# ---- expr_vector_sequencer ----
**expr_vector_sequencer: the clock network**

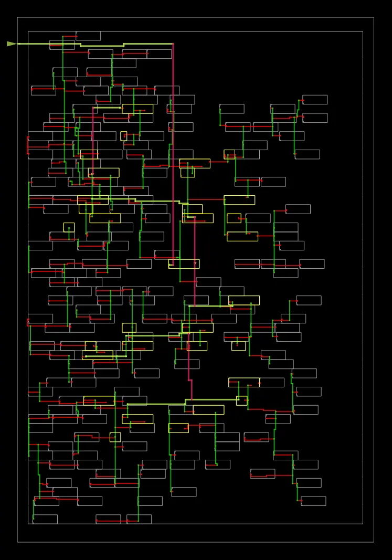

[src/rtl/expr_vector_sequencer.sv]
// expr_vector_sequencer: drives LFSR operand vectors into an expression datapath and
// compacts its results into a 32-bit MISR signature checked against exp_sig.
module expr_vector_sequencer #(
    parameter int          NVEC = 256,
    parameter int          LAT  = 0,
    parameter logic [63:0] SEED = 64'h1
) (
    input  logic        clk,
    input  logic        reset,
    input  logic        start,
    input  logic        abort,
    input  logic [31:0] exp_sig,
    output logic [29:0] op_a,
    output logic [29:0] op_b,
    input  logic [89:0] y_in,
    output logic        busy,
    output logic        done,
    output logic [31:0] sig,
    output logic        pass,
    output logic        aborted
);
    localparam logic [63:0] SEED_E = (SEED == 64'd0) ? 64'd1 : SEED;
    localparam logic [15:0] VLAST  = 16'(NVEC - 1);
    localparam logic [2:0]  WLAST  = (LAT > 0) ? 3'(LAT - 1) : 3'd0;

    typedef enum logic [2:0] {IDLE, LOAD, WAIT, SAMPLE, DONE} state_t;

    state_t      state_q;
    logic [63:0] lfsr_q, lfsr_d;
    logic [29:0] op_a_q, op_b_q;
    logic [31:0] sig_q, sig_d, fold;
    logic [15:0] vcnt_q;
    logic [2:0]  wcnt_q;
    logic        done_q, pass_q, aborted_q;

    assign lfsr_d  = {lfsr_q[62:0], lfsr_q[63] ^ lfsr_q[62] ^ lfsr_q[60] ^ lfsr_q[59]};
    assign fold    = y_in[31:0] ^ y_in[63:32] ^ {6'b0, y_in[89:64]};
    assign sig_d   = {sig_q[30:0], 1'b0} ^ (sig_q[31] ? 32'h04C11DB7 : 32'h0) ^ fold;
    assign busy    = (state_q == LOAD) || (state_q == WAIT) || (state_q == SAMPLE);
    assign op_a    = op_a_q;
    assign op_b    = op_b_q;
    assign done    = done_q;
    assign sig     = sig_q;
    assign pass    = pass_q;
    assign aborted = aborted_q;

    always_ff @(posedge clk) begin
        if (reset) begin
            state_q   <= IDLE;
            lfsr_q    <= SEED_E;
            op_a_q    <= '0;
            op_b_q    <= '0;
            sig_q     <= '0;
            vcnt_q    <= '0;
            wcnt_q    <= '0;
            done_q    <= 1'b0;
            pass_q    <= 1'b0;
            aborted_q <= 1'b0;
        end else begin
            done_q <= 1'b0;
            // abort freezes all run state except the flag; DONE is not busy, so it completes
            if (abort && busy) begin
                state_q   <= IDLE;
                aborted_q <= 1'b1;
            end else begin
                case (state_q)
                    IDLE: if (start && !abort) begin
                        state_q   <= LOAD;
                        lfsr_q    <= SEED_E;
                        sig_q     <= 32'hFFFFFFFF;
                        vcnt_q    <= '0;
                        aborted_q <= 1'b0;
                    end
                    LOAD: begin
                        op_a_q  <= lfsr_q[59:30];
                        op_b_q  <= lfsr_q[29:0];
                        lfsr_q  <= lfsr_d;
                        wcnt_q  <= '0;
                        state_q <= (LAT > 0) ? WAIT : SAMPLE;
                    end
                    WAIT: begin
                        wcnt_q  <= wcnt_q + 3'd1;
                        state_q <= (wcnt_q == WLAST) ? SAMPLE : WAIT;
                    end
                    SAMPLE: begin
                        sig_q   <= sig_d;
                        vcnt_q  <= vcnt_q + 16'd1;
                        state_q <= (vcnt_q == VLAST) ? DONE : LOAD;
                    end
                    DONE: begin
                        done_q  <= 1'b1;
                        pass_q  <= (sig_q == exp_sig);
                        state_q <= IDLE;
                    end
                    default: state_q <= IDLE;
                endcase
            end
        end
    end
endmodule

[config.mk]
export PLATFORM = sky130hd
export DESIGN_NAME = expr_vector_sequencer
export DESIGN_NICKNAME = d
export VERILOG_FILES = /design/src/rtl/expr_vector_sequencer.sv
export SDC_FILE = /design/constraint.sdc
export NUM_CORES = 1
export LEC_CHECK = 0
export CAP_MARGIN = 30
export CORE_ASPECT_RATIO = 1.5
export CORE_MARGIN = 3
export CORE_UTILIZATION = 51
export DETAILED_ROUTE_END_ITERATION = 8
export PLACE_DENSITY = 0.85
export SLEW_MARGIN = 30
export SYNTH_ARGS = -nofsm -noshare
export SYNTH_HDL_FRONTEND = slang
export SYNTH_SLANG_ARGS = --single-unit
[constraint.sdc]
create_clock -name clk -period 3.2 [get_ports clk]
set_input_delay 0.64 -clock clk [delete_from_list [all_inputs] [get_ports clk]]
set_output_delay 0.64 -clock clk [all_outputs]
set_load 0.005 [all_outputs]
# ---- fifo_wr_arbiter ----
[src/rtl/fifo_wr_arbiter.sv]
// Purpose : round-robin, burst-locked arbiter sharing one FIFO write port between NUM_REQ streams.
// Latency : grant one cycle after a request is seen in IDLE; data path is combinational in BURST.
// Backpr. : wr_ready_i passes straight to the owner's ready; almost_full_i only blocks new bursts.
//
// Ports
//   clk, rst        rising-edge clock, synchronous active-high reset
//   req_valid_i     per-source valid
//   req_ready_o     per-source ready (only the owner's bit can be 1)
//   req_data_i      packed source data, source k at [k*DATA_WIDTH +: DATA_WIDTH]
//   wr_valid_o      FIFO write valid
//   wr_ready_i      FIFO write ready
//   wr_data_o       FIFO write data, 0 outside a burst
//   almost_full_i   FIFO almost-full, sampled only when choosing a new owner
//   grant_o         one-hot owner, 0 when idle
//   busy_o          1 while a burst is in progress
//
// Build option
//   FIFO_ARB_PRIO0_EN : requester 0 wins every grant decision it takes part in;
//                       the rotation pointer only moves for the other requesters.
//                       Undefined (default): plain round-robin over all requesters.

module fifo_wr_arbiter #(
  parameter int NUM_REQ    = 4,
  parameter int DATA_WIDTH = 10,
  parameter int MAX_BURST  = 8
) (
  input  logic                          clk,
  input  logic                          rst,
  input  logic [NUM_REQ-1:0]            req_valid_i,
  output logic [NUM_REQ-1:0]            req_ready_o,
  input  logic [NUM_REQ*DATA_WIDTH-1:0] req_data_i,
  output logic                          wr_valid_o,
  input  logic                          wr_ready_i,
  output logic [DATA_WIDTH-1:0]         wr_data_o,
  input  logic                          almost_full_i,
  output logic [NUM_REQ-1:0]            grant_o,
  output logic                          busy_o
);

  localparam int IDX_W = (NUM_REQ > 1) ? $clog2(NUM_REQ) : 1;
  localparam int CNT_W = $clog2(MAX_BURST + 1);

  localparam logic [IDX_W-1:0] PTR_RST   = IDX_W'(NUM_REQ - 1);
  localparam logic [CNT_W-1:0] LAST_BEAT = CNT_W'(MAX_BURST - 1);

  typedef enum logic {
    IDLE  = 1'b0,
    BURST = 1'b1
  } state_t;

  state_t            state_q, state_d;
  logic [IDX_W-1:0]  ptr_q, ptr_d;
  logic [IDX_W-1:0]  owner_q, owner_d;
  logic [CNT_W-1:0]  beat_cnt_q, beat_cnt_d;

  logic [IDX_W-1:0]      rr_owner;
  logic                  rr_found;
  logic [IDX_W-1:0]      cand_idx;
  int                    cand;
  logic [IDX_W-1:0]      sel_owner;
  logic [IDX_W-1:0]      sel_ptr;
  logic                  owner_vld;
  logic [DATA_WIDTH-1:0] owner_dat;
  logic                  active;

  // ------------------------------------------------------------------
  // Round-robin search: first valid source after ptr, wrapping at NUM_REQ.
  // The search runs ptr+1 .. ptr+NUM_REQ so the previous owner is looked
  // at last, which is what gives the fairness.
  // ------------------------------------------------------------------
  always_comb begin
    rr_owner = ptr_q;
    rr_found = 1'b0;
    cand     = 0;
    cand_idx = '0;
    for (int i = 1; i <= NUM_REQ; i++) begin
      cand = int'(ptr_q) + i;
      if (cand >= NUM_REQ) begin
        cand = cand - NUM_REQ;
      end
      cand_idx = IDX_W'(cand);
      if (!rr_found && req_valid_i[cand_idx]) begin
        rr_found = 1'b1;
        rr_owner = cand_idx;
      end
    end
  end

  // Owner selection at a grant decision, and where the pointer goes.
`ifdef FIFO_ARB_PRIO0_EN
  // Requester 0 jumps the queue but leaves the rotation untouched, so the
  // other requesters keep their round-robin order around it.
  always_comb begin
    if (req_valid_i[0]) begin
      sel_owner = '0;
      sel_ptr   = ptr_q;
    end else begin
      sel_owner = rr_owner;
      sel_ptr   = rr_owner;
    end
  end
`else
  always_comb begin
    sel_owner = rr_owner;
    sel_ptr   = rr_owner;
  end
`endif

  // ------------------------------------------------------------------
  // Owner mux: valid and data of the current owner.
  // ------------------------------------------------------------------
  always_comb begin
    owner_vld = 1'b0;
    owner_dat = '0;
    for (int k = 0; k < NUM_REQ; k++) begin
      if (owner_q == IDX_W'(k)) begin
        owner_vld = req_valid_i[k];
        owner_dat = req_data_i[k*DATA_WIDTH +: DATA_WIDTH];
      end
    end
  end

  // rst masks the port in the reset cycle itself so no beat slips through
  // while ownership is being torn down.
  assign active = (state_q == BURST) && !rst;

  assign busy_o     = active;
  assign wr_valid_o = active && owner_vld;
  assign wr_data_o  = active ? owner_dat : '0;

  always_comb begin
    grant_o     = '0;
    req_ready_o = '0;
    for (int k = 0; k < NUM_REQ; k++) begin
      if (active && (owner_q == IDX_W'(k))) begin
        grant_o[k]     = 1'b1;
        req_ready_o[k] = wr_ready_i;
      end
    end
  end

  // ------------------------------------------------------------------
  // FSM next state
  // ------------------------------------------------------------------
  always_comb begin
    state_d    = state_q;
    ptr_d      = ptr_q;
    owner_d    = owner_q;
    beat_cnt_d = beat_cnt_q;

    case (state_q)
      IDLE: begin
        // almost_full only gates the start of a burst.
        if ((|req_valid_i) && !almost_full_i) begin
          state_d    = BURST;
          owner_d    = sel_owner;
          ptr_d      = sel_ptr;
          beat_cnt_d = '0;
        end
      end

      BURST: begin
        if (!owner_vld) begin
          // Owner went quiet: release without transferring anything.
          state_d = IDLE;
        end else if (wr_ready_i) begin
          beat_cnt_d = beat_cnt_q + 1'b1;
          // The beat that fills the quota is still transferred this cycle.
          if (beat_cnt_q == LAST_BEAT) begin
            state_d = IDLE;
          end
        end
      end

      default: begin
        state_d = IDLE;
      end
    endcase
  end

  // ------------------------------------------------------------------
  // State registers
  // ------------------------------------------------------------------
  always_ff @(posedge clk) begin
    if (rst) begin
      state_q    <= IDLE;
      ptr_q      <= PTR_RST;
      owner_q    <= '0;
      beat_cnt_q <= '0;
    end else begin
      state_q    <= state_d;
      ptr_q      <= ptr_d;
      owner_q    <= owner_d;
      beat_cnt_q <= beat_cnt_d;
    end
  end

endmodule
[config.mk]
export PLATFORM = sky130hd
export DESIGN_NAME = fifo_wr_arbiter
export DESIGN_NICKNAME = d
export VERILOG_FILES = /design/src/rtl/fifo_wr_arbiter.sv
export SDC_FILE = /design/constraint.sdc
export NUM_CORES = 1
export LEC_CHECK = 0
export ABC_AREA = 1
export CAP_MARGIN = 10
export CORE_ASPECT_RATIO = 1.2
export CORE_MARGIN = 2
export CORE_UTILIZATION = 37
export CTS_CLUSTER_DIAMETER = 200
export CTS_CLUSTER_SIZE = 25
export DETAILED_ROUTE_END_ITERATION = 10
export PLACE_DENSITY_LB_ADDON = 0.25
export SLEW_MARGIN = 20
export SYNTH_ARGS = -nofsm -noshare
export SYNTH_HDL_FRONTEND = slang
export SYNTH_SLANG_ARGS = --single-unit
export TNS_END_PERCENT = 100
[constraint.sdc]
create_clock -name clk -period 2 [get_ports clk]
set_input_delay 0.5 -clock clk [delete_from_list [all_inputs] [get_ports clk]]
set_output_delay 0.5 -clock clk [all_outputs]
set_load 0.03 [all_outputs]
# ---- special_reg_file ----
==> src/rtl/special_reg_file.sv <==
// Accumulator-datapath register file: hardwired Zero/One entries, a flags register
// with a carry-out merge port, and a dedicated accumulator write-back path.
module special_reg_file #(
  parameter  int W        = 8,
  parameter  int NREGS    = 16,
  parameter  int NRD      = 2,
  parameter  int ACC_IDX  = 15,
  parameter  int BCMP_IDX = 14,
  parameter  int BTGT_IDX = 13,
  parameter  int BITS_IDX = 12,
  parameter  int ONE_IDX  = 11,
  parameter  int ZERO_IDX = 10,
  parameter  int FWD      = 1,
  localparam int AW       = $clog2(NREGS)
) (
  input  logic              CLK,
  input  logic              reset,
  input  logic [NRD*AW-1:0] rd_addr,
  output logic [NRD*W-1:0]  rd_data,
  input  logic              wr_en,
  input  logic [AW-1:0]     wr_addr,
  input  logic [W-1:0]      wr_data,
  input  logic              acc_we,
  input  logic [W-1:0]      acc_wdata,
  input  logic              flag_we,
  input  logic              carry_out,
  output logic [W-1:0]      acc,
  output logic              carry_in,
  output logic              branch_dir
);

  // Branch-comparison and branch-target registers are plain storage; only their range is checked.
  if (W < 2 || NRD < 1 || NRD > 4 || (1 << AW) != NREGS ||
      BCMP_IDX >= NREGS || BTGT_IDX >= NREGS || ACC_IDX >= NREGS) begin : g_bad_cfg
    $fatal(1, "special_reg_file: illegal parameter set");
  end

  logic [W-1:0]     w_q    [NREGS];
  logic [W-1:0]     w_next [NREGS];
  logic [NREGS-1:0] w_we;

  for (genvar i = 0; i < NREGS; i++) begin : g_reg
    if (i == ZERO_IDX || i == ONE_IDX) begin : g_const
      assign w_q[i]    = (i == ONE_IDX) ? W'(1) : '0;
      assign w_next[i] = w_q[i];
      assign w_we[i]   = 1'b0;
    end else begin : g_store
      logic         w_hit;
      logic         w_upd;
      logic [W-1:0] w_d;
      logic [W-1:0] r_q;

      assign w_hit = wr_en && (wr_addr == AW'(i));

      // General write port wins over the accumulator path; carry_out always owns Bits[0].
      always_comb begin
        w_upd = w_hit;
        w_d   = wr_data;
        if (i == ACC_IDX) begin
          if (!w_hit && acc_we) begin
            w_upd = 1'b1;
            w_d   = acc_wdata;
          end
        end else if (i == BITS_IDX) begin
          if (flag_we) begin
            w_upd = 1'b1;
            w_d   = {(w_hit ? wr_data[W-1:1] : r_q[W-1:1]), carry_out};
          end
        end
      end

      // NOTE: every storage word is reset, so reads after reset are defined rather than X.
      always_ff @(posedge CLK or posedge reset) begin
        if (reset)      r_q <= '0;
        else if (w_upd) r_q <= w_d;
      end

      assign w_q[i]    = r_q;
      assign w_next[i] = w_d;
      assign w_we[i]   = w_upd && !reset;
    end
  end

  always_comb begin
    rd_data = '0;
    for (int k = 0; k < NRD; k++) begin
      if (FWD != 0 && w_we[rd_addr[k*AW +: AW]])
        rd_data[k*W +: W] = w_next[rd_addr[k*AW +: AW]];
      else
        rd_data[k*W +: W] = w_q[rd_addr[k*AW +: AW]];
    end
  end

  assign acc      = w_q[ACC_IDX];
  assign carry_in = w_q[BITS_IDX][1];

  if (W >= 4) begin : g_bdir
    assign branch_dir = w_q[BITS_IDX][3];
  end else begin : g_no_bdir
    assign branch_dir = 1'b0;
  end

endmodule

==> config.mk <==
export PLATFORM = sky130hd
export DESIGN_NAME = special_reg_file
export DESIGN_NICKNAME = d
export VERILOG_FILES = /design/src/rtl/special_reg_file.sv
export SDC_FILE = /design/constraint.sdc
export NUM_CORES = 1
export LEC_CHECK = 0
export CAP_MARGIN = 20
export CORE_MARGIN = 4
export CORE_UTILIZATION = 40
export CTS_BUF_LIST = sky130_fd_sc_hd__clkbuf_16
export CTS_CLUSTER_SIZE = 24
export DETAILED_ROUTE_END_ITERATION = 16
export GPL_TIMING_DRIVEN = 0
export SLEW_MARGIN = 30
export SYNTH_ARGS = -nofsm -noshare
export SYNTH_HDL_FRONTEND = slang
export SYNTH_SLANG_ARGS = --single-unit
==> constraint.sdc <==
create_clock -name CLK -period 12.2 [get_ports CLK]
set_clock_uncertainty 0.15 [all_clocks]
set_input_delay 1.83 -clock CLK [delete_from_list [all_inputs] [get_ports CLK]]
set_output_delay 1.83 -clock CLK [all_outputs]
set_load 0.02 [all_outputs]

==> gallery <==
Metal 4.
panel A
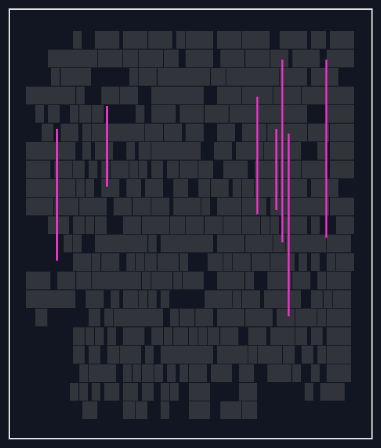
panel B
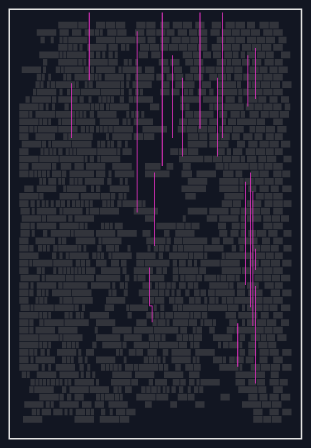
panel C
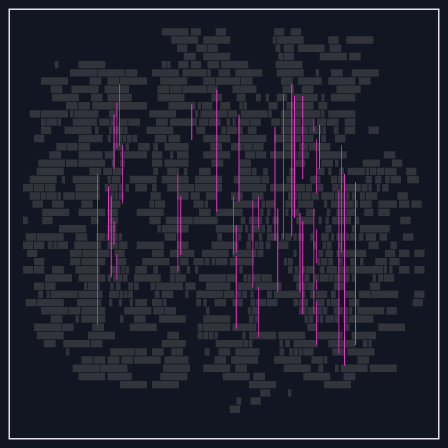
| from | picture |
|---|---|
| special_reg_file | panel C |
| expr_vector_sequencer | panel B |
| fifo_wr_arbiter | panel A |

Key to panel A:
nets with wire on the layer	7
main direction	vertical
longest straight run	26.5 microns

**fifo_wr_arbiter: the clock network**

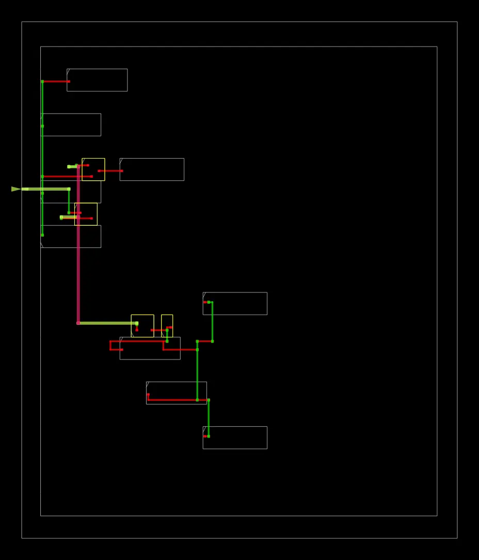
clock skew: 0.0112 ns
clk latency late pin: 0.27 ns
Power Clock: 145 uW
Clock Sinks: 9

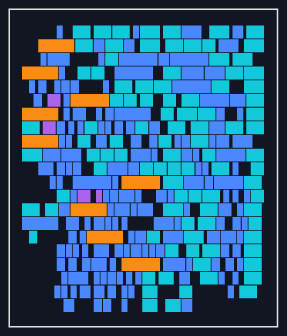
**Above:** fifo_wr_arbiter (cells colored by class).
class	color	cells
combinational and other logic	blue	163
clock drivers and dummy loads	purple	4
flops	orange	9
other buffers and delay cells	cyan	96

==> results.toml, fifo_wr_arbiter <==
# synthesis and place-and-route metrics
[routing]
dr.max_layer_used = "met4"
dr_wl_met3_microns = 261
drtAntennaViolNets = 0

[final_layout]
top_regs = "beat_cnt_q x4, owner_q x2, ptr_q x2"
inverters = 18
fillers = 198
drive_gt1_frac = 0.401

[power_and_ir_drop]
swShare = 0.456

[worst_setup_path]
rrSetupSlack_ns = 0.38
crit_family = "buffers and inverters"
critPathLaunchType = "register"

[die]
die_w_microns = 53.1

[logic_synthesis]
edf_count = 0
ys_seq_elements = 9

[status]
status = "completed"

[sta]
tightest_slew_ns = 0.405

[clock_tree]
postCtsSetupRepairBufs = 4
h-tree-depth = 1

[global_route]
overflow = 0
gr-usage-met1 = 0.249
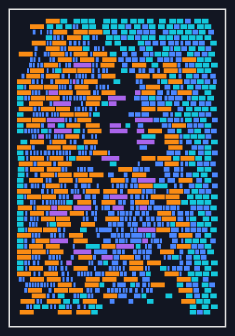
**Above:** expr_vector_sequencer (cells colored by class).
class	color	cells
flops	orange	181
combinational and other logic	blue	650
other buffers and delay cells	cyan	233
clock drivers and dummy loads	purple	32

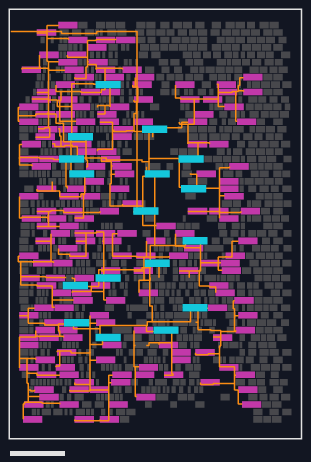
**Above:** expr_vector_sequencer (routed clock nets over the placement).
The bar under the picture is 20 microns long.
[flip-flops] magenta | count: 181
[clock drivers] cyan | count: 17
[clock wires] orange | length: 1890 microns
routed clock nets	18

Notes on 'the clock network' of expr_vector_sequencer above:
flop count: 181
clock skew: 0.0142 ns
Power Clock: 2040 uW
CTS buffer count: 17
clock buf count: 18

==> results.toml, expr_vector_sequencer <==
# synthesis and place-and-route metrics
[logic_synthesis]
ys_seq_elements = 181
topCellsByArea = "dfxtp_1, a21oi_1, nand2_1"
yosys.area.top_type_share = 0.471
yosysTopAreaCell = "dfxtp_1"
yosys.stat.seqShare = 0.471
simple_gate_share = 0.162

[place]
dpl.cell_count = 1260
portBuffers = 221

[power_and_ir_drop]
p_switching_uw = 1320
power_uw = 5060
swShare = 0.261
combPwrFrac = 0.133

[routing]
wl_met1_microns = 7790
routedWlPerCell_microns = 16.3

[sta]
rsz0062_at_grt = "false"
period_minus_slack_ns = 2.69

[worst_setup_path]
r2r-start = "state_q[0]$_SDFFE_PP0P_"
crit_family = "flip-flops"
critical_path.max_stage_delay_ns = 0.81
crit_top_cell = "nor2_1"
slowest_stage = "dfxtp_1"

[global_route]
antenna_found_initial = 0

[hold_path]
holdPathEnd = "lfsr_q[36]$_SDFFE_PP0P_"

[final_layout]
area_growth_pct = 38.0
num-multi-input-gates = 646

[run]
openroad.warnings = 29

[clock_tree]
cts_hold_buf = 0

[status]
status = "completed"
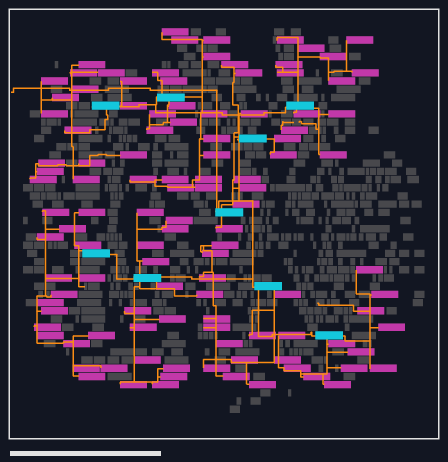
**Above:** special_reg_file (routed clock nets over the placement).
The bar under the picture is 50 microns long.
[flip-flops] magenta | count: 112
[clock drivers] cyan | count: 9
[clock wires] orange | length: 1450 microns
flops lie	spread over the die

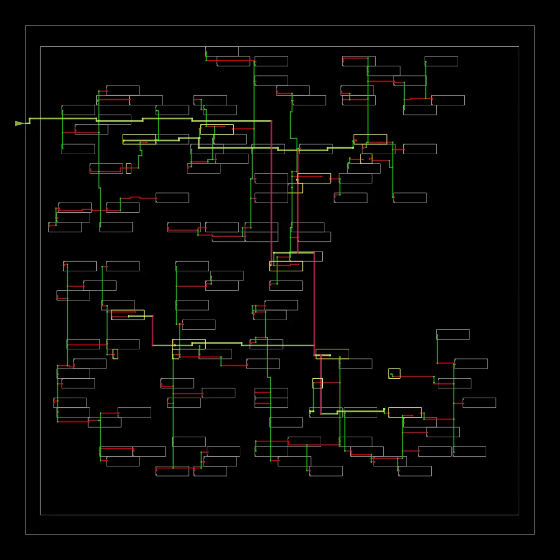
**Above:** special_reg_file (the clock network).
Clock Sinks: 112
clock buf count: 9

==> results.toml, special_reg_file <==
# synthesis and place-and-route metrics
[status]
status = "completed"

[worst_setup_path]
path_depth = 9
crit_family = "buffers and inverters"

[logic_synthesis]
ys_area_sq_um = 7170

[die]
dieHeight_microns = 142
initial_core_util = 0.412

[final_layout]
fillers = 1629
layout.nets = 730

[sta]
drv_slew = 0
fin_crit_sh = 0.626

[global_route]
met3_usage = 0.0674

[routing]
route.met2.wl_microns = 10800
routedWlPerCell_microns = 26.8

[power_and_ir_drop]
p_leak_uw = 0.00341
swShare = 0.322
p_switching_uw = 369
power_uw = 1150

# ---- dm_access_unit ----
--- config.mk ---
export PLATFORM = sky130hd
export DESIGN_NAME = dm_access_unit
export DESIGN_NICKNAME = d
export VERILOG_FILES = /design/src/rtl/dmau_pkg.sv /design/src/rtl/dmau_lane_align.sv /design/src/rtl/dm_access_unit.sv
export SDC_FILE = /design/constraint.sdc
export NUM_CORES = 1
export LEC_CHECK = 0
export CAP_MARGIN = 10
export CORE_ASPECT_RATIO = 0.75
export CORE_MARGIN = 1.5
export CORE_UTILIZATION = 45
export CTS_BUF_LIST = sky130_fd_sc_hd__clkbuf_8 sky130_fd_sc_hd__clkbuf_16
export CTS_CLUSTER_DIAMETER = 200
export DETAILED_ROUTE_END_ITERATION = 12
export PLACE_DENSITY = 0.86
export SYNTH_ARGS = -nofsm -noshare
export SYNTH_HDL_FRONTEND = slang
export SYNTH_SLANG_ARGS = --single-unit
--- constraint.sdc ---
create_clock -name clk -period 5.4 [get_ports clk]
set_input_delay 1.08 -clock clk [delete_from_list [all_inputs] [get_ports clk]]
set_output_delay 1.08 -clock clk [all_outputs]
set_load 0.05 [all_outputs]
--- src/rtl/dmau_pkg.sv ---
// Shared types and lane constants for the data-memory access unit.
// The misaligned-access check is only consumed when DMAU_MISALIGN_TRAP_EN is defined.
package dmau_pkg;

  typedef enum logic [1:0] {
    SZ_BYTE   = 2'b00,
    SZ_HALF   = 2'b01,
    SZ_WORD   = 2'b10,
    SZ_WORD_X = 2'b11
  } dmau_size_e;

  typedef enum logic [1:0] {
    ST_IDLE,
    ST_ACCESS,
    ST_RDATA,
    ST_RESP
  } dmau_state_e;

  localparam int unsigned WORD_W = 32;
  localparam int unsigned HALF_W = 16;
  localparam int unsigned BYTE_W = 8;
  localparam logic [WORD_W-1:0] BYTE_LANE_MASK = 32'h0000_00FF;
  localparam logic [WORD_W-1:0] HALF_LANE_MASK = 32'h0000_FFFF;

  function automatic logic is_misaligned(input dmau_size_e size, input logic [1:0] addr_lo);
    case (size)
      SZ_BYTE: return 1'b0;
      SZ_HALF: return addr_lo[0];
      default: return |addr_lo;
    endcase
  endfunction

endpackage

--- src/rtl/dmau_lane_align.sv ---
// Combinational lane steering: store data replication / byte-write masks,
// and load lane extraction with sign or zero extension.
module dmau_lane_align
  import dmau_pkg::*;
(
  input  dmau_size_e        st_size,
  input  logic [1:0]        st_addr_lo,
  input  logic [WORD_W-1:0] st_wdata,
  output logic [WORD_W-1:0] dm_in,
  output logic [WORD_W-1:0] dm_bweb,
  input  dmau_size_e        ld_size,
  input  logic [1:0]        ld_addr_lo,
  input  logic              ld_unsigned,
  input  logic [WORD_W-1:0] ld_rdata,
  output logic [WORD_W-1:0] ld_data
);

  logic signed [BYTE_W-1:0] byte_s;
  logic signed [HALF_W-1:0] half_s;
  logic signed [WORD_W-1:0] byte_ext;
  logic signed [WORD_W-1:0] half_ext;

  always_comb begin
    dm_in   = st_wdata;
    dm_bweb = '0;
    case (st_size)
      SZ_BYTE: begin
        dm_in   = {4{st_wdata[BYTE_W-1:0]}};
        dm_bweb = ~(BYTE_LANE_MASK << {st_addr_lo, 3'b000});
      end
      SZ_HALF: begin
        dm_in   = {2{st_wdata[HALF_W-1:0]}};
        dm_bweb = ~(HALF_LANE_MASK << {st_addr_lo[1], 4'b0000});
      end
      default: ;
    endcase
  end

  // Half accesses only look at addr[1]; word accesses ignore the low bits entirely.
  always_comb begin
    byte_s   = signed'(ld_rdata[{ld_addr_lo, 3'b000} +: BYTE_W]);
    half_s   = signed'(ld_rdata[{ld_addr_lo[1], 4'b0000} +: HALF_W]);
    byte_ext = byte_s;
    half_ext = half_s;
    ld_data  = ld_rdata;
    case (ld_size)
      SZ_BYTE: ld_data = ld_unsigned ? {24'd0, byte_s} : byte_ext;
      SZ_HALF: ld_data = ld_unsigned ? {16'd0, half_s} : half_ext;
      default: ld_data = ld_rdata;
    endcase
  end

endmodule

--- src/rtl/dm_access_unit.sv ---
// CPU load/store front end for a single-port SRAM with active-low controls.
// Define DMAU_MISALIGN_TRAP_EN to report misaligned half/word accesses via rsp_err.
module dm_access_unit
  import dmau_pkg::*;
#(
  parameter int ADDR_W = 16
) (
  input  logic              clk,
  input  logic              rst,
  input  logic              req_valid,
  output logic              req_ready,
  input  logic              req_we,
  input  logic [1:0]        req_size,
  input  logic              req_unsigned,
  input  logic [ADDR_W-1:0] req_addr,
  input  logic [31:0]       req_wdata,
  output logic              rsp_valid,
  input  logic              rsp_ready,
  output logic [31:0]       rsp_rdata,
  output logic              rsp_err,
  output logic              DM_CEB,
  output logic              DM_WEB,
  output logic [31:0]       DM_BWEB,
  output logic [ADDR_W-3:0] DM_A,
  output logic [31:0]       DM_IN,
  input  logic [31:0]       DM_OUT
);

  dmau_state_e state_q, state_d;

  logic        accept;
  logic        misalign;
  logic        we_p0;
  logic        unsigned_p0;
  dmau_size_e  size_p0;
  logic [1:0]  addr_lo_p0;
  logic [31:0] bweb_p0;
  logic        err_p0;
  logic [31:0] st_din;
  logic [31:0] st_bweb;
  logic [31:0] ld_data;
  logic        store_access;

  assign req_ready = (state_q == ST_IDLE) && !rst;
  assign accept    = req_valid && req_ready;

`ifdef DMAU_MISALIGN_TRAP_EN
  assign misalign = is_misaligned(dmau_size_e'(req_size), req_addr[1:0]);
`else
  assign misalign = 1'b0;
`endif

  dmau_lane_align u_lane_align (
    .st_size     (dmau_size_e'(req_size)),
    .st_addr_lo  (req_addr[1:0]),
    .st_wdata    (req_wdata),
    .dm_in       (st_din),
    .dm_bweb     (st_bweb),
    .ld_size     (size_p0),
    .ld_addr_lo  (addr_lo_p0),
    .ld_unsigned (unsigned_p0),
    .ld_rdata    (DM_OUT),
    .ld_data     (ld_data)
  );

  always_ff @(posedge clk or posedge rst) begin
    if (rst) state_q <= ST_IDLE;
    else     state_q <= state_d;
  end

  always_comb begin
    state_d = state_q;
    case (state_q)
      ST_IDLE:   if (accept) state_d = misalign ? ST_RESP : ST_ACCESS;
      ST_ACCESS: state_d = we_p0 ? ST_RESP : ST_RDATA;
      ST_RDATA:  state_d = ST_RESP;
      ST_RESP:   if (rsp_ready) state_d = ST_IDLE;
      default:   state_d = ST_IDLE;
    endcase
  end

  // Accept stage: request fields and SRAM address/data are latched at the handshake.
  always_ff @(posedge clk or posedge rst) begin
    if (rst) begin
      we_p0       <= 1'b0;
      unsigned_p0 <= 1'b0;
      size_p0     <= SZ_BYTE;
      addr_lo_p0  <= 2'b00;
      bweb_p0     <= '1;
      err_p0      <= 1'b0;
      rsp_rdata   <= '0;
      DM_A        <= '0;
      DM_IN       <= '0;
    end else begin
      if (accept) begin
        we_p0       <= req_we;
        unsigned_p0 <= req_unsigned;
        size_p0     <= dmau_size_e'(req_size);
        addr_lo_p0  <= req_addr[1:0];
        err_p0      <= misalign;
        rsp_rdata   <= '0;
        if (!misalign) begin
          DM_A <= req_addr[ADDR_W-1:2];
          if (req_we) begin
            DM_IN   <= st_din;
            bweb_p0 <= st_bweb;
          end
        end
      end
      // Read stage: SRAM output is valid one cycle after the access cycle.
      if (state_q == ST_RDATA) rsp_rdata <= ld_data;
    end
  end

  assign store_access = (state_q == ST_ACCESS) && we_p0;
  assign DM_CEB       = (state_q != ST_ACCESS);
  assign DM_WEB       = !store_access;
  assign DM_BWEB      = store_access ? bweb_p0 : '1;
  assign rsp_valid    = (state_q == ST_RESP);
  assign rsp_err      = err_p0;

endmodule
# ---- spi_slave ----
### src/rtl/spi_slave.sv
// -----------------------------------------------------------------------------
// spi_slave
//
// Serial-to-parallel SPI slave front end. MOSI is sampled on every rising edge
// of the system clock while SS_n is low. Each frame is one discarded dummy bit
// followed by a 10-bit word, MSB first. The word is presented on rx_data with
// rx_valid. Bits [9:8] of the word are the command and bits [7:0] the payload.
//
// A read is two frames:
//   - A read-address frame (first bit 1, rd_addr_done clear). It sets
//     rd_addr_done.
//   - A read-data frame (first bit 1, rd_addr_done set). It clears
//     rd_addr_done.
// After a read-data word completes, the first tx_valid latches tx_data. That
// byte is then shifted out on MISO, MSB first, one bit per clock.
//
// Ports
//   clk       in   1   system clock, rising edge
//   rst_n     in   1   asynchronous active-low reset
//   MOSI      in   1   serial data from master, MSB first
//   MISO      out  1   serial reply to master, MSB first; 0 when idle
//   SS_n      in   1   slave select, active low
//   rx_valid  out  1   rx_data holds a complete word (held until SS_n high)
//   rx_data   out  10  last complete received word
//   tx_valid  in   1   tx_data carries the read-data reply
//   tx_data   in   8   reply byte
// -----------------------------------------------------------------------------
module spi_slave (
    input  logic       clk,
    input  logic       rst_n,
    input  logic       MOSI,
    output logic       MISO,
    input  logic       SS_n,
    output logic       rx_valid,
    output logic [9:0] rx_data,
    input  logic       tx_valid,
    input  logic [7:0] tx_data
);

    typedef enum logic [2:0] {
        IDLE      = 3'd0,
        CHK_CMD   = 3'd1,
        WRITE     = 3'd2,
        READ_ADD  = 3'd3,
        READ_DATA = 3'd4
    } state_t;

    state_t      state_q, state_d;

    // Receive path.
    // The shifter only needs the first nine bits. The tenth bit is taken
    // straight from MOSI when the word is loaded into rx_data.
    logic [8:0]  shift_q, shift_d;
    logic [3:0]  bit_cnt_q, bit_cnt_d;
    logic        word_done_q, word_done_d;   // word of this frame completed
    logic [9:0]  rx_data_q, rx_data_d;
    logic        rx_valid_q, rx_valid_d;
    logic        rd_addr_done_q, rd_addr_done_d;

    // Reply path
    logic [7:0]  tx_shift_q, tx_shift_d;
    logic [3:0]  tx_cnt_q, tx_cnt_d;         // reply bits still to send
    logic        tx_busy_q, tx_busy_d;       // reply shifting out
    logic        tx_used_q, tx_used_d;       // reply already taken this frame
    logic        miso_q, miso_d;

    // -------------------------------------------------------------------------
    // State register
    // -------------------------------------------------------------------------
    always_ff @(posedge clk or negedge rst_n) begin
        if (!rst_n) begin
            state_q <= IDLE;
        end else begin
            state_q <= state_d;
        end
    end

    // -------------------------------------------------------------------------
    // Next-state logic
    // -------------------------------------------------------------------------
    always_comb begin
        state_d = state_q;
        if (SS_n) begin
            state_d = IDLE;
        end else begin
            case (state_q)
                IDLE:      state_d = CHK_CMD;
                // The first data bit selects write versus read. rd_addr_done
                // then decides whether a read carries an address or data.
                CHK_CMD: begin
                    if (!MOSI) begin
                        state_d = WRITE;
                    end else if (rd_addr_done_q) begin
                        state_d = READ_DATA;
                    end else begin
                        state_d = READ_ADD;
                    end
                end
                WRITE:     state_d = WRITE;
                READ_ADD:  state_d = READ_ADD;
                READ_DATA: state_d = READ_DATA;
                default:   state_d = IDLE;
            endcase
        end
    end

    // -------------------------------------------------------------------------
    // Output / datapath logic
    // -------------------------------------------------------------------------
    always_comb begin
        shift_d        = shift_q;
        bit_cnt_d      = bit_cnt_q;
        word_done_d    = word_done_q;
        rx_data_d      = rx_data_q;
        rx_valid_d     = rx_valid_q;
        rd_addr_done_d = rd_addr_done_q;
        tx_shift_d     = tx_shift_q;
        tx_cnt_d       = tx_cnt_q;
        tx_busy_d      = tx_busy_q;
        tx_used_d      = tx_used_q;
        miso_d         = 1'b0;

        if (SS_n) begin
            // End of frame, or an aborted frame. rx_data and rd_addr_done
            // keep their values. Everything tied to the frame is cleared.
            bit_cnt_d   = 4'd0;
            word_done_d = 1'b0;
            rx_valid_d  = 1'b0;
            tx_busy_d   = 1'b0;
            tx_used_d   = 1'b0;
            tx_cnt_d    = 4'd0;
        end else begin
            case (state_q)
                IDLE: begin
                    // The dummy bit is discarded.
                    bit_cnt_d   = 4'd0;
                    word_done_d = 1'b0;
                end
                CHK_CMD: begin
                    shift_d   = {shift_q[7:0], MOSI};
                    bit_cnt_d = 4'd1;
                end
                WRITE, READ_ADD, READ_DATA: begin
                    if (!word_done_q) begin
                        if (bit_cnt_q == 4'd9) begin
                            // Tenth bit: load the whole word in parallel.
                            rx_data_d   = {shift_q, MOSI};
                            rx_valid_d  = 1'b1;
                            word_done_d = 1'b1;
                            bit_cnt_d   = 4'd10;
                            if (state_q == READ_ADD) begin
                                rd_addr_done_d = 1'b1;
                            end else if (state_q == READ_DATA) begin
                                rd_addr_done_d = 1'b0;
                            end
                        end else begin
                            shift_d   = {shift_q[7:0], MOSI};
                            bit_cnt_d = bit_cnt_q + 4'd1;
                        end
                    end else if (state_q == READ_DATA) begin
                        // Reply phase. Only one byte is taken per frame.
                        // MISO is registered, so each bit appears one edge
                        // after it reaches tx_shift_q[7].
                        if (tx_busy_q) begin
                            miso_d     = tx_shift_q[7];
                            tx_shift_d = {tx_shift_q[6:0], 1'b0};
                            tx_cnt_d   = tx_cnt_q - 4'd1;
                            if (tx_cnt_q == 4'd1) begin
                                tx_busy_d = 1'b0;
                            end
                        end else if (!tx_used_q && tx_valid) begin
                            tx_shift_d = tx_data;
                            tx_cnt_d   = 4'd8;
                            tx_busy_d  = 1'b1;
                            tx_used_d  = 1'b1;
                        end
                    end
                end
                default: begin
                    bit_cnt_d = 4'd0;
                end
            endcase
        end
    end

    // -------------------------------------------------------------------------
    // Datapath registers
    // -------------------------------------------------------------------------
    always_ff @(posedge clk or negedge rst_n) begin
        if (!rst_n) begin
            shift_q        <= 9'd0;
            bit_cnt_q      <= 4'd0;
            word_done_q    <= 1'b0;
            rx_data_q      <= 10'd0;
            rx_valid_q     <= 1'b0;
            rd_addr_done_q <= 1'b0;
            tx_shift_q     <= 8'd0;
            tx_cnt_q       <= 4'd0;
            tx_busy_q      <= 1'b0;
            tx_used_q      <= 1'b0;
            miso_q         <= 1'b0;
        end else begin
            shift_q        <= shift_d;
            bit_cnt_q      <= bit_cnt_d;
            word_done_q    <= word_done_d;
            rx_data_q      <= rx_data_d;
            rx_valid_q     <= rx_valid_d;
            rd_addr_done_q <= rd_addr_done_d;
            tx_shift_q     <= tx_shift_d;
            tx_cnt_q       <= tx_cnt_d;
            tx_busy_q      <= tx_busy_d;
            tx_used_q      <= tx_used_d;
            miso_q         <= miso_d;
        end
    end

    assign MISO     = miso_q;
    assign rx_valid = rx_valid_q;
    assign rx_data  = rx_data_q;

endmodule

### config.mk
export PLATFORM = sky130hd
export DESIGN_NAME = spi_slave
export DESIGN_NICKNAME = d
export VERILOG_FILES = /design/src/rtl/spi_slave.sv
export SDC_FILE = /design/constraint.sdc
export NUM_CORES = 1
export LEC_CHECK = 0
export CAP_MARGIN = 5
export CORE_ASPECT_RATIO = 1.4
export CORE_MARGIN = 2
export CORE_UTILIZATION = 25
export DETAILED_ROUTE_END_ITERATION = 8
export PLACE_DENSITY = 0.52
export SETUP_SLACK_MARGIN = 0.05
export SYNTH_ARGS = -nofsm -noshare
export SYNTH_HDL_FRONTEND = slang
export SYNTH_SLANG_ARGS = --single-unit
### constraint.sdc
create_clock -name clk -period 4.6 [get_ports clk]
set_clock_uncertainty 0.2 [all_clocks]
set_input_delay 0.92 -clock clk [delete_from_list [all_inputs] [get_ports clk]]
set_output_delay 0.92 -clock clk [all_outputs]
set_load 0.02 [all_outputs]
**dm_access_unit: signal metal coverage by tile**

The die is cut into 24 by 18 equal tiles; dark blue is low, red is high, scaled to the fullest tile. Values are wire area over tile area, all layers added.
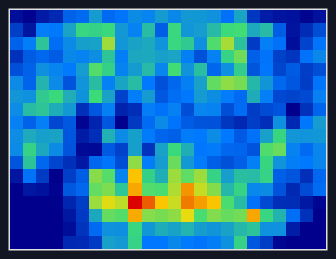
mean over tiles	0.20
tiles over half the peak	12%
nearly empty tiles	7.6%
densest ninth of the die	south
fullest tile	0.68

==> results.toml, dm_access_unit <==
# synthesis and place-and-route metrics
[status]
status = "completed"

[final_layout]
final_cell_mix = "clkdlybuf4s50_1, nand2_1, dfrtp_1"
num-multi-input-gates = 305

[sta]
fmax_mhz = 275
slew_headroom = 0.300
fin_crit_sh = 0.673

[routing]
route.met2.wl_microns = 6280
drt-total-wl_microns = 12900
drtAntennaViolNets = 0

[place]
gp_congestion = 0.896

[logic_synthesis]
ys_async_sr_fraction = 1.00
yosys.area.top_type_share = 0.480
synth.cellmix.xorXnorShare = 0
netlist_area_sq_um = 4480
synthTopCellsByCount = "nand2_1, dfrtp_1, o21ai_0"
synthCells = 457

[power_and_ir_drop]
comb-power_uw = 2910
seqPwrFrac = 0.259

[clock_tree]
cts_hold_buf = 0
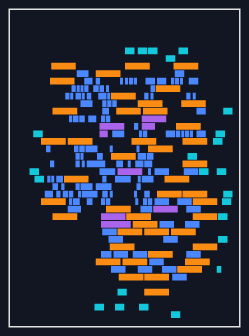
**Above:** spi_slave (cells colored by class).
class	color	cells
clock drivers and dummy loads	purple	8
other buffers and delay cells	cyan	24
combinational and other logic	blue	128
flops	orange	44

==> results.toml, spi_slave <==
# synthesis and place-and-route metrics
[status]
status = "completed"

[final_layout]
utilization = 0.310
num-multi-input-gates = 120
final_cell_mix = "dfrtp_1, clkdlybuf4s50_1, mux2_4"
layout_top_cell = "dfrtp_1"

[die]
core_sq_um = 8510
rows = 40
dieArea_sq_um = 9420

[clock_tree]
clockBufferDepth = 2
cts_resized = 0
clockRootBuffer = "clkbuf_16"

[logic_synthesis]
yosys_most_used_dff = "dfrtp_1"
post_synth.cell_area_avg_sq_um = 11.9

[worst_setup_path]
crit_buf_inv = 2

[global_route]
gr-usage-met1 = 0.127
overflow = 0
grt_pass1_wl_microns = 6830

[place]
gp_congestion = 0.792

[power_and_ir_drop]
comb-power_uw = 132
p_switching_uw = 238

[routing]
drtIter0Drc = 72
routedWlPerCell_microns = 12.6
drcViolationCount = 0

[sta]
slew_headroom = 0.332

# ---- onc_16_mem_arb ----
**onc_16_mem_arb: routed clock nets over the placement**

The bar under the picture is 20 microns long.
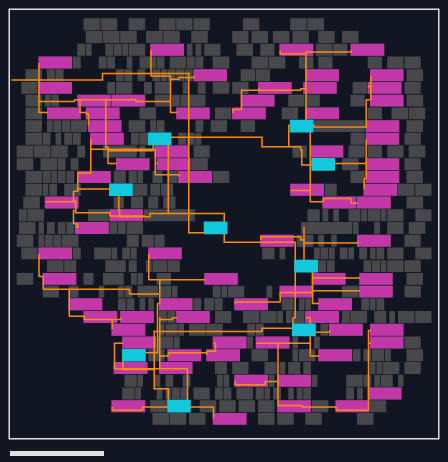

**src/rtl/onc_16_mem_arb_pkg.sv**
```systemverilog
// -----------------------------------------------------------------------------
// onc_16_mem_arb_pkg
// Shared definitions for the ONC-16 unified-memory arbiter:
//   - ONC_DATA_W   : native ONC-16 word width, default for address and data.
//   - ARB_MEM_LAT  : default RAM read latency (cycles after the mem_en cycle).
//   - ARB_ST_W     : arbiter FSM state width, states ARB_IDLE .. ARB_ACK.
//   - ARB_PORT_I / ARB_PORT_D : port identifiers (fetch / data).
//   - ARB_CNT_W    : width of the WAIT-phase counter (covers MEM_LAT 1..4).
// Optional build macro used by the arbiter: ONC_16_ARB_FETCH_PRIO_EN.
// -----------------------------------------------------------------------------
package onc_16_mem_arb_pkg;

    localparam int ONC_DATA_W  = 16;
    localparam int ARB_MEM_LAT = 1;
    localparam int ARB_ST_W    = 2;
    localparam int ARB_CNT_W   = 2;

    typedef enum logic [ARB_ST_W-1:0] {
        ARB_IDLE  = 2'd0,
        ARB_ISSUE = 2'd1,
        ARB_WAIT  = 2'd2,
        ARB_ACK   = 2'd3
    } arb_state_e;

    typedef enum logic {
        ARB_PORT_I = 1'b0,
        ARB_PORT_D = 1'b1
    } arb_port_e;

    // One-hot grant encoding: bit 0 = fetch, bit 1 = data.
    function automatic arb_port_e grant_to_port(input logic [1:0] grant);
        return grant[1] ? ARB_PORT_D : ARB_PORT_I;
    endfunction

endpackage

```
**src/rtl/onc_16_rr_arb2.sv**
```systemverilog
// -----------------------------------------------------------------------------
// onc_16_rr_arb2
// Two-requester arbiter for the ONC-16 memory arbiter. Produces a one-hot
// grant from the fetch and data requests; on a tie the port that was not
// served last wins. The "last served" register is updated when the parent
// FSM accepts a grant. Reset leaves rr_last = data so fetch wins the first tie.
//
// Build option: ONC_16_ARB_FETCH_PRIO_EN - ties always go to fetch and the
// last-served register is not needed.
//
// Ports:
//   clock   in  system clock, rising edge
//   n_rst   in  synchronous active-low reset
//   i_req   in  fetch request
//   d_req   in  data request
//   accept  in  parent has taken the current grant this cycle
//   grant   out one-hot grant (bit 0 fetch, bit 1 data), combinational
// -----------------------------------------------------------------------------
module onc_16_rr_arb2
    import onc_16_mem_arb_pkg::*;
(
    input  logic       clock,
    input  logic       n_rst,
    input  logic       i_req,
    input  logic       d_req,
    input  logic       accept,
    output logic [1:0] grant
);

`ifdef ONC_16_ARB_FETCH_PRIO_EN

    // Fixed priority: fetch whenever it asks, data only when fetch is idle.
    always_comb begin
        grant = 2'b00;
        if (i_req) begin
            grant = 2'b01;
        end else if (d_req) begin
            grant = 2'b10;
        end else begin
            grant = 2'b00;
        end
    end

`else

    arb_port_e rr_last_r;

    // Round-robin tie-break: the port that was not served last wins a tie.
    always_comb begin
        grant = 2'b00;
        if (i_req && d_req) begin
            if (rr_last_r == ARB_PORT_D) begin
                grant = 2'b01;
            end else begin
                grant = 2'b10;
            end
        end else if (i_req) begin
            grant = 2'b01;
        end else if (d_req) begin
            grant = 2'b10;
        end else begin
            grant = 2'b00;
        end
    end

    // Remember which port was granted last, updated only on an accepted grant.
    always_ff @(posedge clock) begin
        if (!n_rst) begin
            rr_last_r <= ARB_PORT_D;
        end else if (accept && (grant != 2'b00)) begin
            rr_last_r <= grant_to_port(grant);
        end else begin
            rr_last_r <= rr_last_r;
        end
    end

`endif

endmodule

```
**src/rtl/onc_16_mem_arb.sv**
```systemverilog
// -----------------------------------------------------------------------------
// onc_16_mem_arb
// Arbitrates one single-port synchronous RAM (program + data) between the
// ONC-16 instruction-fetch port and its data port. One transaction at a time:
//   IDLE -> ISSUE (1 cycle, mem_en) -> WAIT (MEM_LAT cycles) -> ACK -> IDLE
// Read data is captured from mem_rdata on the last WAIT cycle and presented
// with a one-cycle ack pulse on the granted port. All outputs are registered.
//
// Build option: ONC_16_ARB_FETCH_PRIO_EN - fetch always wins a tie (handled
// in onc_16_rr_arb2); default is round-robin.
//
// Parameters: ADDR_W, DATA_W (default 16), MEM_LAT (1..4, default 1).
// Ports:
//   clock, n_rst               clock (rising edge), synchronous active-low reset
//   i_req, i_addr              fetch request (level) and address
//   i_ack, i_rdata             fetch completion pulse and fetched word
//   d_req, d_we, d_addr, d_wdata  data request, write flag, address, write data
//   d_ack, d_rdata             data completion pulse and read data
//   mem_en, mem_we, mem_addr, mem_wdata, mem_rdata  RAM interface
//   busy                       high whenever the FSM is not in IDLE
// -----------------------------------------------------------------------------
module onc_16_mem_arb
    import onc_16_mem_arb_pkg::*;
#(
    parameter int ADDR_W  = ONC_DATA_W,
    parameter int DATA_W  = ONC_DATA_W,
    parameter int MEM_LAT = ARB_MEM_LAT
) (
    input  logic              clock,
    input  logic              n_rst,
    input  logic              i_req,
    input  logic [ADDR_W-1:0] i_addr,
    output logic              i_ack,
    output logic [DATA_W-1:0] i_rdata,
    input  logic              d_req,
    input  logic              d_we,
    input  logic [ADDR_W-1:0] d_addr,
    input  logic [DATA_W-1:0] d_wdata,
    output logic              d_ack,
    output logic [DATA_W-1:0] d_rdata,
    output logic              mem_en,
    output logic              mem_we,
    output logic [ADDR_W-1:0] mem_addr,
    output logic [DATA_W-1:0] mem_wdata,
    input  logic [DATA_W-1:0] mem_rdata,
    output logic              busy
);

    // Counter value reached on the final WAIT cycle.
    localparam logic [ARB_CNT_W-1:0] LAT_LAST = ARB_CNT_W'(MEM_LAT - 1);

    arb_state_e           state_r;
    arb_state_e           state_s;
    logic [ARB_CNT_W-1:0] cnt_r;
    arb_port_e            port_r;
    logic                 we_r;

    logic [1:0]           grant_s;
    logic                 accept_s;
    logic                 last_wait_s;
    logic                 sel_we_s;
    logic [ADDR_W-1:0]    sel_addr_s;
    logic [DATA_W-1:0]    sel_wdata_s;

    logic                 i_ack_r;
    logic                 d_ack_r;
    logic [DATA_W-1:0]    i_rdata_r;
    logic [DATA_W-1:0]    d_rdata_r;
    logic                 mem_en_r;
    logic                 mem_we_r;
    logic [ADDR_W-1:0]    mem_addr_r;
    logic [DATA_W-1:0]    mem_wdata_r;
    logic                 busy_r;

    onc_16_rr_arb2 u_rr_arb2 (
        .clock  (clock),
        .n_rst  (n_rst),
        .i_req  (i_req),
        .d_req  (d_req),
        .accept (accept_s),
        .grant  (grant_s)
    );

    assign last_wait_s = (state_r == ARB_WAIT) && (cnt_r == LAT_LAST);

    // Next-state logic; a grant is only taken while IDLE.
    always_comb begin
        state_s  = state_r;
        accept_s = 1'b0;
        case (state_r)
            ARB_IDLE: begin
                if (grant_s != 2'b00) begin
                    state_s  = ARB_ISSUE;
                    accept_s = 1'b1;
                end else begin
                    state_s  = ARB_IDLE;
                end
            end
            ARB_ISSUE: begin
                state_s = ARB_WAIT;
            end
            ARB_WAIT: begin
                if (last_wait_s) begin
                    state_s = ARB_ACK;
                end else begin
                    state_s = ARB_WAIT;
                end
            end
            ARB_ACK: begin
                state_s = ARB_IDLE;
            end
            default: begin
                state_s = ARB_IDLE;
            end
        endcase
    end

    // Winner's request fields; a fetch is always a read with zero write data.
    always_comb begin
        sel_we_s    = 1'b0;
        sel_addr_s  = i_addr;
        sel_wdata_s = {DATA_W{1'b0}};
        if (grant_s[1]) begin
            sel_we_s    = d_we;
            sel_addr_s  = d_addr;
            sel_wdata_s = d_wdata;
        end else begin
            sel_we_s    = 1'b0;
            sel_addr_s  = i_addr;
            sel_wdata_s = {DATA_W{1'b0}};
        end
    end

    // FSM state register.
    always_ff @(posedge clock) begin
        if (!n_rst) begin
            state_r <= ARB_IDLE;
        end else begin
            state_r <= state_s;
        end
    end

    // WAIT-phase counter: counts cycles spent in WAIT, zero elsewhere.
    always_ff @(posedge clock) begin
        if (!n_rst) begin
            cnt_r <= {ARB_CNT_W{1'b0}};
        end else if ((state_r == ARB_WAIT) && (state_s == ARB_WAIT)) begin
            cnt_r <= cnt_r + ARB_CNT_W'(1);
        end else begin
            cnt_r <= {ARB_CNT_W{1'b0}};
        end
    end

    // Latch which port owns the transaction and whether it is a write.
    always_ff @(posedge clock) begin
        if (!n_rst) begin
            port_r <= ARB_PORT_I;
            we_r   <= 1'b0;
        end else if (accept_s) begin
            port_r <= grant_to_port(grant_s);
            we_r   <= sel_we_s;
        end else begin
            port_r <= port_r;
            we_r   <= we_r;
        end
    end

    // RAM strobe for exactly the ISSUE cycle; address/data held afterwards.
    always_ff @(posedge clock) begin
        if (!n_rst) begin
            mem_en_r    <= 1'b0;
            mem_we_r    <= 1'b0;
            mem_addr_r  <= {ADDR_W{1'b0}};
            mem_wdata_r <= {DATA_W{1'b0}};
        end else if (accept_s) begin
            mem_en_r    <= 1'b1;
            mem_we_r    <= sel_we_s;
            mem_addr_r  <= sel_addr_s;
            mem_wdata_r <= sel_wdata_s;
        end else begin
            mem_en_r    <= 1'b0;
            mem_we_r    <= 1'b0;
            mem_addr_r  <= mem_addr_r;
            mem_wdata_r <= mem_wdata_r;
        end
    end

    // Capture read data on the last WAIT cycle and raise the owner's ack for ACK.
    always_ff @(posedge clock) begin
        if (!n_rst) begin
            i_ack_r   <= 1'b0;
            d_ack_r   <= 1'b0;
            i_rdata_r <= {DATA_W{1'b0}};
            d_rdata_r <= {DATA_W{1'b0}};
        end else if (last_wait_s) begin
            i_ack_r <= (port_r == ARB_PORT_I);
            d_ack_r <= (port_r == ARB_PORT_D);
            if (port_r == ARB_PORT_I) begin
                i_rdata_r <= mem_rdata;
                d_rdata_r <= d_rdata_r;
            end else if (!we_r) begin
                i_rdata_r <= i_rdata_r;
                d_rdata_r <= mem_rdata;
            end else begin
                // Data write: both read registers keep their values.
                i_rdata_r <= i_rdata_r;
                d_rdata_r <= d_rdata_r;
            end
        end else begin
            i_ack_r   <= 1'b0;
            d_ack_r   <= 1'b0;
            i_rdata_r <= i_rdata_r;
            d_rdata_r <= d_rdata_r;
        end
    end

    // Busy mirrors "not IDLE" for the state being entered.
    always_ff @(posedge clock) begin
        if (!n_rst) begin
            busy_r <= 1'b0;
        end else begin
            busy_r <= (state_s != ARB_IDLE);
        end
    end

    assign i_ack     = i_ack_r;
    assign d_ack     = d_ack_r;
    assign i_rdata   = i_rdata_r;
    assign d_rdata   = d_rdata_r;
    assign mem_en    = mem_en_r;
    assign mem_we    = mem_we_r;
    assign mem_addr  = mem_addr_r;
    assign mem_wdata = mem_wdata_r;
    assign busy      = busy_r;

endmodule

```
**config.mk**
```make
export PLATFORM = sky130hd
export DESIGN_NAME = onc_16_mem_arb
export DESIGN_NICKNAME = d
export VERILOG_FILES = /design/src/rtl/onc_16_mem_arb_pkg.sv /design/src/rtl/onc_16_rr_arb2.sv /design/src/rtl/onc_16_mem_arb.sv
export SDC_FILE = /design/constraint.sdc
export NUM_CORES = 1
export LEC_CHECK = 0
export CAP_MARGIN = 0
export CORE_UTILIZATION = 35
export DETAILED_ROUTE_END_ITERATION = 8
export PLACE_DENSITY = 0.77
export SLEW_MARGIN = 20
export SYNTH_ARGS = -nofsm -noshare
export SYNTH_HDL_FRONTEND = slang
export SYNTH_SLANG_ARGS = --single-unit
```
**constraint.sdc**
```tcl
create_clock -name clock -period 2.25 [get_ports clock]
set_input_delay 0.3375 -clock clock [delete_from_list [all_inputs] [get_ports clock]]
set_output_delay 0.3375 -clock clock [all_outputs]
set_load 0.02 [all_outputs]
```
# ---- pag_refill ----
==> config.mk <==
export PLATFORM = sky130hd
export DESIGN_NAME = pag_refill
export DESIGN_NICKNAME = d
export VERILOG_FILES = /design/src/rtl/pag_refill.sv
export SDC_FILE = /design/constraint.sdc
export NUM_CORES = 1
export LEC_CHECK = 0
export ABC_AREA = 1
export CORE_MARGIN = 1
export CORE_UTILIZATION = 39
export DETAILED_ROUTE_END_ITERATION = 12
export PLACE_DENSITY_LB_ADDON = 0.2
export SLEW_MARGIN = 20
export SYNTH_ARGS = -nofsm -noshare
export SYNTH_HDL_FRONTEND = slang
export SYNTH_SLANG_ARGS = --single-unit
export TNS_END_PERCENT = 10
==> constraint.sdc <==
create_clock -name clk -period 1.8 [get_ports clk]
set_input_delay 0.27 -clock clk [delete_from_list [all_inputs] [get_ports clk]]
set_output_delay 0.27 -clock clk [all_outputs]
set_load 0.05 [all_outputs]
==> src/rtl/pag_refill.sv <==
// Page-table refill sequencer: fetches the page-map word after a PAG miss and writes the PT entry and directory tag.
// Optional macro PAG_REFILL_PARITY_EN: reject acknowledged words whose odd parity is bad.
module pag_refill #(
  parameter int unsigned TIMEOUT  = 63,
  parameter logic        EXEC_OFS = 1'b1
) (
  input  logic         clk,
  input  logic         CROBAR,
  input  logic         refill_req,
  input  logic         abort,
  input  logic         vma_user,
  input  logic [13:26] vma,
  input  logic [14:26] ubr,
  input  logic [14:26] ebr,
  output logic         mem_req,
  output logic [14:35] mem_adr,
  input  logic         mem_ack,
  input  logic [0:35]  mem_data,
  input  logic         mem_par,
  output logic         pgrf_cyc,
  output logic         pt_wr,
  output logic [18:26] pt_adr,
  output logic [0:35]  pt_din,
  output logic         dir_wr,
  output logic [5:0]   dir_din,
  output logic         refill_done,
  output logic         refill_err
);

  typedef enum logic [2:0] {IDLE, ADR, WAIT, WRITE, DONE, ERR} state_t;

  localparam logic [5:0] TimeoutCnt = 6'(TIMEOUT);

  state_t        state_q, state_d;
  logic [5:0]    cnt_q, cnt_d;
  logic [14:35]  memAdr_q, memAdr_d;
  logic [18:26]  ptAdr_q, ptAdr_d;
  logic [0:35]   ptDin_q, ptDin_d;
  logic [5:0]    dirDin_q, dirDin_d;
  logic [14:26]  base;
  logic          parityOk;

  // The PT write always covers both halves, so vma[26] never reaches the datapath.
`ifdef PAG_REFILL_PARITY_EN
  assign parityOk = ^{mem_data, mem_par};
  logic unusedBits;
  assign unusedBits = vma[26];
`else
  assign parityOk = 1'b1;
  logic unusedBits;
  assign unusedBits = ^{vma[26], mem_par};
`endif

  assign base = vma_user ? ubr : ebr;

  always_ff @(posedge clk) begin
    if (CROBAR) begin
      state_q  <= IDLE;
      cnt_q    <= '0;
      memAdr_q <= '0;
      ptAdr_q  <= '0;
      ptDin_q  <= '0;
      dirDin_q <= '0;
    end else begin
      state_q  <= state_d;
      cnt_q    <= cnt_d;
      memAdr_q <= memAdr_d;
      ptAdr_q  <= ptAdr_d;
      ptDin_q  <= ptDin_d;
      dirDin_q <= dirDin_d;
    end
  end

  // Abort wins over a coincident ack; a WRITE in progress still completes.
  always_comb begin
    state_d     = state_q;
    cnt_d       = cnt_q;
    memAdr_d    = memAdr_q;
    ptAdr_d     = ptAdr_q;
    ptDin_d     = ptDin_q;
    dirDin_d    = dirDin_q;
    mem_req     = 1'b0;
    pgrf_cyc    = 1'b0;
    pt_wr       = 1'b0;
    dir_wr      = 1'b0;
    refill_done = 1'b0;
    refill_err  = 1'b0;
    case (state_q)
      IDLE: begin
        if (refill_req && !abort) begin
          state_d  = ADR;
          memAdr_d = {base, (vma_user ? ~EXEC_OFS : EXEC_OFS), vma[18:25]};
          ptAdr_d  = {vma[18:25], 1'b0};
          dirDin_d = {vma_user, vma[13:17]};
        end
      end
      ADR: begin
        mem_req  = 1'b1;
        pgrf_cyc = 1'b1;
        cnt_d    = '0;
        state_d  = abort ? IDLE : WAIT;
      end
      WAIT: begin
        mem_req  = 1'b1;
        pgrf_cyc = 1'b1;
        if (abort) begin
          state_d = IDLE;
        end else if (mem_ack) begin
          if (parityOk) begin
            ptDin_d = mem_data;
            state_d = WRITE;
          end else begin
            state_d = ERR;
          end
        end else if (cnt_q == TimeoutCnt) begin
          state_d = ERR;
        end else begin
          cnt_d = cnt_q + 6'd1;
        end
      end
      WRITE: begin
        pgrf_cyc = 1'b1;
        pt_wr    = 1'b1;
        dir_wr   = 1'b1;
        state_d  = abort ? IDLE : DONE;
      end
      DONE: begin
        pgrf_cyc    = 1'b1;
        refill_done = 1'b1;
        state_d     = IDLE;
      end
      ERR: begin
        refill_err = 1'b1;
        if (!refill_req) state_d = IDLE;
      end
      default: state_d = IDLE;
    endcase
  end

  assign mem_adr = memAdr_q;
  assign pt_adr  = ptAdr_q;
  assign pt_din  = ptDin_q;
  assign dir_din = dirDin_q;

endmodule

# ---- fifo_fwft_out ----
**src/rtl/fifo_pkg.sv**
```systemverilog
// Shared types and defaults for the synchronous FIFO and its read-side output stage.
`default_nettype none

package fifo_pkg;

  localparam int DATA_WIDTH = 8;

  typedef logic [DATA_WIDTH-1:0] fifo_data_t;
  typedef logic [1:0]            fifo_occ_t;

endpackage : fifo_pkg

`default_nettype wire

```
**src/rtl/fifo_fwft_out.sv**
```systemverilog
// fifo_fwft_out: FIFO read-side stage presenting data as a first-word-fall-through
// valid/ready stream through a two-entry (head + skid) holding buffer.
`default_nettype none

module fifo_fwft_out
  import fifo_pkg::*;
#(
  parameter int DATA_WIDTH = fifo_pkg::DATA_WIDTH
) (
  input  logic                  clk,
  input  logic                  reset_n,
  input  logic                  fifo_empty,
  output logic                  fifo_rd,
  input  logic [DATA_WIDTH-1:0] fifo_rdata,
  output logic                  m_valid,
  input  logic                  m_ready,
  output logic [DATA_WIDTH-1:0] m_data,
  output fifo_occ_t             occ
);

  logic [DATA_WIDTH-1:0] head_q, head_d;
  logic [DATA_WIDTH-1:0] skid_q, skid_d;
  logic                  head_v_q, head_v_d;
  logic                  skid_v_q, skid_v_d;
  logic                  inflight_q;

  logic       pop;
  logic       head_v_pp;
  logic       skid_v_pp;
  logic       overflow;
  logic [2:0] level;

  assign m_valid = head_v_q;
  assign m_data  = head_q;

  always_comb begin
    pop       = head_v_q & m_ready;
    occ       = {1'b0, head_v_q} + {1'b0, skid_v_q};
    // Words committed after this cycle's pop, counting the read already in flight.
    level     = {1'b0, occ} + {2'b00, inflight_q} - {2'b00, pop};
    fifo_rd   = reset_n & ~fifo_empty & (level < 3'd2);

    head_v_pp = pop ? skid_v_q : head_v_q;
    skid_v_pp = skid_v_q & ~pop;
    overflow  = inflight_q & head_v_pp & skid_v_pp;

    head_d    = pop ? skid_q : head_q;
    head_v_d  = head_v_pp;
    skid_d    = skid_q;
    skid_v_d  = skid_v_pp;

    if (inflight_q) begin
      if (!head_v_pp) begin
        head_d   = fifo_rdata;
        head_v_d = 1'b1;
      end else begin
        skid_d   = fifo_rdata;
        skid_v_d = 1'b1;
      end
    end
  end

  always_ff @(posedge clk or negedge reset_n) begin
    if (!reset_n) begin
      head_q     <= '0;
      skid_q     <= '0;
      head_v_q   <= 1'b0;
      skid_v_q   <= 1'b0;
      inflight_q <= 1'b0;
    end else begin
      head_q     <= head_d;
      skid_q     <= skid_d;
      head_v_q   <= head_v_d;
      skid_v_q   <= skid_v_d;
      inflight_q <= fifo_rd;
    end
  end

  a_no_overflow : assert property (@(posedge clk) disable iff (!reset_n) !overflow);

endmodule : fifo_fwft_out

`default_nettype wire

```
**config.mk**
```make
export PLATFORM = sky130hd
export DESIGN_NAME = fifo_fwft_out
export DESIGN_NICKNAME = d
export VERILOG_FILES = /design/src/rtl/fifo_pkg.sv /design/src/rtl/fifo_fwft_out.sv
export SDC_FILE = /design/constraint.sdc
export NUM_CORES = 1
export LEC_CHECK = 0
export CORE_MARGIN = 1
export CORE_UTILIZATION = 47
export DETAILED_ROUTE_END_ITERATION = 8
export PLACE_DENSITY = 0.83
export SYNTH_ARGS = -nofsm -noshare
export SYNTH_HDL_FRONTEND = slang
export SYNTH_SLANG_ARGS = --single-unit
```
**constraint.sdc**
```tcl
create_clock -name clk -period 2.35 [get_ports clk]
set_clock_uncertainty 0.05 [all_clocks]
set_input_delay 0.47 -clock clk [delete_from_list [all_inputs] [get_ports clk]]
set_output_delay 0.47 -clock clk [all_outputs]
set_load 0.03 [all_outputs]
```
# ---- moving_avg ----
### config.mk
export PLATFORM = sky130hd
export DESIGN_NAME = moving_avg
export DESIGN_NICKNAME = d
export VERILOG_FILES = /design/src/rtl/moving_avg_pkg.sv /design/src/rtl/moving_avg_window.sv /design/src/rtl/moving_avg.sv
export SDC_FILE = /design/constraint.sdc
export NUM_CORES = 1
export LEC_CHECK = 0
export CORE_ASPECT_RATIO = 1.5
export CORE_UTILIZATION = 53
export DETAILED_ROUTE_END_ITERATION = 16
export HOLD_SLACK_MARGIN = 0.08
export PLACE_DENSITY = 0.83
export SLEW_MARGIN = 0
export SYNTH_ARGS = -nofsm -noshare
export SYNTH_HDL_FRONTEND = slang
export SYNTH_HIERARCHICAL = 1
export SYNTH_SLANG_ARGS = --single-unit
### constraint.sdc
create_clock -name clk -period 3.35 [get_ports clk]
set_clock_uncertainty 0.2 [all_clocks]
set_input_delay 0.5025 -clock clk [delete_from_list [all_inputs] [get_ports clk]]
set_output_delay 0.5025 -clock clk [all_outputs]
set_load 0.02 [all_outputs]
### src/rtl/moving_avg_pkg.sv
// Shared widths and helpers for the moving_avg streaming filter.
package moving_avg_pkg;

   localparam int unsigned DATA_W_DEF = 8;
   localparam int unsigned DEPTH_DEF  = 4;

   function automatic int unsigned log2_depth(input int unsigned depth);
      return $clog2(depth);
   endfunction

   localparam int unsigned LOG2_DEPTH = log2_depth(DEPTH_DEF);
   localparam int unsigned SUM_W      = DATA_W_DEF + LOG2_DEPTH;
   localparam int unsigned SAMPLE_W   = DATA_W_DEF;
   localparam int unsigned CNT_W      = LOG2_DEPTH + 1;

endpackage

### src/rtl/moving_avg_window.sv
// DEPTH-entry sample shift register; exposes the entry about to drop out and a
// saturating fill counter.
module moving_avg_window
   import moving_avg_pkg::*;
#(
   parameter  int unsigned DATA_W = DATA_W_DEF,
   parameter  int unsigned DEPTH  = DEPTH_DEF,
   localparam int unsigned CW     = log2_depth(DEPTH) + 1
) (
   input  logic                     clk,
   input  logic                     rst,
   input  logic signed [DATA_W-1:0] num,
   output logic signed [DATA_W-1:0] oldest,
   output logic        [CW-1:0]     fill_cnt
);

   logic signed [DATA_W-1:0] win_q [DEPTH];
   logic signed [DATA_W-1:0] win_d [DEPTH];
   logic        [CW-1:0]     fill_q;
   logic        [CW-1:0]     fill_d;

   always_comb begin
      win_d[0] = num;
      for (int i = 1; i < int'(DEPTH); i++) begin
         win_d[i] = win_q[i-1];
      end
      // Saturate at DEPTH so avg_valid stays high until the next reset.
      fill_d = (fill_q == CW'(DEPTH)) ? fill_q : fill_q + CW'(1);
   end

   always_ff @(posedge clk or posedge rst) begin
      if (rst) begin
         for (int i = 0; i < int'(DEPTH); i++) begin
            win_q[i] <= '0;
         end
         fill_q <= '0;
      end else begin
         for (int i = 0; i < int'(DEPTH); i++) begin
            win_q[i] <= win_d[i];
         end
         fill_q <= fill_d;
      end
   end

   assign oldest   = win_q[DEPTH-1];
   assign fill_cnt = fill_q;

endmodule

### src/rtl/moving_avg.sv
// Streaming moving-average filter: running window sum plus shift-divide.
// Build option MOVING_AVG_ROUND_EN selects round-half-up instead of floor.
module moving_avg
   import moving_avg_pkg::*;
#(
   parameter  int unsigned DATA_W = DATA_W_DEF,
   parameter  int unsigned DEPTH  = DEPTH_DEF,
   localparam int unsigned LW     = log2_depth(DEPTH),
   localparam int unsigned SW     = DATA_W + LW,
   localparam int unsigned CW     = LW + 1
) (
   input  logic                     clk,
   input  logic                     rst,
   input  logic signed [DATA_W-1:0] num,
   output logic signed [DATA_W-1:0] avg,
   output logic signed [SW-1:0]     sum,
   output logic                     avg_valid
);

   logic signed [DATA_W-1:0] oldest;
   logic        [CW-1:0]     fill_cnt;
   logic signed [SW-1:0]     sum_q;
   logic signed [SW-1:0]     sum_d;
   logic signed [SW-1:0]     num_ext;
   logic signed [SW-1:0]     old_ext;

   moving_avg_window #(
      .DATA_W (DATA_W),
      .DEPTH  (DEPTH)
   ) u_window (
      .clk      (clk),
      .rst      (rst),
      .num      (num),
      .oldest   (oldest),
      .fill_cnt (fill_cnt)
   );

   // SW bits hold DEPTH full-scale samples, so the update cannot overflow.
   always_comb begin
      num_ext = $signed({{LW{num[DATA_W-1]}}, num});
      old_ext = $signed({{LW{oldest[DATA_W-1]}}, oldest});
      sum_d   = sum_q + num_ext - old_ext;
   end

   always_ff @(posedge clk or posedge rst) begin
      if (rst) begin
         sum_q <= '0;
      end else begin
         sum_q <= sum_d;
      end
   end

`ifdef MOVING_AVG_ROUND_EN
   localparam logic signed [DATA_W:0] AVG_MAX = (DATA_W+1)'((2 ** (DATA_W - 1)) - 1);
   logic signed [DATA_W:0] rnd_hi;

   // Adding half an LSB before the shift only carries in bit LW-1 of the sum.
   always_comb begin
      rnd_hi = $signed({sum_q[SW-1], sum_q[SW-1:LW]})
             + $signed({{DATA_W{1'b0}}, sum_q[LW-1]});
      avg    = (rnd_hi > AVG_MAX) ? AVG_MAX[DATA_W-1:0] : rnd_hi[DATA_W-1:0];
   end
`else
   always_comb begin
      avg = sum_q[SW-1:LW];
   end
`endif

   assign sum       = sum_q;
   assign avg_valid = (fill_cnt == CW'(DEPTH));

endmodule

# ---- aes_key_gen_core ----
==> src/rtl/aes_key_gen_core.sv <==
// -----------------------------------------------------------------------------
// aes_key_gen_core
// AES-128 key-expansion engine. Holds the current 128-bit round key and derives
// the next round key in a single clock. SubWord is done by an external shared
// S-box (Sub_o out, Sub_i back in the same cycle), and the round constant comes
// from an external Rcon source indexed by r_con_ctrl.
//
// Ports
//   clk        : clock, all state updates on the rising edge
//   nrst       : synchronous reset, active-high (1 = reset)
//   en         : global enable, 0 holds all state
//   gen_key    : load key_i as the round-0 key
//   next_rnd   : advance to the next round key (ignored once round 10 is reached)
//   key_i      : cipher key, w0 = [127:96] .. w3 = [31:0]
//   Sub_i      : SubWord(Sub_o) from the external S-box
//   r_con_i    : Rcon byte for the round selected by r_con_ctrl
//   Sub_o      : RotWord(w3) of the current key, to the external S-box
//   r_con_ctrl : round index to the Rcon source, {4'h0, round}
//   key_o      : current round key (registered)
// -----------------------------------------------------------------------------
module aes_key_gen_core (
   input  logic         clk,
   input  logic         nrst,
   input  logic         en,
   input  logic         gen_key,
   input  logic         next_rnd,
   input  logic [127:0] key_i,
   input  logic [31:0]  Sub_i,
   input  logic [7:0]   r_con_i,
   output logic [31:0]  Sub_o,
   output logic [7:0]   r_con_ctrl,
   output logic [127:0] key_o
);

   localparam logic [3:0] LAST_ROUND = 4'd10;

   logic [127:0] key_reg;
   logic [127:0] key_next;
   logic [3:0]   round_reg;
   logic [3:0]   round_next;

   logic [31:0]  temp;
   logic [31:0]  w [4];
   logic [31:0]  n [4];
   logic [127:0] key_step;

   // g(w3) = SubWord(RotWord(w3)) ^ Rcon; the S-box lookup happens outside.
   assign temp = Sub_i ^ {r_con_i, 24'h0};

   // Split the key into words and build the chained XOR n[i] = w[i] ^ n[i-1].
   generate
      for (genvar gi = 0; gi < 4; gi++) begin : g_word
         assign w[gi] = key_reg[127-32*gi -: 32];
         if (gi == 0) begin : g_first
            assign n[gi] = w[gi] ^ temp;
         end else begin : g_rest
            assign n[gi] = w[gi] ^ n[gi-1];
         end
         assign key_step[127-32*gi -: 32] = n[gi];
      end
   endgenerate

   // Load beats advance; advance saturates at round 10 rather than wrapping.
   always_comb begin
      key_next   = key_reg;
      round_next = round_reg;
      if (en) begin
         if (gen_key) begin
            key_next   = key_i;
            round_next = 4'd0;
         end else if (next_rnd && (round_reg < LAST_ROUND)) begin
            key_next   = key_step;
            round_next = round_reg + 4'd1;
         end
      end
   end

   always_ff @(posedge clk) begin
      if (nrst) begin
         key_reg   <= '0;
         round_reg <= '0;
      end else begin
         key_reg   <= key_next;
         round_reg <= round_next;
      end
   end

   // Outputs depend only on registered state, never on inputs.
   assign Sub_o      = {w[3][23:0], w[3][31:24]};
   assign r_con_ctrl = {4'h0, round_reg};
   assign key_o      = key_reg;

endmodule

==> config.mk <==
export PLATFORM = sky130hd
export DESIGN_NAME = aes_key_gen_core
export DESIGN_NICKNAME = d
export VERILOG_FILES = /design/src/rtl/aes_key_gen_core.sv
export SDC_FILE = /design/constraint.sdc
export NUM_CORES = 1
export LEC_CHECK = 0
export CORE_UTILIZATION = 48
export DETAILED_ROUTE_END_ITERATION = 10
export PLACE_DENSITY = 0.95
export SLEW_MARGIN = 15
export SYNTH_ARGS = -nofsm -noshare
export SYNTH_HDL_FRONTEND = slang
export SYNTH_SLANG_ARGS = --single-unit
==> constraint.sdc <==
create_clock -name clk -period 5.15 [get_ports clk]
set_clock_uncertainty 0.1 [all_clocks]
set_input_delay 1.03 -clock clk [delete_from_list [all_inputs] [get_ports clk]]
set_output_delay 1.03 -clock clk [all_outputs]
set_load 0.02 [all_outputs]
**pag_refill: signal metal coverage by tile**

The die is cut into 18 by 18 equal tiles; dark blue is low, red is high, scaled to the fullest tile. Values are wire area over tile area, all layers added.
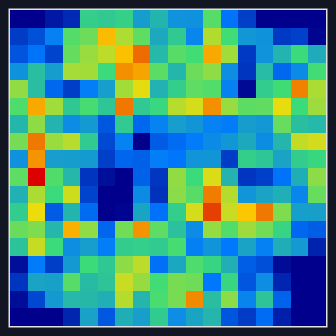
nearly empty tiles	7.7%
densest ninth of the die	north
emptiest ninth of the die	south-east

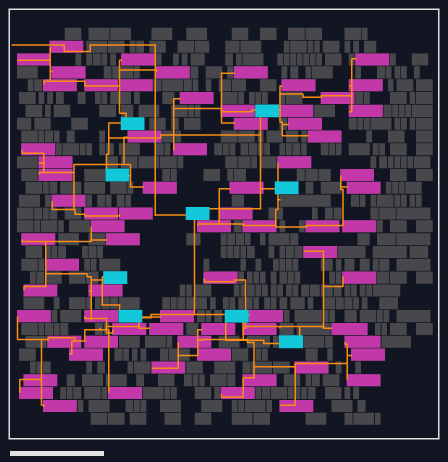
**Above:** pag_refill (routed clock nets over the placement).
The bar under the picture is 20 microns long.
[clock drivers] cyan | count: 9
[clock wires] orange | length: 872 microns
[flip-flops] magenta | count: 73
flops lie	spread over the die
routed clock nets	10

==> results.toml, pag_refill <==
# synthesis and place-and-route metrics
[logic_synthesis]
synth.logic.top_family = "simple AND/OR/NAND/NOR gates"
yosysWarnings = 0
simple_gate_share = 0.299
aoi_share = 0.124
yosysTopAreaCell = "dfxtp_1"

[final_layout]
layout_top_cell = "nor2_1"
register_area_sq_um = 1460

[status]
status = "completed"

[sta]
drv_slew = 0
finalSetupViolCount = 0

[global_route]
grt_pass1_vias = 2943
grt_max_degree = 37

[place]
place_hpwl_microns = 6030
place_area_sq_um = 4710

[power_and_ir_drop]
power_top_consumer = "registers"
p_leak_uw = 0.00301
p_seq_uw = 1790
combPwrFrac = 0.320

[worst_setup_path]
critPathLaunch = "dir_din[1]$_SDFFE_PP0P_"
path_class = "register to output port"
end_kind = "output port"

[routing]
drt_first_pass_iters = 4
routedWlPerCell_microns = 12.9

[clock_tree]
clockRootBuffer = "clkbuf_8"
cts_buffers = 9
postCtsSetupRepairBufs = 0

[die]
die_w_microns = 90.7
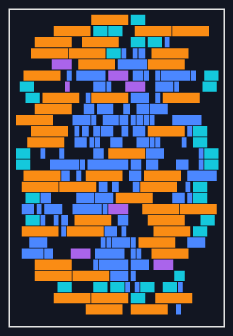
**Above:** moving_avg (cells colored by class).
class	color	cells
clock drivers and dummy loads	purple	7
combinational and other logic	blue	105
other buffers and delay cells	cyan	29
flops	orange	45

==> results.toml, moving_avg <==
# synthesis and place-and-route metrics
[power_and_ir_drop]
comb-power_uw = 1250
clockPowerShare = 0.144
swShare = 0.385

[final_layout]
multiInputGateArea_sq_um = 659
fillers = 297
area_growth_pct = 18.4

[logic_synthesis]
yosys.stat.seqShare = 0.563
ys_async_sr_fraction = 1.00
topCellsByArea = "dfrtp_1, fa_1, ha_1"
ys_area_sq_um = 2000

[clock_tree]
clk_latency_ns = 0.30
cts_buffers = 5

[die]
nWellTaps = 43
dieArea_sq_um = 4030

[worst_setup_path]
critPathLaunchType = "input port"
slowest_stage = "fa_1"

[status]
status = "completed"

[place]
dp_slack_ns = 0.0122

[routing]
vias = 1107
dr_wl_met3_microns = 119
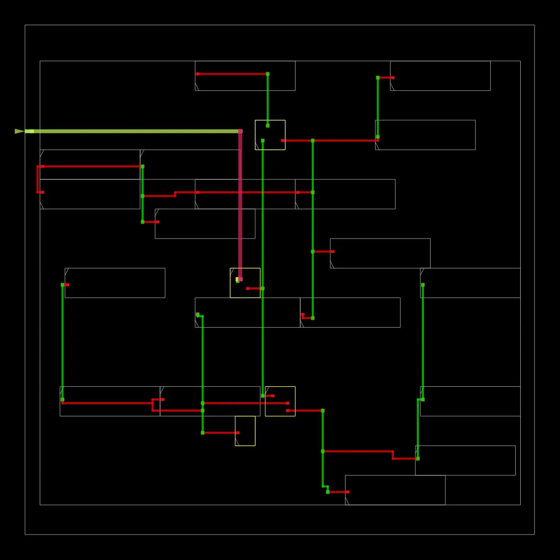
**Above:** fifo_fwft_out (the clock network).
CTS buffer count: 3
Power Clock: 164 uW
clock buf count: 3

==> results.toml, fifo_fwft_out <==
# synthesis and place-and-route metrics
[final_layout]
register_area_sq_um = 477
layout_top_cell = "clkdlybuf4s50_1"
clockNetworkAreaShare = 0.0207

[place]
place_area_sq_um = 1270
gp_congestion = 0.701
portBuffers = 23

[routing]
drcViolationCount = 0

[logic_synthesis]
synthCells = 60
yosys.stat.seqShare = 0.503
topCellsByArea = "dfrtp_1, mux2_4, mux2_2"

[status]
status = "finished, violations left"
violations = "setup timing"

[power_and_ir_drop]
p_seq_uw = 588
power_top_consumer = "combinational logic"

[sta]
tightest_slew_ns = 0.402
fin_ws_ns = -0.185
finalSetupViolCount = 1
tns_ns = -0.185

[hold_path]
hold_class = "register to register"

[clock_tree]
clk_pin_slew_ns = 0.11
cts_hold_buf = 0

[global_route]
gr-max-usage-layer = "met2"
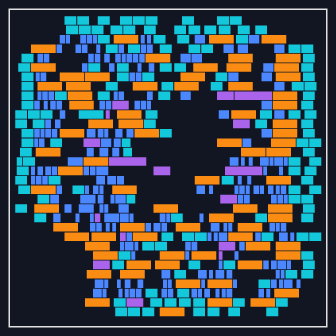
**Above:** onc_16_mem_arb (cells colored by class).
class	color	cells
flops	orange	76
clock drivers and dummy loads	purple	16
other buffers and delay cells	cyan	141
combinational and other logic	blue	216

Notes on 'routed clock nets over the placement' of onc_16_mem_arb above:
[flip-flops] magenta | count: 76
[clock drivers] cyan | count: 9
[clock wires] orange | length: 939 microns
routed clock nets	10
flops lie	spread over the die

==> results.toml, onc_16_mem_arb <==
# synthesis and place-and-route metrics
[logic_synthesis]
yosys_most_used_dff = "dfxtp_1"
ys_async_sr_fraction = 0
yosysUniqueCellTypes = 27
yosysTopAreaCell = "dfxtp_1"
fp_nets = 388
yosysWarnings = 0

[worst_setup_path]
end_kind = "output port"
slowest_stage = "clkdlybuf4s50_1"
rrSetupSlack_ns = 0.64

[power_and_ir_drop]
p_leak_uw = 0.00166
power_uw = 3670
pg_clk_uw = 1220

[run]
drv_cap = 0
openroad.warnings = 28

[routing]
drtIter0Drc = 64
vias = 2632

[status]
status = "completed"

[sta]
period_minus_slack_ns = 1.66

[final_layout]
final_cell_mix = "clkdlybuf4s50_1, dfxtp_1, nand2_1"
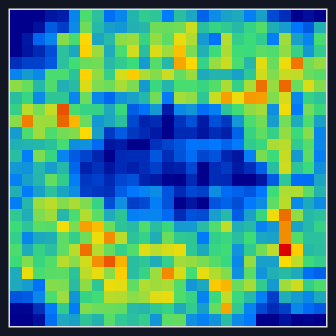
**Above:** aes_key_gen_core (signal metal coverage by tile).
The die is cut into 27 by 27 equal tiles; dark blue is low, red is high, scaled to the fullest tile. Values are wire area over tile area, all layers added.
emptiest ninth of the die	center
tiles over half the peak	35%
nearly empty tiles	4.3%
fullest tile	0.64
mean over tiles	0.26

==> results.toml, aes_key_gen_core <==
# synthesis and place-and-route metrics
[status]
status = "completed"

[worst_setup_path]
r2r_cells = 5
rrSetupSlack_ns = 2.71
slowest_stage = "a31o_4"

[clock_tree]
clockBufferDepth = 2
postCtsSetupRepairBufs = 0
h-tree-depth = 4

[sta]
rsz0062_at_grt = "false"

[die]
dieArea_sq_um = 17900
die_w_microns = 134
pin_count = 341

[global_route]
grt_max_degree = 110
grt_pass1_vias = 8485
antenna_found_initial = 0
grt_pass1_wl_microns = 43400

[power_and_ir_drop]
p_int_uw = 2580
clockPowerShare = 0.335
p_leak_uw = 0.00468

[routing]
wl_met1_microns = 10500
viasPerCell = 5.81

[final_layout]
register_area_sq_um = 2640
num-multi-input-gates = 742
ff_count = 132

[logic_synthesis]
yosysWarnings = 0

[place]
place_hpwl_microns = 19000

# ---- iob_dma_wr_mc ----
`src/rtl/iob_dma_wr_mc_pkg.sv`:
```
// iob_dma_wr_mc_pkg: shared FSM encoding, AXI constants and size helper for the write DMA
package iob_dma_wr_mc_pkg;
  typedef enum logic [1:0] {S_IDLE, S_ADDR, S_DATA, S_RESP} state_t;
  localparam logic [1:0] AXI_INCR = 2'b01;
  localparam logic [1:0] AXI_OKAY = 2'b00;
  localparam logic [12:0] PAGE_BYTES = 13'h1000;
  function automatic int size_log2(input int bytes);
    return $clog2(bytes);
  endfunction
endpackage

```
`src/rtl/iob_dma_rr_arb.sv`:
```
// iob_dma_rr_arb: N-way round-robin arbiter, first requester at or after ptr wins
module iob_dma_rr_arb #(
  parameter int N  = 4,
  parameter int IW = (N > 1) ? $clog2(N) : 1
) (
  input  logic [N-1:0]  req,
  input  logic [IW-1:0] ptr,
  output logic [N-1:0]  gnt,
  output logic [IW-1:0] idx,
  output logic          any
);
  logic [IW-1:0] j;
  always_comb begin
    gnt = '0;
    idx = '0;
    any = 1'b0;
    j   = '0;
    for (int k = 0; k < N; k++) begin
      j = IW'((int'(ptr) + k) % N);
      if (!any && req[j]) begin
        any    = 1'b1;
        gnt[j] = 1'b1;
        idx    = j;
      end
    end
  end
endmodule

```
`src/rtl/iob_dma_wr_mc.sv`:
```
// iob_dma_wr_mc: multi-channel stream-to-memory AXI4 write DMA, round-robin one burst at a time
module iob_dma_wr_mc
  import iob_dma_wr_mc_pkg::*;
#(
  parameter int N_CH      = 4,
  parameter int DATA_W    = 32,
  parameter int ADDR_W    = 32,
  parameter int LEN_W     = 24,
  parameter int MAX_BURST = 16
) (
  input  logic                   clk_i,
  input  logic                   cke_i,
  input  logic                   arst_n_i,
  input  logic [N_CH-1:0]        cfg_valid_i,
  input  logic [N_CH*ADDR_W-1:0] cfg_addr_i,
  input  logic [N_CH*LEN_W-1:0]  cfg_len_i,
  output logic [N_CH-1:0]        cfg_ready_o,
  input  logic [N_CH*DATA_W-1:0] tdata_i,
  input  logic [N_CH-1:0]        tvalid_i,
  output logic [N_CH-1:0]        tready_o,
  output logic [N_CH-1:0]        done_o,
  output logic [N_CH-1:0]        err_o,
  output logic [ADDR_W-1:0]      axi_awaddr_o,
  output logic [7:0]             axi_awlen_o,
  output logic [2:0]             axi_awsize_o,
  output logic [1:0]             axi_awburst_o,
  output logic                   axi_awvalid_o,
  input  logic                   axi_awready_i,
  output logic [DATA_W-1:0]      axi_wdata_o,
  output logic [DATA_W/8-1:0]    axi_wstrb_o,
  output logic                   axi_wlast_o,
  output logic                   axi_wvalid_o,
  input  logic                   axi_wready_i,
  input  logic [1:0]             axi_bresp_i,
  input  logic                   axi_bvalid_i,
  output logic                   axi_bready_o
);
  localparam int SZ = size_log2(DATA_W / 8);
  localparam int IW = (N_CH > 1) ? $clog2(N_CH) : 1;
  localparam logic [ADDR_W-1:0] AMASK = ~ADDR_W'((1 << SZ) - 1);
  state_t state, state_n;
  logic [N_CH-1:0] busy, err, done, gnt, g_oh;
  logic [ADDR_W-1:0] addr [N_CH];
  logic [LEN_W-1:0] rem [N_CH];
  logic [IW-1:0] g, rr_ptr, idx;
  logic [7:0] len_q, cnt;
  logic [31:0] page_w, lim, beats_n;
  logic any, aw_hs, w_hs, b_hs, last;
  iob_dma_rr_arb #(.N(N_CH), .IW(IW)) u_arb (
    .req(busy & tvalid_i),
    .ptr(rr_ptr),
    .gnt(gnt),
    .idx(idx),
    .any(any)
  );
  // burst length is limited by remaining words, MAX_BURST and the words left in the 4 KB page
  assign page_w  = 32'((PAGE_BYTES - {1'b0, addr[idx][11:0]}) >> SZ);
  assign lim     = (page_w < 32'(MAX_BURST)) ? page_w : 32'(MAX_BURST);
  assign beats_n = (32'(rem[idx]) < lim) ? 32'(rem[idx]) : lim;
  assign last    = cnt == len_q;
  assign aw_hs   = state == S_ADDR && axi_awready_i;
  assign w_hs    = state == S_DATA && tvalid_i[g] && axi_wready_i;
  assign b_hs    = state == S_RESP && axi_bvalid_i;
  assign cfg_ready_o   = ~busy;
  assign done_o        = done;
  assign err_o         = err;
  assign tready_o      = (state == S_DATA && axi_wready_i) ? g_oh : '0;
  assign axi_awaddr_o  = addr[g];
  assign axi_awlen_o   = len_q;
  assign axi_awsize_o  = 3'(SZ);
  assign axi_awburst_o = AXI_INCR;
  assign axi_awvalid_o = state == S_ADDR;
  assign axi_wdata_o   = tdata_i[int'(g)*DATA_W +: DATA_W];
  assign axi_wstrb_o   = '1;
  assign axi_wlast_o   = state == S_DATA && last;
  assign axi_wvalid_o  = state == S_DATA && tvalid_i[g];
  assign axi_bready_o  = state == S_RESP;
  always_ff @(posedge clk_i or negedge arst_n_i)
    if (!arst_n_i) state <= S_IDLE;
    else if (cke_i) state <= state_n;
  always_comb begin
    state_n = state;
    case (state)
      S_IDLE:  state_n = any ? S_ADDR : S_IDLE;
      S_ADDR:  state_n = aw_hs ? S_DATA : S_ADDR;
      S_DATA:  state_n = (w_hs && last) ? S_RESP : S_DATA;
      default: state_n = b_hs ? S_IDLE : S_RESP;
    endcase
  end
  always_ff @(posedge clk_i or negedge arst_n_i)
    if (!arst_n_i) begin
      busy   <= '0;
      err    <= '0;
      done   <= '0;
      g      <= '0;
      g_oh   <= '0;
      rr_ptr <= '0;
      len_q  <= '0;
      cnt    <= '0;
      for (int c = 0; c < N_CH; c++) begin
        addr[c] <= '0;
        rem[c]  <= '0;
      end
    end else if (cke_i) begin
      done <= '0;
      if (state == S_IDLE && any) begin
        g     <= idx;
        g_oh  <= gnt;
        len_q <= 8'(beats_n - 1);
        cnt   <= '0;
      end
      if (w_hs) cnt <= cnt + 8'd1;
      if (b_hs) begin
        rr_ptr <= (int'(g) == N_CH - 1) ? '0 : g + 1'b1;
        if (axi_bresp_i == AXI_OKAY) begin
          addr[g] <= addr[g] + ADDR_W'((32'(len_q) + 1) << SZ);
          rem[g]  <= rem[g] - LEN_W'(32'(len_q) + 1);
          if (rem[g] == LEN_W'(32'(len_q) + 1)) begin
            busy[g] <= 1'b0;
            done[g] <= 1'b1;
          end
        end else begin
          err[g]  <= 1'b1;
          busy[g] <= 1'b0;
          done[g] <= 1'b1;
        end
      end
      // a config only lands on an idle channel, so it never collides with the burst above
      for (int c = 0; c < N_CH; c++)
        if (cfg_valid_i[c] && !busy[c]) begin
          addr[c] <= cfg_addr_i[c*ADDR_W +: ADDR_W] & AMASK;
          rem[c]  <= cfg_len_i[c*LEN_W +: LEN_W];
          err[c]  <= 1'b0;
          busy[c] <= |cfg_len_i[c*LEN_W +: LEN_W];
          done[c] <= ~|cfg_len_i[c*LEN_W +: LEN_W];
        end
    end
endmodule
```
`config.mk`:
```
export PLATFORM = sky130hd
export DESIGN_NAME = iob_dma_wr_mc
export DESIGN_NICKNAME = d
export VERILOG_FILES = /design/src/rtl/iob_dma_wr_mc_pkg.sv /design/src/rtl/iob_dma_rr_arb.sv /design/src/rtl/iob_dma_wr_mc.sv
export SDC_FILE = /design/constraint.sdc
export NUM_CORES = 1
export LEC_CHECK = 0
export CORE_MARGIN = 4
export CORE_UTILIZATION = 46
export CTS_CLUSTER_DIAMETER = 100
export DETAILED_ROUTE_END_ITERATION = 12
export PLACE_DENSITY = 0.82
export SYNTH_ARGS = -nofsm -noshare
export SYNTH_HDL_FRONTEND = slang
export SYNTH_SLANG_ARGS = --single-unit
export TNS_END_PERCENT = 20
```
`constraint.sdc`:
```
create_clock -name clk_i -period 16.85 [get_ports clk_i]
set_clock_uncertainty 0.15 [all_clocks]
set_input_delay 3.37 -clock clk_i [delete_from_list [all_inputs] [get_ports clk_i]]
set_output_delay 3.37 -clock clk_i [all_outputs]
set_load 0.1 [all_outputs]
```
# ---- i2c_eeprom_ctrl ----
File: config.mk
export PLATFORM = sky130hd
export DESIGN_NAME = i2c_eeprom_ctrl
export DESIGN_NICKNAME = d
export VERILOG_FILES = /design/src/rtl/i2c_pkg.sv /design/src/rtl/i2c_eeprom_ctrl.sv
export SDC_FILE = /design/constraint.sdc
export NUM_CORES = 1
export LEC_CHECK = 0
export CAP_MARGIN = 20
export CORE_ASPECT_RATIO = 0.9
export CORE_MARGIN = 4
export CORE_UTILIZATION = 40
export DETAILED_ROUTE_END_ITERATION = 16
export GPL_ROUTABILITY_DRIVEN = 0
export PLACE_DENSITY = 0.77
export SLEW_MARGIN = 20
export SYNTH_ARGS = -nofsm -noshare
export SYNTH_HDL_FRONTEND = slang
export SYNTH_SLANG_ARGS = --single-unit
File: constraint.sdc
create_clock -name clk -period 5.9 [get_ports clk]
set_clock_uncertainty 0.15 [all_clocks]
set_input_delay 1.18 -clock clk [delete_from_list [all_inputs] [get_ports clk]]
set_output_delay 1.18 -clock clk [all_outputs]
set_load 0.005 [all_outputs]
File: src/rtl/i2c_pkg.sv
// Command encodings and sequencer state codes shared by the I2C EEPROM
// sequencer and i2c_interface.
package i2c_pkg;

  localparam logic [3:0] CMD_START = 4'b0001;
  localparam logic [3:0] CMD_WR    = 4'b0010;
  localparam logic [3:0] CMD_RD    = 4'b0100;
  localparam logic [3:0] CMD_STOP  = 4'b1000;

  typedef logic [3:0] state_t;

  localparam state_t S_IDLE     = 4'd0;
  localparam state_t S_WR_CTRL  = 4'd1;
  localparam state_t S_WR_ADDR  = 4'd2;
  localparam state_t S_WR_DATA  = 4'd3;
  localparam state_t S_WR_WAIT  = 4'd4;
  localparam state_t S_RD_CTRL  = 4'd5;
  localparam state_t S_RD_ADDR  = 4'd6;
  localparam state_t S_RD_CTRLR = 4'd7;
  localparam state_t S_RD_DATA  = 4'd8;
  localparam state_t S_ABORT    = 4'd9;
  localparam state_t S_DONE     = 4'd10;

  // Command issued to i2c_interface in each byte-phase state; 0 marks a non-byte state.
  function automatic logic [3:0] step_cmd(input state_t s);
    case (s)
      S_WR_CTRL, S_RD_CTRL, S_RD_CTRLR: step_cmd = CMD_START | CMD_WR;
      S_WR_ADDR, S_RD_ADDR:             step_cmd = CMD_WR;
      S_WR_DATA:                        step_cmd = CMD_STOP | CMD_WR;
      S_RD_DATA:                        step_cmd = CMD_STOP | CMD_RD;
      S_ABORT:                          step_cmd = CMD_STOP;
      default:                          step_cmd = 4'b0000;
    endcase
  endfunction

  function automatic logic is_step(input state_t s);
    return step_cmd(s) != 4'b0000;
  endfunction

endpackage

File: src/rtl/i2c_eeprom_ctrl.sv
// Byte-write / random-read EEPROM transaction sequencer driving i2c_interface.
// Handles slave NACK with a STOP-only abort and the post-write tWR idle period.
//
// state      | meaning
// -----------+-----------------------------------------------------------
// S_IDLE     | rdy=1, waiting for wr_req / rd_req
// S_WR_CTRL  | send START + control byte (write)
// S_WR_ADDR  | send word address
// S_WR_DATA  | send data byte + STOP
// S_WR_WAIT  | idle WR_WAIT_CYC cycles for the EEPROM internal write
// S_RD_CTRL  | send START + control byte (write, sets address pointer)
// S_RD_ADDR  | send word address
// S_RD_CTRLR | repeated START + control byte (read)
// S_RD_DATA  | receive one byte, master NACK + STOP
// S_ABORT    | STOP only, after a slave NACK
// S_DONE     | one-cycle completion pulse
module i2c_eeprom_ctrl
  import i2c_pkg::*;
#(
  parameter logic [6:0] DEV_ADDR    = 7'b1010000,
  parameter int         WR_WAIT_CYC = 250_000
) (
  input  logic       clk,
  input  logic       rst,
  input  logic       wr_req,
  input  logic       rd_req,
  input  logic [7:0] addr,
  input  logic [7:0] wdata,
  output logic       rdy,
  output logic       done,
  output logic       err,
  output logic [7:0] rd_data,
  output logic       rd_vld,
  output logic       req,
  output logic [3:0] cmd,
  output logic [7:0] wr_din,
  input  logic       rw_done,
  input  logic       wr_fail,
  input  logic [7:0] rd_dout
);

  localparam int CW = (WR_WAIT_CYC > 0) ? $clog2(WR_WAIT_CYC + 1) : 1;
  localparam logic [CW-1:0] CNT_LAST = CW'((WR_WAIT_CYC > 0) ? WR_WAIT_CYC - 1 : 0);

  state_t        state, state_n;
  logic          waiting, waiting_n;
  logic [CW-1:0] cnt, cnt_n;
  logic          err_q, err_n;
  logic          rok_q, rok_n;
  logic          rdy_q;
  logic [7:0]    addr_q, wdata_q;

  always_comb begin
    state_n   = state;
    waiting_n = waiting;
    cnt_n     = cnt;
    err_n     = err_q;
    rok_n     = rok_q;
    case (state)
      S_IDLE: begin
        err_n     = 1'b0;
        rok_n     = 1'b0;
        cnt_n     = '0;
        waiting_n = 1'b0;
        if (rdy_q && wr_req)      state_n = S_WR_CTRL;
        else if (rdy_q && rd_req) state_n = S_RD_CTRL;
      end
      S_WR_WAIT: begin
        if (cnt == CNT_LAST) begin
          cnt_n   = '0;
          state_n = S_DONE;
        end else begin
          cnt_n = cnt + CW'(1);
        end
      end
      S_DONE: state_n = S_IDLE;
      default: begin
        if (!is_step(state)) begin
          state_n = S_IDLE;
        end else if (!waiting) begin
          waiting_n = 1'b1;
        end else if (rw_done) begin
          waiting_n = 1'b0;
          case (state)
            S_WR_CTRL:  state_n = wr_fail ? S_ABORT : S_WR_ADDR;
            S_WR_ADDR:  state_n = wr_fail ? S_ABORT : S_WR_DATA;
            S_WR_DATA: begin
              // STOP already went out with the data byte, so a NACK here ends directly
              err_n   = wr_fail;
              state_n = (wr_fail || WR_WAIT_CYC == 0) ? S_DONE : S_WR_WAIT;
            end
            S_RD_CTRL:  state_n = wr_fail ? S_ABORT : S_RD_ADDR;
            S_RD_ADDR:  state_n = wr_fail ? S_ABORT : S_RD_CTRLR;
            S_RD_CTRLR: state_n = wr_fail ? S_ABORT : S_RD_DATA;
            S_RD_DATA: begin
              rok_n   = 1'b1;
              state_n = S_DONE;
            end
            S_ABORT: begin
              err_n   = 1'b1;
              state_n = S_DONE;
            end
            default:    state_n = S_IDLE;
          endcase
        end
      end
    endcase
  end

  always_ff @(posedge clk or posedge rst) begin
    if (rst) begin
      state   <= S_IDLE;
      waiting <= 1'b0;
      cnt     <= '0;
      err_q   <= 1'b0;
      rok_q   <= 1'b0;
      rdy_q   <= 1'b0;
      addr_q  <= 8'h00;
      wdata_q <= 8'h00;
      rd_data <= 8'h00;
    end else begin
      state   <= state_n;
      waiting <= waiting_n;
      cnt     <= cnt_n;
      err_q   <= err_n;
      rok_q   <= rok_n;
      rdy_q   <= (state_n == S_IDLE);
      if (rdy_q && (wr_req || rd_req)) begin
        addr_q  <= addr;
        wdata_q <= wdata;
      end
      if (state == S_RD_DATA && waiting && rw_done) rd_data <= rd_dout;
    end
  end

  always_comb begin
    case (state)
      S_WR_CTRL, S_RD_CTRL: wr_din = {DEV_ADDR, 1'b0};
      S_RD_CTRLR:           wr_din = {DEV_ADDR, 1'b1};
      S_WR_ADDR, S_RD_ADDR: wr_din = addr_q;
      S_WR_DATA:            wr_din = wdata_q;
      default:              wr_din = 8'h00;
    endcase
  end

  assign req    = is_step(state) && !waiting;
  assign cmd    = step_cmd(state);
  assign rdy    = rdy_q;
  assign done   = (state == S_DONE);
  assign err    = done && err_q;
  assign rd_vld = done && rok_q;

endmodule


==> gallery <==
Routed clock nets over the placement.
(a)
The bar under the picture is 20 microns long.
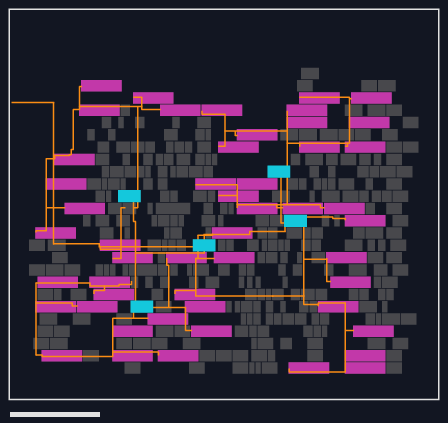
(b)
The bar under the picture is 50 microns long.
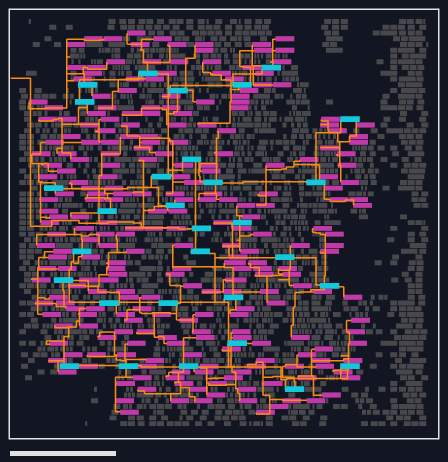
(b) -> iob_dma_wr_mc
(a) -> i2c_eeprom_ctrl
The one with the largest die is (b).

**i2c_eeprom_ctrl: cells colored by class**

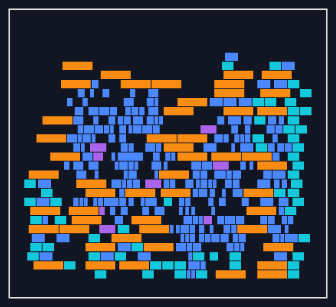
class	color	cells
other buffers and delay cells	cyan	56
combinational and other logic	blue	212
clock drivers and dummy loads	purple	8
flops	orange	50

==> results.toml, i2c_eeprom_ctrl <==
# synthesis and place-and-route metrics
[final_layout]
clockNetworkAreaShare = 0.0265
diodes = 0
largest-register = "cnt"
seq_share = 0.368
non_clock_buffer_area_share = 0.164
largest_register_ffs = 18
final_cell_mix = "clkdlybuf4s50_1, dfrtp_1, nand2_1"
layout.nets = 356

[die]
rows = 28
dieArea_sq_um = 8170

[place]
place_hpwl_microns = 4380

[routing]
route.met2.wl_microns = 2920
drtIter0Drc = 103
drt-total-wl_microns = 6210
drt_first_pass_iters = 5

[global_route]
gr-max-usage-layer = "met2"

[logic_synthesis]
aoi_share = 0.155
ys_cells = 281
post_synth.cell_area_avg_sq_um = 9.66

[clock_tree]
cts_tree = "done"
cts_resized = 0

[worst_setup_path]
r2r_cells = 5
worstSetupEndpoint = "req"
critical_path.max_stage_delay_ns = 0.93
slowest_stage = "dfrtp_1"

[hold_path]
whs_path_depth = 1

[power_and_ir_drop]
swShare = 0.363

[status]
status = "completed"
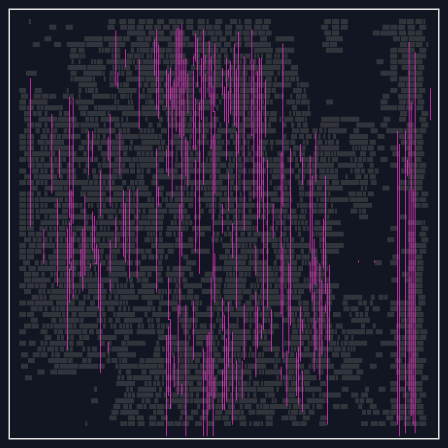
**Above:** iob_dma_wr_mc (metal 4).
longest straight run	180 microns
main direction	vertical
nets with wire on the layer	131

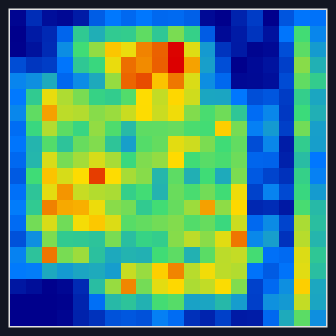
**Above:** iob_dma_wr_mc (signal metal coverage by tile).
The die is cut into 20 by 20 equal tiles; dark blue is low, red is high, scaled to the fullest tile. Values are wire area over tile area, all layers added.
emptiest ninth of the die	north-east
fullest tile	0.79
tiles over half the peak	43%
mean over tiles	0.33

==> results.toml, iob_dma_wr_mc <==
# synthesis and place-and-route metrics
[status]
status = "completed"

[power_and_ir_drop]
pg_clk_uw = 693
seqPwrFrac = 0.218
combPwrFrac = 0.658

[die]
initial_core_util = 0.465
rows = 71

[sta]
worst_hold_slack_ns = 0.331

[logic_synthesis]
ys_area_sq_um = 17400
ys_seq_elements = 262
ys_async_sr_fraction = 1.00

[final_layout]
finalNonFillerCells = 2796
layout_top_cell = "clkdlybuf4s50_1"
area_growth_pct = 33.9
diodes = 10

[routing]
vias = 18500
dr.max_layer_used = "met5"

[hold_path]
hold_class = "register to register"

[worst_setup_path]
cp_max_fo = 35
rrSetupSlack_ns = 10.26
end_kind = "register"

# ---- prio_enc_stream ----
**prio_enc_stream: routed clock nets over the placement**

The bar under the picture is 20 microns long.
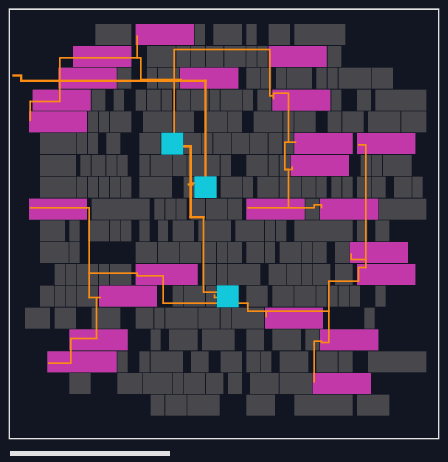

<file path="src/rtl/prio_enc_pkg.sv">
// Shared types and helpers for the streaming priority encoder.
package prio_enc_pkg;

   // Controller states: waiting for a vector, or emitting its indices.
   typedef enum logic {
      IDLE = 1'b0,
      SCAN = 1'b1
   } state_e;

   // Ceiling log2, used to size the index output. Only called for value >= 2.
   function automatic int clog2(input int value);
      int r;
      int v;
      r = 0;
      v = value - 1;
      while (v > 0) begin
         r = r + 1;
         v = v >> 1;
      end
      return r;
   endfunction

endpackage

</file>
<file path="src/rtl/prio_find.sv">
// Combinational search for the highest-priority set bit of a vector.
// Returns its index, a one-hot mask of that bit, whether any bit was set,
// and whether it was the only set bit.
module prio_find
   import prio_enc_pkg::*;
#(
   parameter int WIDTH     = 8,
   parameter bit LSB_FIRST = 1'b1,
   parameter int IDX_W     = clog2(WIDTH)
) (
   input  logic [WIDTH-1:0] pending,
   output logic [IDX_W-1:0] idx,
   output logic [WIDTH-1:0] mask,
   output logic             found,
   output logic             single
);

   // Walk bits in priority order; the first set bit wins.
   always_comb begin
      int p;
      p      = 0;
      idx    = '0;
      mask   = '0;
      found  = 1'b0;
      for (int i = 0; i < WIDTH; i++) begin
         p = LSB_FIRST ? i : (WIDTH - 1 - i);
         if (!found && pending[p]) begin
            found   = 1'b1;
            idx     = p[IDX_W-1:0];
            mask[p] = 1'b1;
         end
      end
      single = found && ((pending & ~mask) == '0);
   end

endmodule

</file>
<file path="src/rtl/prio_enc_stream.sv">
// Streaming priority encoder: accepts a request vector over valid/ready and
// emits the index of every set bit, one per beat, in priority order.
//
// Handshake: a transfer happens on a rising edge where valid & ready are both
// high; valid never drops without a transfer and the payload stays stable
// while valid & !ready.
//
// pending_q holds the bits not yet retired, including the one currently on
// out_idx; mask_q is the one-hot of that bit, so retiring it needs no second
// search. The search runs on pending_d so the beat registers already describe
// the next state's pending vector.
module prio_enc_stream
   import prio_enc_pkg::*;
#(
   parameter int WIDTH     = 8,
   parameter bit LSB_FIRST = 1'b1,
   parameter int IDX_W     = clog2(WIDTH)
) (
   input  logic             clk,
   input  logic             rst_n,
   input  logic             in_valid,
   output logic             in_ready,
   input  logic [WIDTH-1:0] in_vec,
   output logic             out_valid,
   input  logic             out_ready,
   output logic [IDX_W-1:0] out_idx,
   output logic             out_last,
   output logic             out_empty
);

   state_e           state_q, state_d;
   logic [WIDTH-1:0] pending_q, pending_d;
   logic [WIDTH-1:0] mask_q, mask_d;
   logic             out_valid_q, out_valid_d;
   logic [IDX_W-1:0] out_idx_q, out_idx_d;
   logic             out_last_q, out_last_d;
   logic             out_empty_q, out_empty_d;

   logic             fire;
   logic             beat_done;
   logic             accept;

   logic [IDX_W-1:0] nxt_idx;
   logic [WIDTH-1:0] nxt_mask;
   logic             nxt_found;
   logic             nxt_single;

   prio_find #(
      .WIDTH     (WIDTH),
      .LSB_FIRST (LSB_FIRST),
      .IDX_W     (IDX_W)
   ) u_find (
      .pending (pending_d),
      .idx     (nxt_idx),
      .mask    (nxt_mask),
      .found   (nxt_found),
      .single  (nxt_single)
   );

   // State, pending vector and registered beat outputs.
   always_ff @(posedge clk) begin
      if (!rst_n) begin
         state_q     <= IDLE;
         pending_q   <= '0;
         mask_q      <= '0;
         out_valid_q <= 1'b0;
         out_idx_q   <= '0;
         out_last_q  <= 1'b0;
         out_empty_q <= 1'b0;
      end else begin
         state_q     <= state_d;
         pending_q   <= pending_d;
         mask_q      <= mask_d;
         out_valid_q <= out_valid_d;
         out_idx_q   <= out_idx_d;
         out_last_q  <= out_last_d;
         out_empty_q <= out_empty_d;
      end
   end

   // Handshake decode; a new vector is taken while the final beat retires.
   always_comb begin
      fire      = out_valid_q & out_ready;
      beat_done = fire & out_last_q;
      in_ready  = (state_q == IDLE) | beat_done;
      accept    = in_valid & in_ready;
   end

   // Next state: leave SCAN only when the last beat retires with no new vector.
   always_comb begin
      state_d = state_q;
      case (state_q)
         IDLE:    if (accept) state_d = SCAN;
         SCAN:    if (beat_done) state_d = accept ? SCAN : IDLE;
         default: state_d = IDLE;
      endcase
   end

   // Pending update and next beat contents; outputs hold during a stall.
   always_comb begin
      logic load;
      load        = 1'b0;
      pending_d   = pending_q;
      mask_d      = mask_q;
      out_valid_d = out_valid_q;
      out_idx_d   = out_idx_q;
      out_last_d  = out_last_q;
      out_empty_d = out_empty_q;

      if (accept) begin
         pending_d = in_vec;
         load      = 1'b1;
      end else if (fire) begin
         pending_d = pending_q & ~mask_q;
         load      = !out_last_q;
      end

      if (load) begin
         out_valid_d = 1'b1;
         out_idx_d   = nxt_idx;
         mask_d      = nxt_mask;
         out_empty_d = !nxt_found;
         out_last_d  = nxt_single | !nxt_found;
      end else if (beat_done) begin
         out_valid_d = 1'b0;
         out_idx_d   = '0;
         mask_d      = '0;
         out_empty_d = 1'b0;
         out_last_d  = 1'b0;
      end
   end

   assign out_valid = out_valid_q;
   assign out_idx   = out_idx_q;
   assign out_last  = out_last_q;
   assign out_empty = out_empty_q;

endmodule
</file>
<file path="config.mk">
export PLATFORM = sky130hd
export DESIGN_NAME = prio_enc_stream
export DESIGN_NICKNAME = d
export VERILOG_FILES = /design/src/rtl/prio_enc_pkg.sv /design/src/rtl/prio_find.sv /design/src/rtl/prio_enc_stream.sv
export SDC_FILE = /design/constraint.sdc
export NUM_CORES = 1
export LEC_CHECK = 0
export ABC_AREA = 1
export CAP_MARGIN = 15
export CORE_UTILIZATION = 47
export DETAILED_ROUTE_END_ITERATION = 7
export PLACE_DENSITY = 0.75
export SLEW_MARGIN = 30
export SYNTH_ARGS = -nofsm -noshare
export SYNTH_HDL_FRONTEND = slang
export SYNTH_SLANG_ARGS = --single-unit
</file>
<file path="constraint.sdc">
create_clock -name clk -period 1.7 [get_ports clk]
set_input_delay 0.34 -clock clk [delete_from_list [all_inputs] [get_ports clk]]
set_output_delay 0.34 -clock clk [all_outputs]
set_load 0.03 [all_outputs]
</file>
# ---- io_pad_arbiter ----
**src/rtl/io_pad_arbiter.sv**
```systemverilog
// Round-robin owner selection for one muxable IO pad. Between owners the pad is
// parked on a receive function for TURNAROUND cycles so two drivers never meet.
module io_pad_arbiter #(
  parameter int TXCOUNT     = 2,
  parameter int RXCOUNT     = 2,
  parameter int PARK_SELECT = 0,
  parameter int TURNAROUND  = 2,
  parameter int MAX_HOLD    = 0,
  localparam int N          = TXCOUNT + RXCOUNT,
  localparam int MUXWIDTH   = $clog2(N)
) (
  input  logic                clk,
  input  logic                rst,
  input  logic [N-1:0]        req,
  output logic [N-1:0]        gnt,
  output logic [MUXWIDTH-1:0] func_select,
  output logic                busy
);

  localparam int HW = (MAX_HOLD > 0) ? $clog2(MAX_HOLD + 1) : 1;
  localparam int TW = (TURNAROUND > 0) ? $clog2(TURNAROUND + 1) : 1;

  localparam logic [MUXWIDTH-1:0] PARK      = MUXWIDTH'(PARK_SELECT);
  localparam logic [HW-1:0]       HOLD_MAX  = HW'(MAX_HOLD);
  localparam logic [HW-1:0]       HOLD_INIT = HW'((MAX_HOLD > 0) ? 1 : 0);
  localparam logic [TW-1:0]       TURN_LOAD = TW'((TURNAROUND > 0) ? TURNAROUND - 1 : 0);

  typedef enum logic [1:0] {
    IDLE  = 2'd0,
    GRANT = 2'd1,
    TURN  = 2'd2
  } state_e;

  state_e              state_q, state_d;
  logic [N-1:0]        gnt_q, gnt_d;
  logic [MUXWIDTH-1:0] sel_q, sel_d;
  logic                busy_q, busy_d;
  logic [MUXWIDTH-1:0] ptr_q, ptr_d;
  logic [HW-1:0]       hold_q, hold_d;
  logic [TW-1:0]       turn_q, turn_d;

  logic                found;
  logic [MUXWIDTH-1:0] winner;
  logic                owner_req;
  logic                others_req;
  logic                release_now;

  // Rotating search starting at ptr_q; the first requester found wins.
  always_comb begin
    found  = 1'b0;
    winner = '0;
    for (int i = 0; i < N; i++) begin
      if (!found && req[(int'(ptr_q) + i) % N]) begin
        found  = 1'b1;
        winner = MUXWIDTH'((int'(ptr_q) + i) % N);
      end
    end
  end

  always_comb begin
    owner_req   = req[sel_q];
    others_req  = |(req & ~gnt_q);
    release_now = !owner_req ||
                  ((MAX_HOLD > 0) && (hold_q == HOLD_MAX) && others_req);
  end

  // NOTE: every *_d starts from its *_q value so no path leaves a latch behind.
  always_comb begin
    state_d = state_q;
    gnt_d   = gnt_q;
    sel_d   = sel_q;
    busy_d  = busy_q;
    ptr_d   = ptr_q;
    hold_d  = hold_q;
    turn_d  = turn_q;

    unique case (state_q)
      IDLE: begin
        if (found) begin
          state_d = GRANT;
          gnt_d   = N'(1) << winner;
          sel_d   = winner;
          busy_d  = 1'b1;
          ptr_d   = MUXWIDTH'((int'(winner) + 1) % N);
          hold_d  = HOLD_INIT;
        end
      end

      GRANT: begin
        if (release_now) begin
          gnt_d  = '0;
          sel_d  = PARK;
          hold_d = '0;
          if (TURNAROUND > 0) begin
            state_d = TURN;
            turn_d  = TURN_LOAD;
            busy_d  = 1'b1;
          end else begin
            state_d = IDLE;
            busy_d  = 1'b0;
          end
        end else if ((MAX_HOLD > 0) && (hold_q != HOLD_MAX)) begin
          hold_d = hold_q + 1'b1;
        end
      end

      TURN: begin
        if (turn_q == '0) begin
          state_d = IDLE;
          busy_d  = 1'b0;
        end else begin
          turn_d = turn_q - 1'b1;
        end
      end

      default: begin
        state_d = IDLE;
        gnt_d   = '0;
        sel_d   = PARK;
        busy_d  = 1'b0;
      end
    endcase
  end

  // NOTE: state is updated with non-blocking assignments only, so every flop
  // sees the pre-edge values of all others regardless of statement order.
  always_ff @(posedge clk or posedge rst) begin
    if (rst) begin
      state_q <= IDLE;
      gnt_q   <= '0;
      sel_q   <= PARK;
      busy_q  <= 1'b0;
      ptr_q   <= '0;
      hold_q  <= '0;
      turn_q  <= '0;
    end else begin
      state_q <= state_d;
      gnt_q   <= gnt_d;
      sel_q   <= sel_d;
      busy_q  <= busy_d;
      ptr_q   <= ptr_d;
      hold_q  <= hold_d;
      turn_q  <= turn_d;
    end
  end

  assign gnt         = gnt_q;
  assign func_select = sel_q;
  assign busy        = busy_q;

endmodule

```
**config.mk**
```make
export PLATFORM = sky130hd
export DESIGN_NAME = io_pad_arbiter
export DESIGN_NICKNAME = d
export VERILOG_FILES = /design/src/rtl/io_pad_arbiter.sv
export SDC_FILE = /design/constraint.sdc
export NUM_CORES = 1
export LEC_CHECK = 0
export CORE_MARGIN = 10
export CORE_UTILIZATION = 46
export DETAILED_ROUTE_END_ITERATION = 12
export PLACE_DENSITY_LB_ADDON = 0.12
export SYNTH_ARGS = -nofsm -noshare
export SYNTH_HDL_FRONTEND = slang
export SYNTH_SLANG_ARGS = --single-unit
```
**constraint.sdc**
```tcl
create_clock -name clk -period 1.7 [get_ports clk]
set_clock_uncertainty 0.15 [all_clocks]
set_input_delay 0.34 -clock clk [delete_from_list [all_inputs] [get_ports clk]]
set_output_delay 0.34 -clock clk [all_outputs]
set_load 0.01 [all_outputs]
```
**io_pad_arbiter: register map, names as in the netlist**

Other sequential cells in the stronger gray, the rest of the logic in the fainter gray.
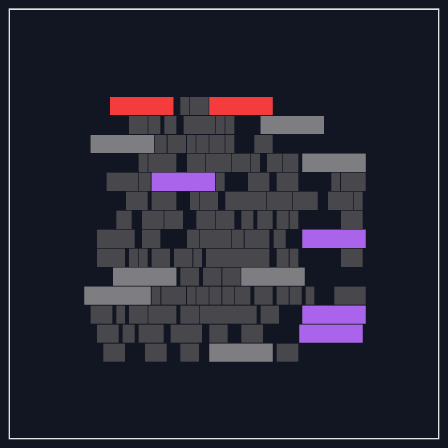
netlist name	color	sequential cells
gnt	purple	4
turn_q	red	2

==> results.toml, io_pad_arbiter <==
# synthesis and place-and-route metrics
[global_route]
grt_max_degree = 14
met3_usage = 0.0309

[final_layout]
signal_buffers = 26
fillers = 126
register_area_sq_um = 327
comb_share = 0.423

[clock_tree]
cts_buffers = 3
clockBufferDepth = 2
postCtsSetupRepairBufs = 2

[sta]
fin_ws_ns = -0.0426
finalSetupViolCount = 4

[logic_synthesis]
yosys_most_used_dff = "dfrtp_1"
ys_area_sq_um = 787
synthTopCellsByCount = "dfrtp_1, nand3_1, inv_1"

[die]
initial_core_util = 0.505
dieArea_sq_um = 3770
rows = 14

[power_and_ir_drop]
pg_clk_uw = 197
combPwrFrac = 0.544
p_switching_uw = 704

[status]
violations = "setup timing"
status = "finished, violations left"

[worst_setup_path]
crit_family = "flip-flops"
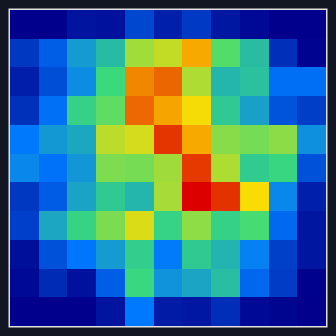
**Above:** prio_enc_stream (signal metal coverage by tile).
The die is cut into 11 by 11 equal tiles; dark blue is low, red is high, scaled to the fullest tile. Values are wire area over tile area, all layers added.
nearly empty tiles	12%
densest ninth of the die	center
mean over tiles	0.22
emptiest ninth of the die	south-west
fullest tile	0.63
tiles over half the peak	26%

Notes on 'routed clock nets over the placement' of prio_enc_stream above:
[clock drivers] cyan | count: 3
[clock wires] orange | length: 271 microns
[flip-flops] magenta | count: 23
routed clock nets	4

==> results.toml, prio_enc_stream <==
# synthesis and place-and-route metrics
[status]
status = "finished, violations left"
violations = "setup timing"

[final_layout]
comb_share = 0.395
non_clock_buffer_area_share = 0.268

[logic_synthesis]
simple_gate_share = 0.417
post_synth.cell_area_avg_sq_um = 6.86
ys_async_sr_fraction = 0
ys_area_sq_um = 1240
edf_count = 0

[worst_setup_path]
crit_family = "simple AND/OR/NAND/NOR gates"
critPathLaunchType = "register"

[global_route]
gr-max-usage-layer = "met2"
grt_pass1_vias = 1233
met3_usage = 0.0517
grt_max_degree = 13

[routing]
route.met2.wl_microns = 1760

[sta]
fin_ws_ns = -0.153
clock_skew_ns = 0.00879
finalSetupViolCount = 8
worst_hold_slack_ns = 0.479

[place]
dpl.cell_count = 253

[hold_path]
holdPathEnd = "out_empty$_SDFFE_PN0P_"

[power_and_ir_drop]
clockPowerShare = 0.190


## Gallery

Routed clock nets over the placement.
shot_01.png
The bar under the picture is 20 microns long.
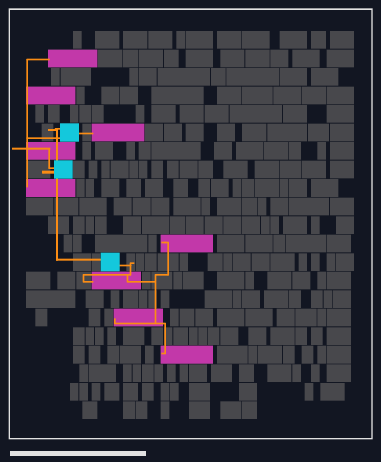
shot_02.png
The bar under the picture is 20 microns long.
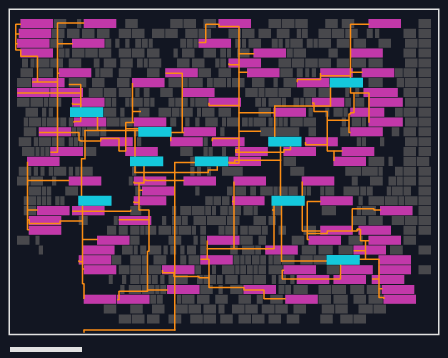
shot_03.png
The bar under the picture is 50 microns long.
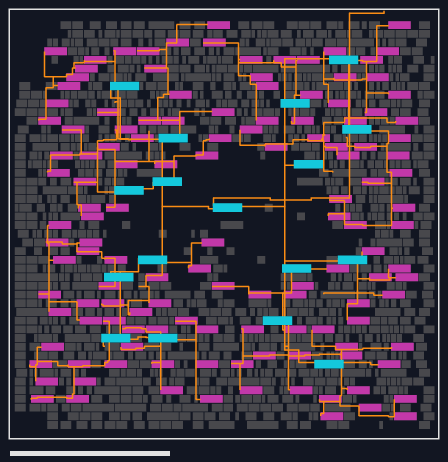
shot_04.png
The bar under the picture is 20 microns long.
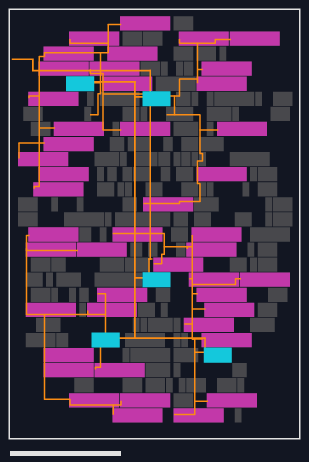
shot_05.png
The bar under the picture is 10 microns long.
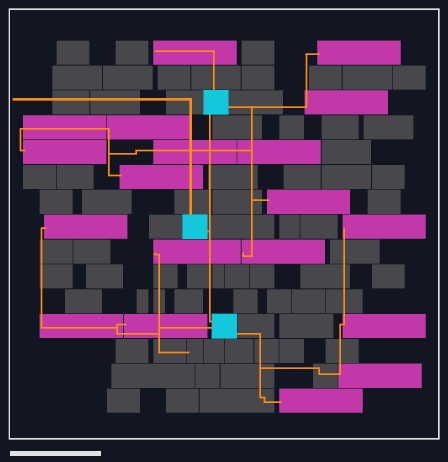
shot_06.png
The bar under the picture is 20 microns long.
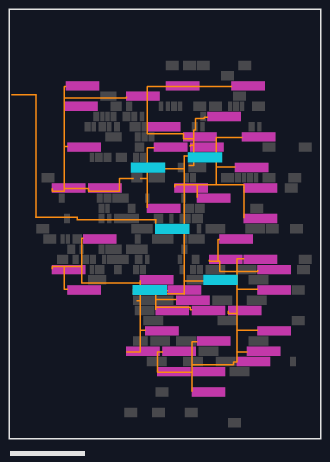
| picture | from |
|---|---|
| shot_02.png | dm_access_unit |
| shot_05.png | fifo_fwft_out |
| shot_01.png | fifo_wr_arbiter |
| shot_04.png | moving_avg |
| shot_06.png | spi_slave |
| shot_03.png | aes_key_gen_core |


==> notes/layouts.md <==
Pictures saved along the way, in no particular order.

Cells colored by class.
image #1
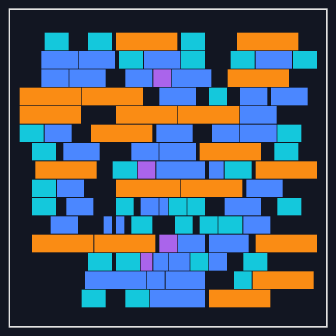
image #2
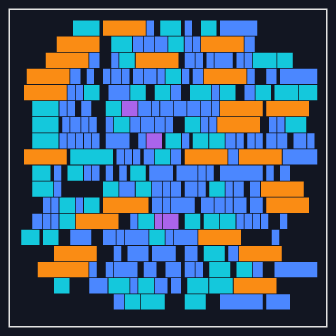
image #3
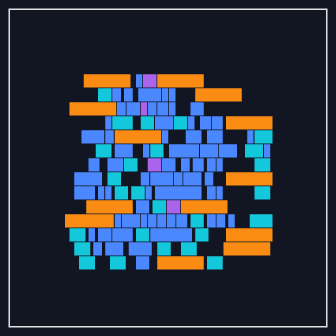
image #4
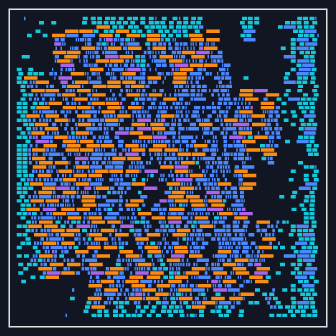
image #5
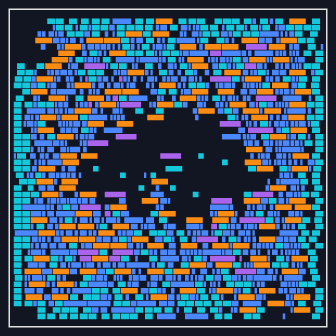
image #6
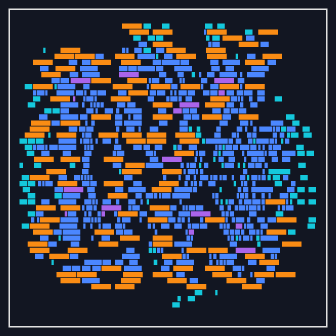
io_pad_arbiter: image #3
iob_dma_wr_mc: image #4
special_reg_file: image #6
prio_enc_stream: image #2
fifo_fwft_out: image #1
aes_key_gen_core: image #5

Power figures rest on the tool's default switching activity, not on a simulated workload.
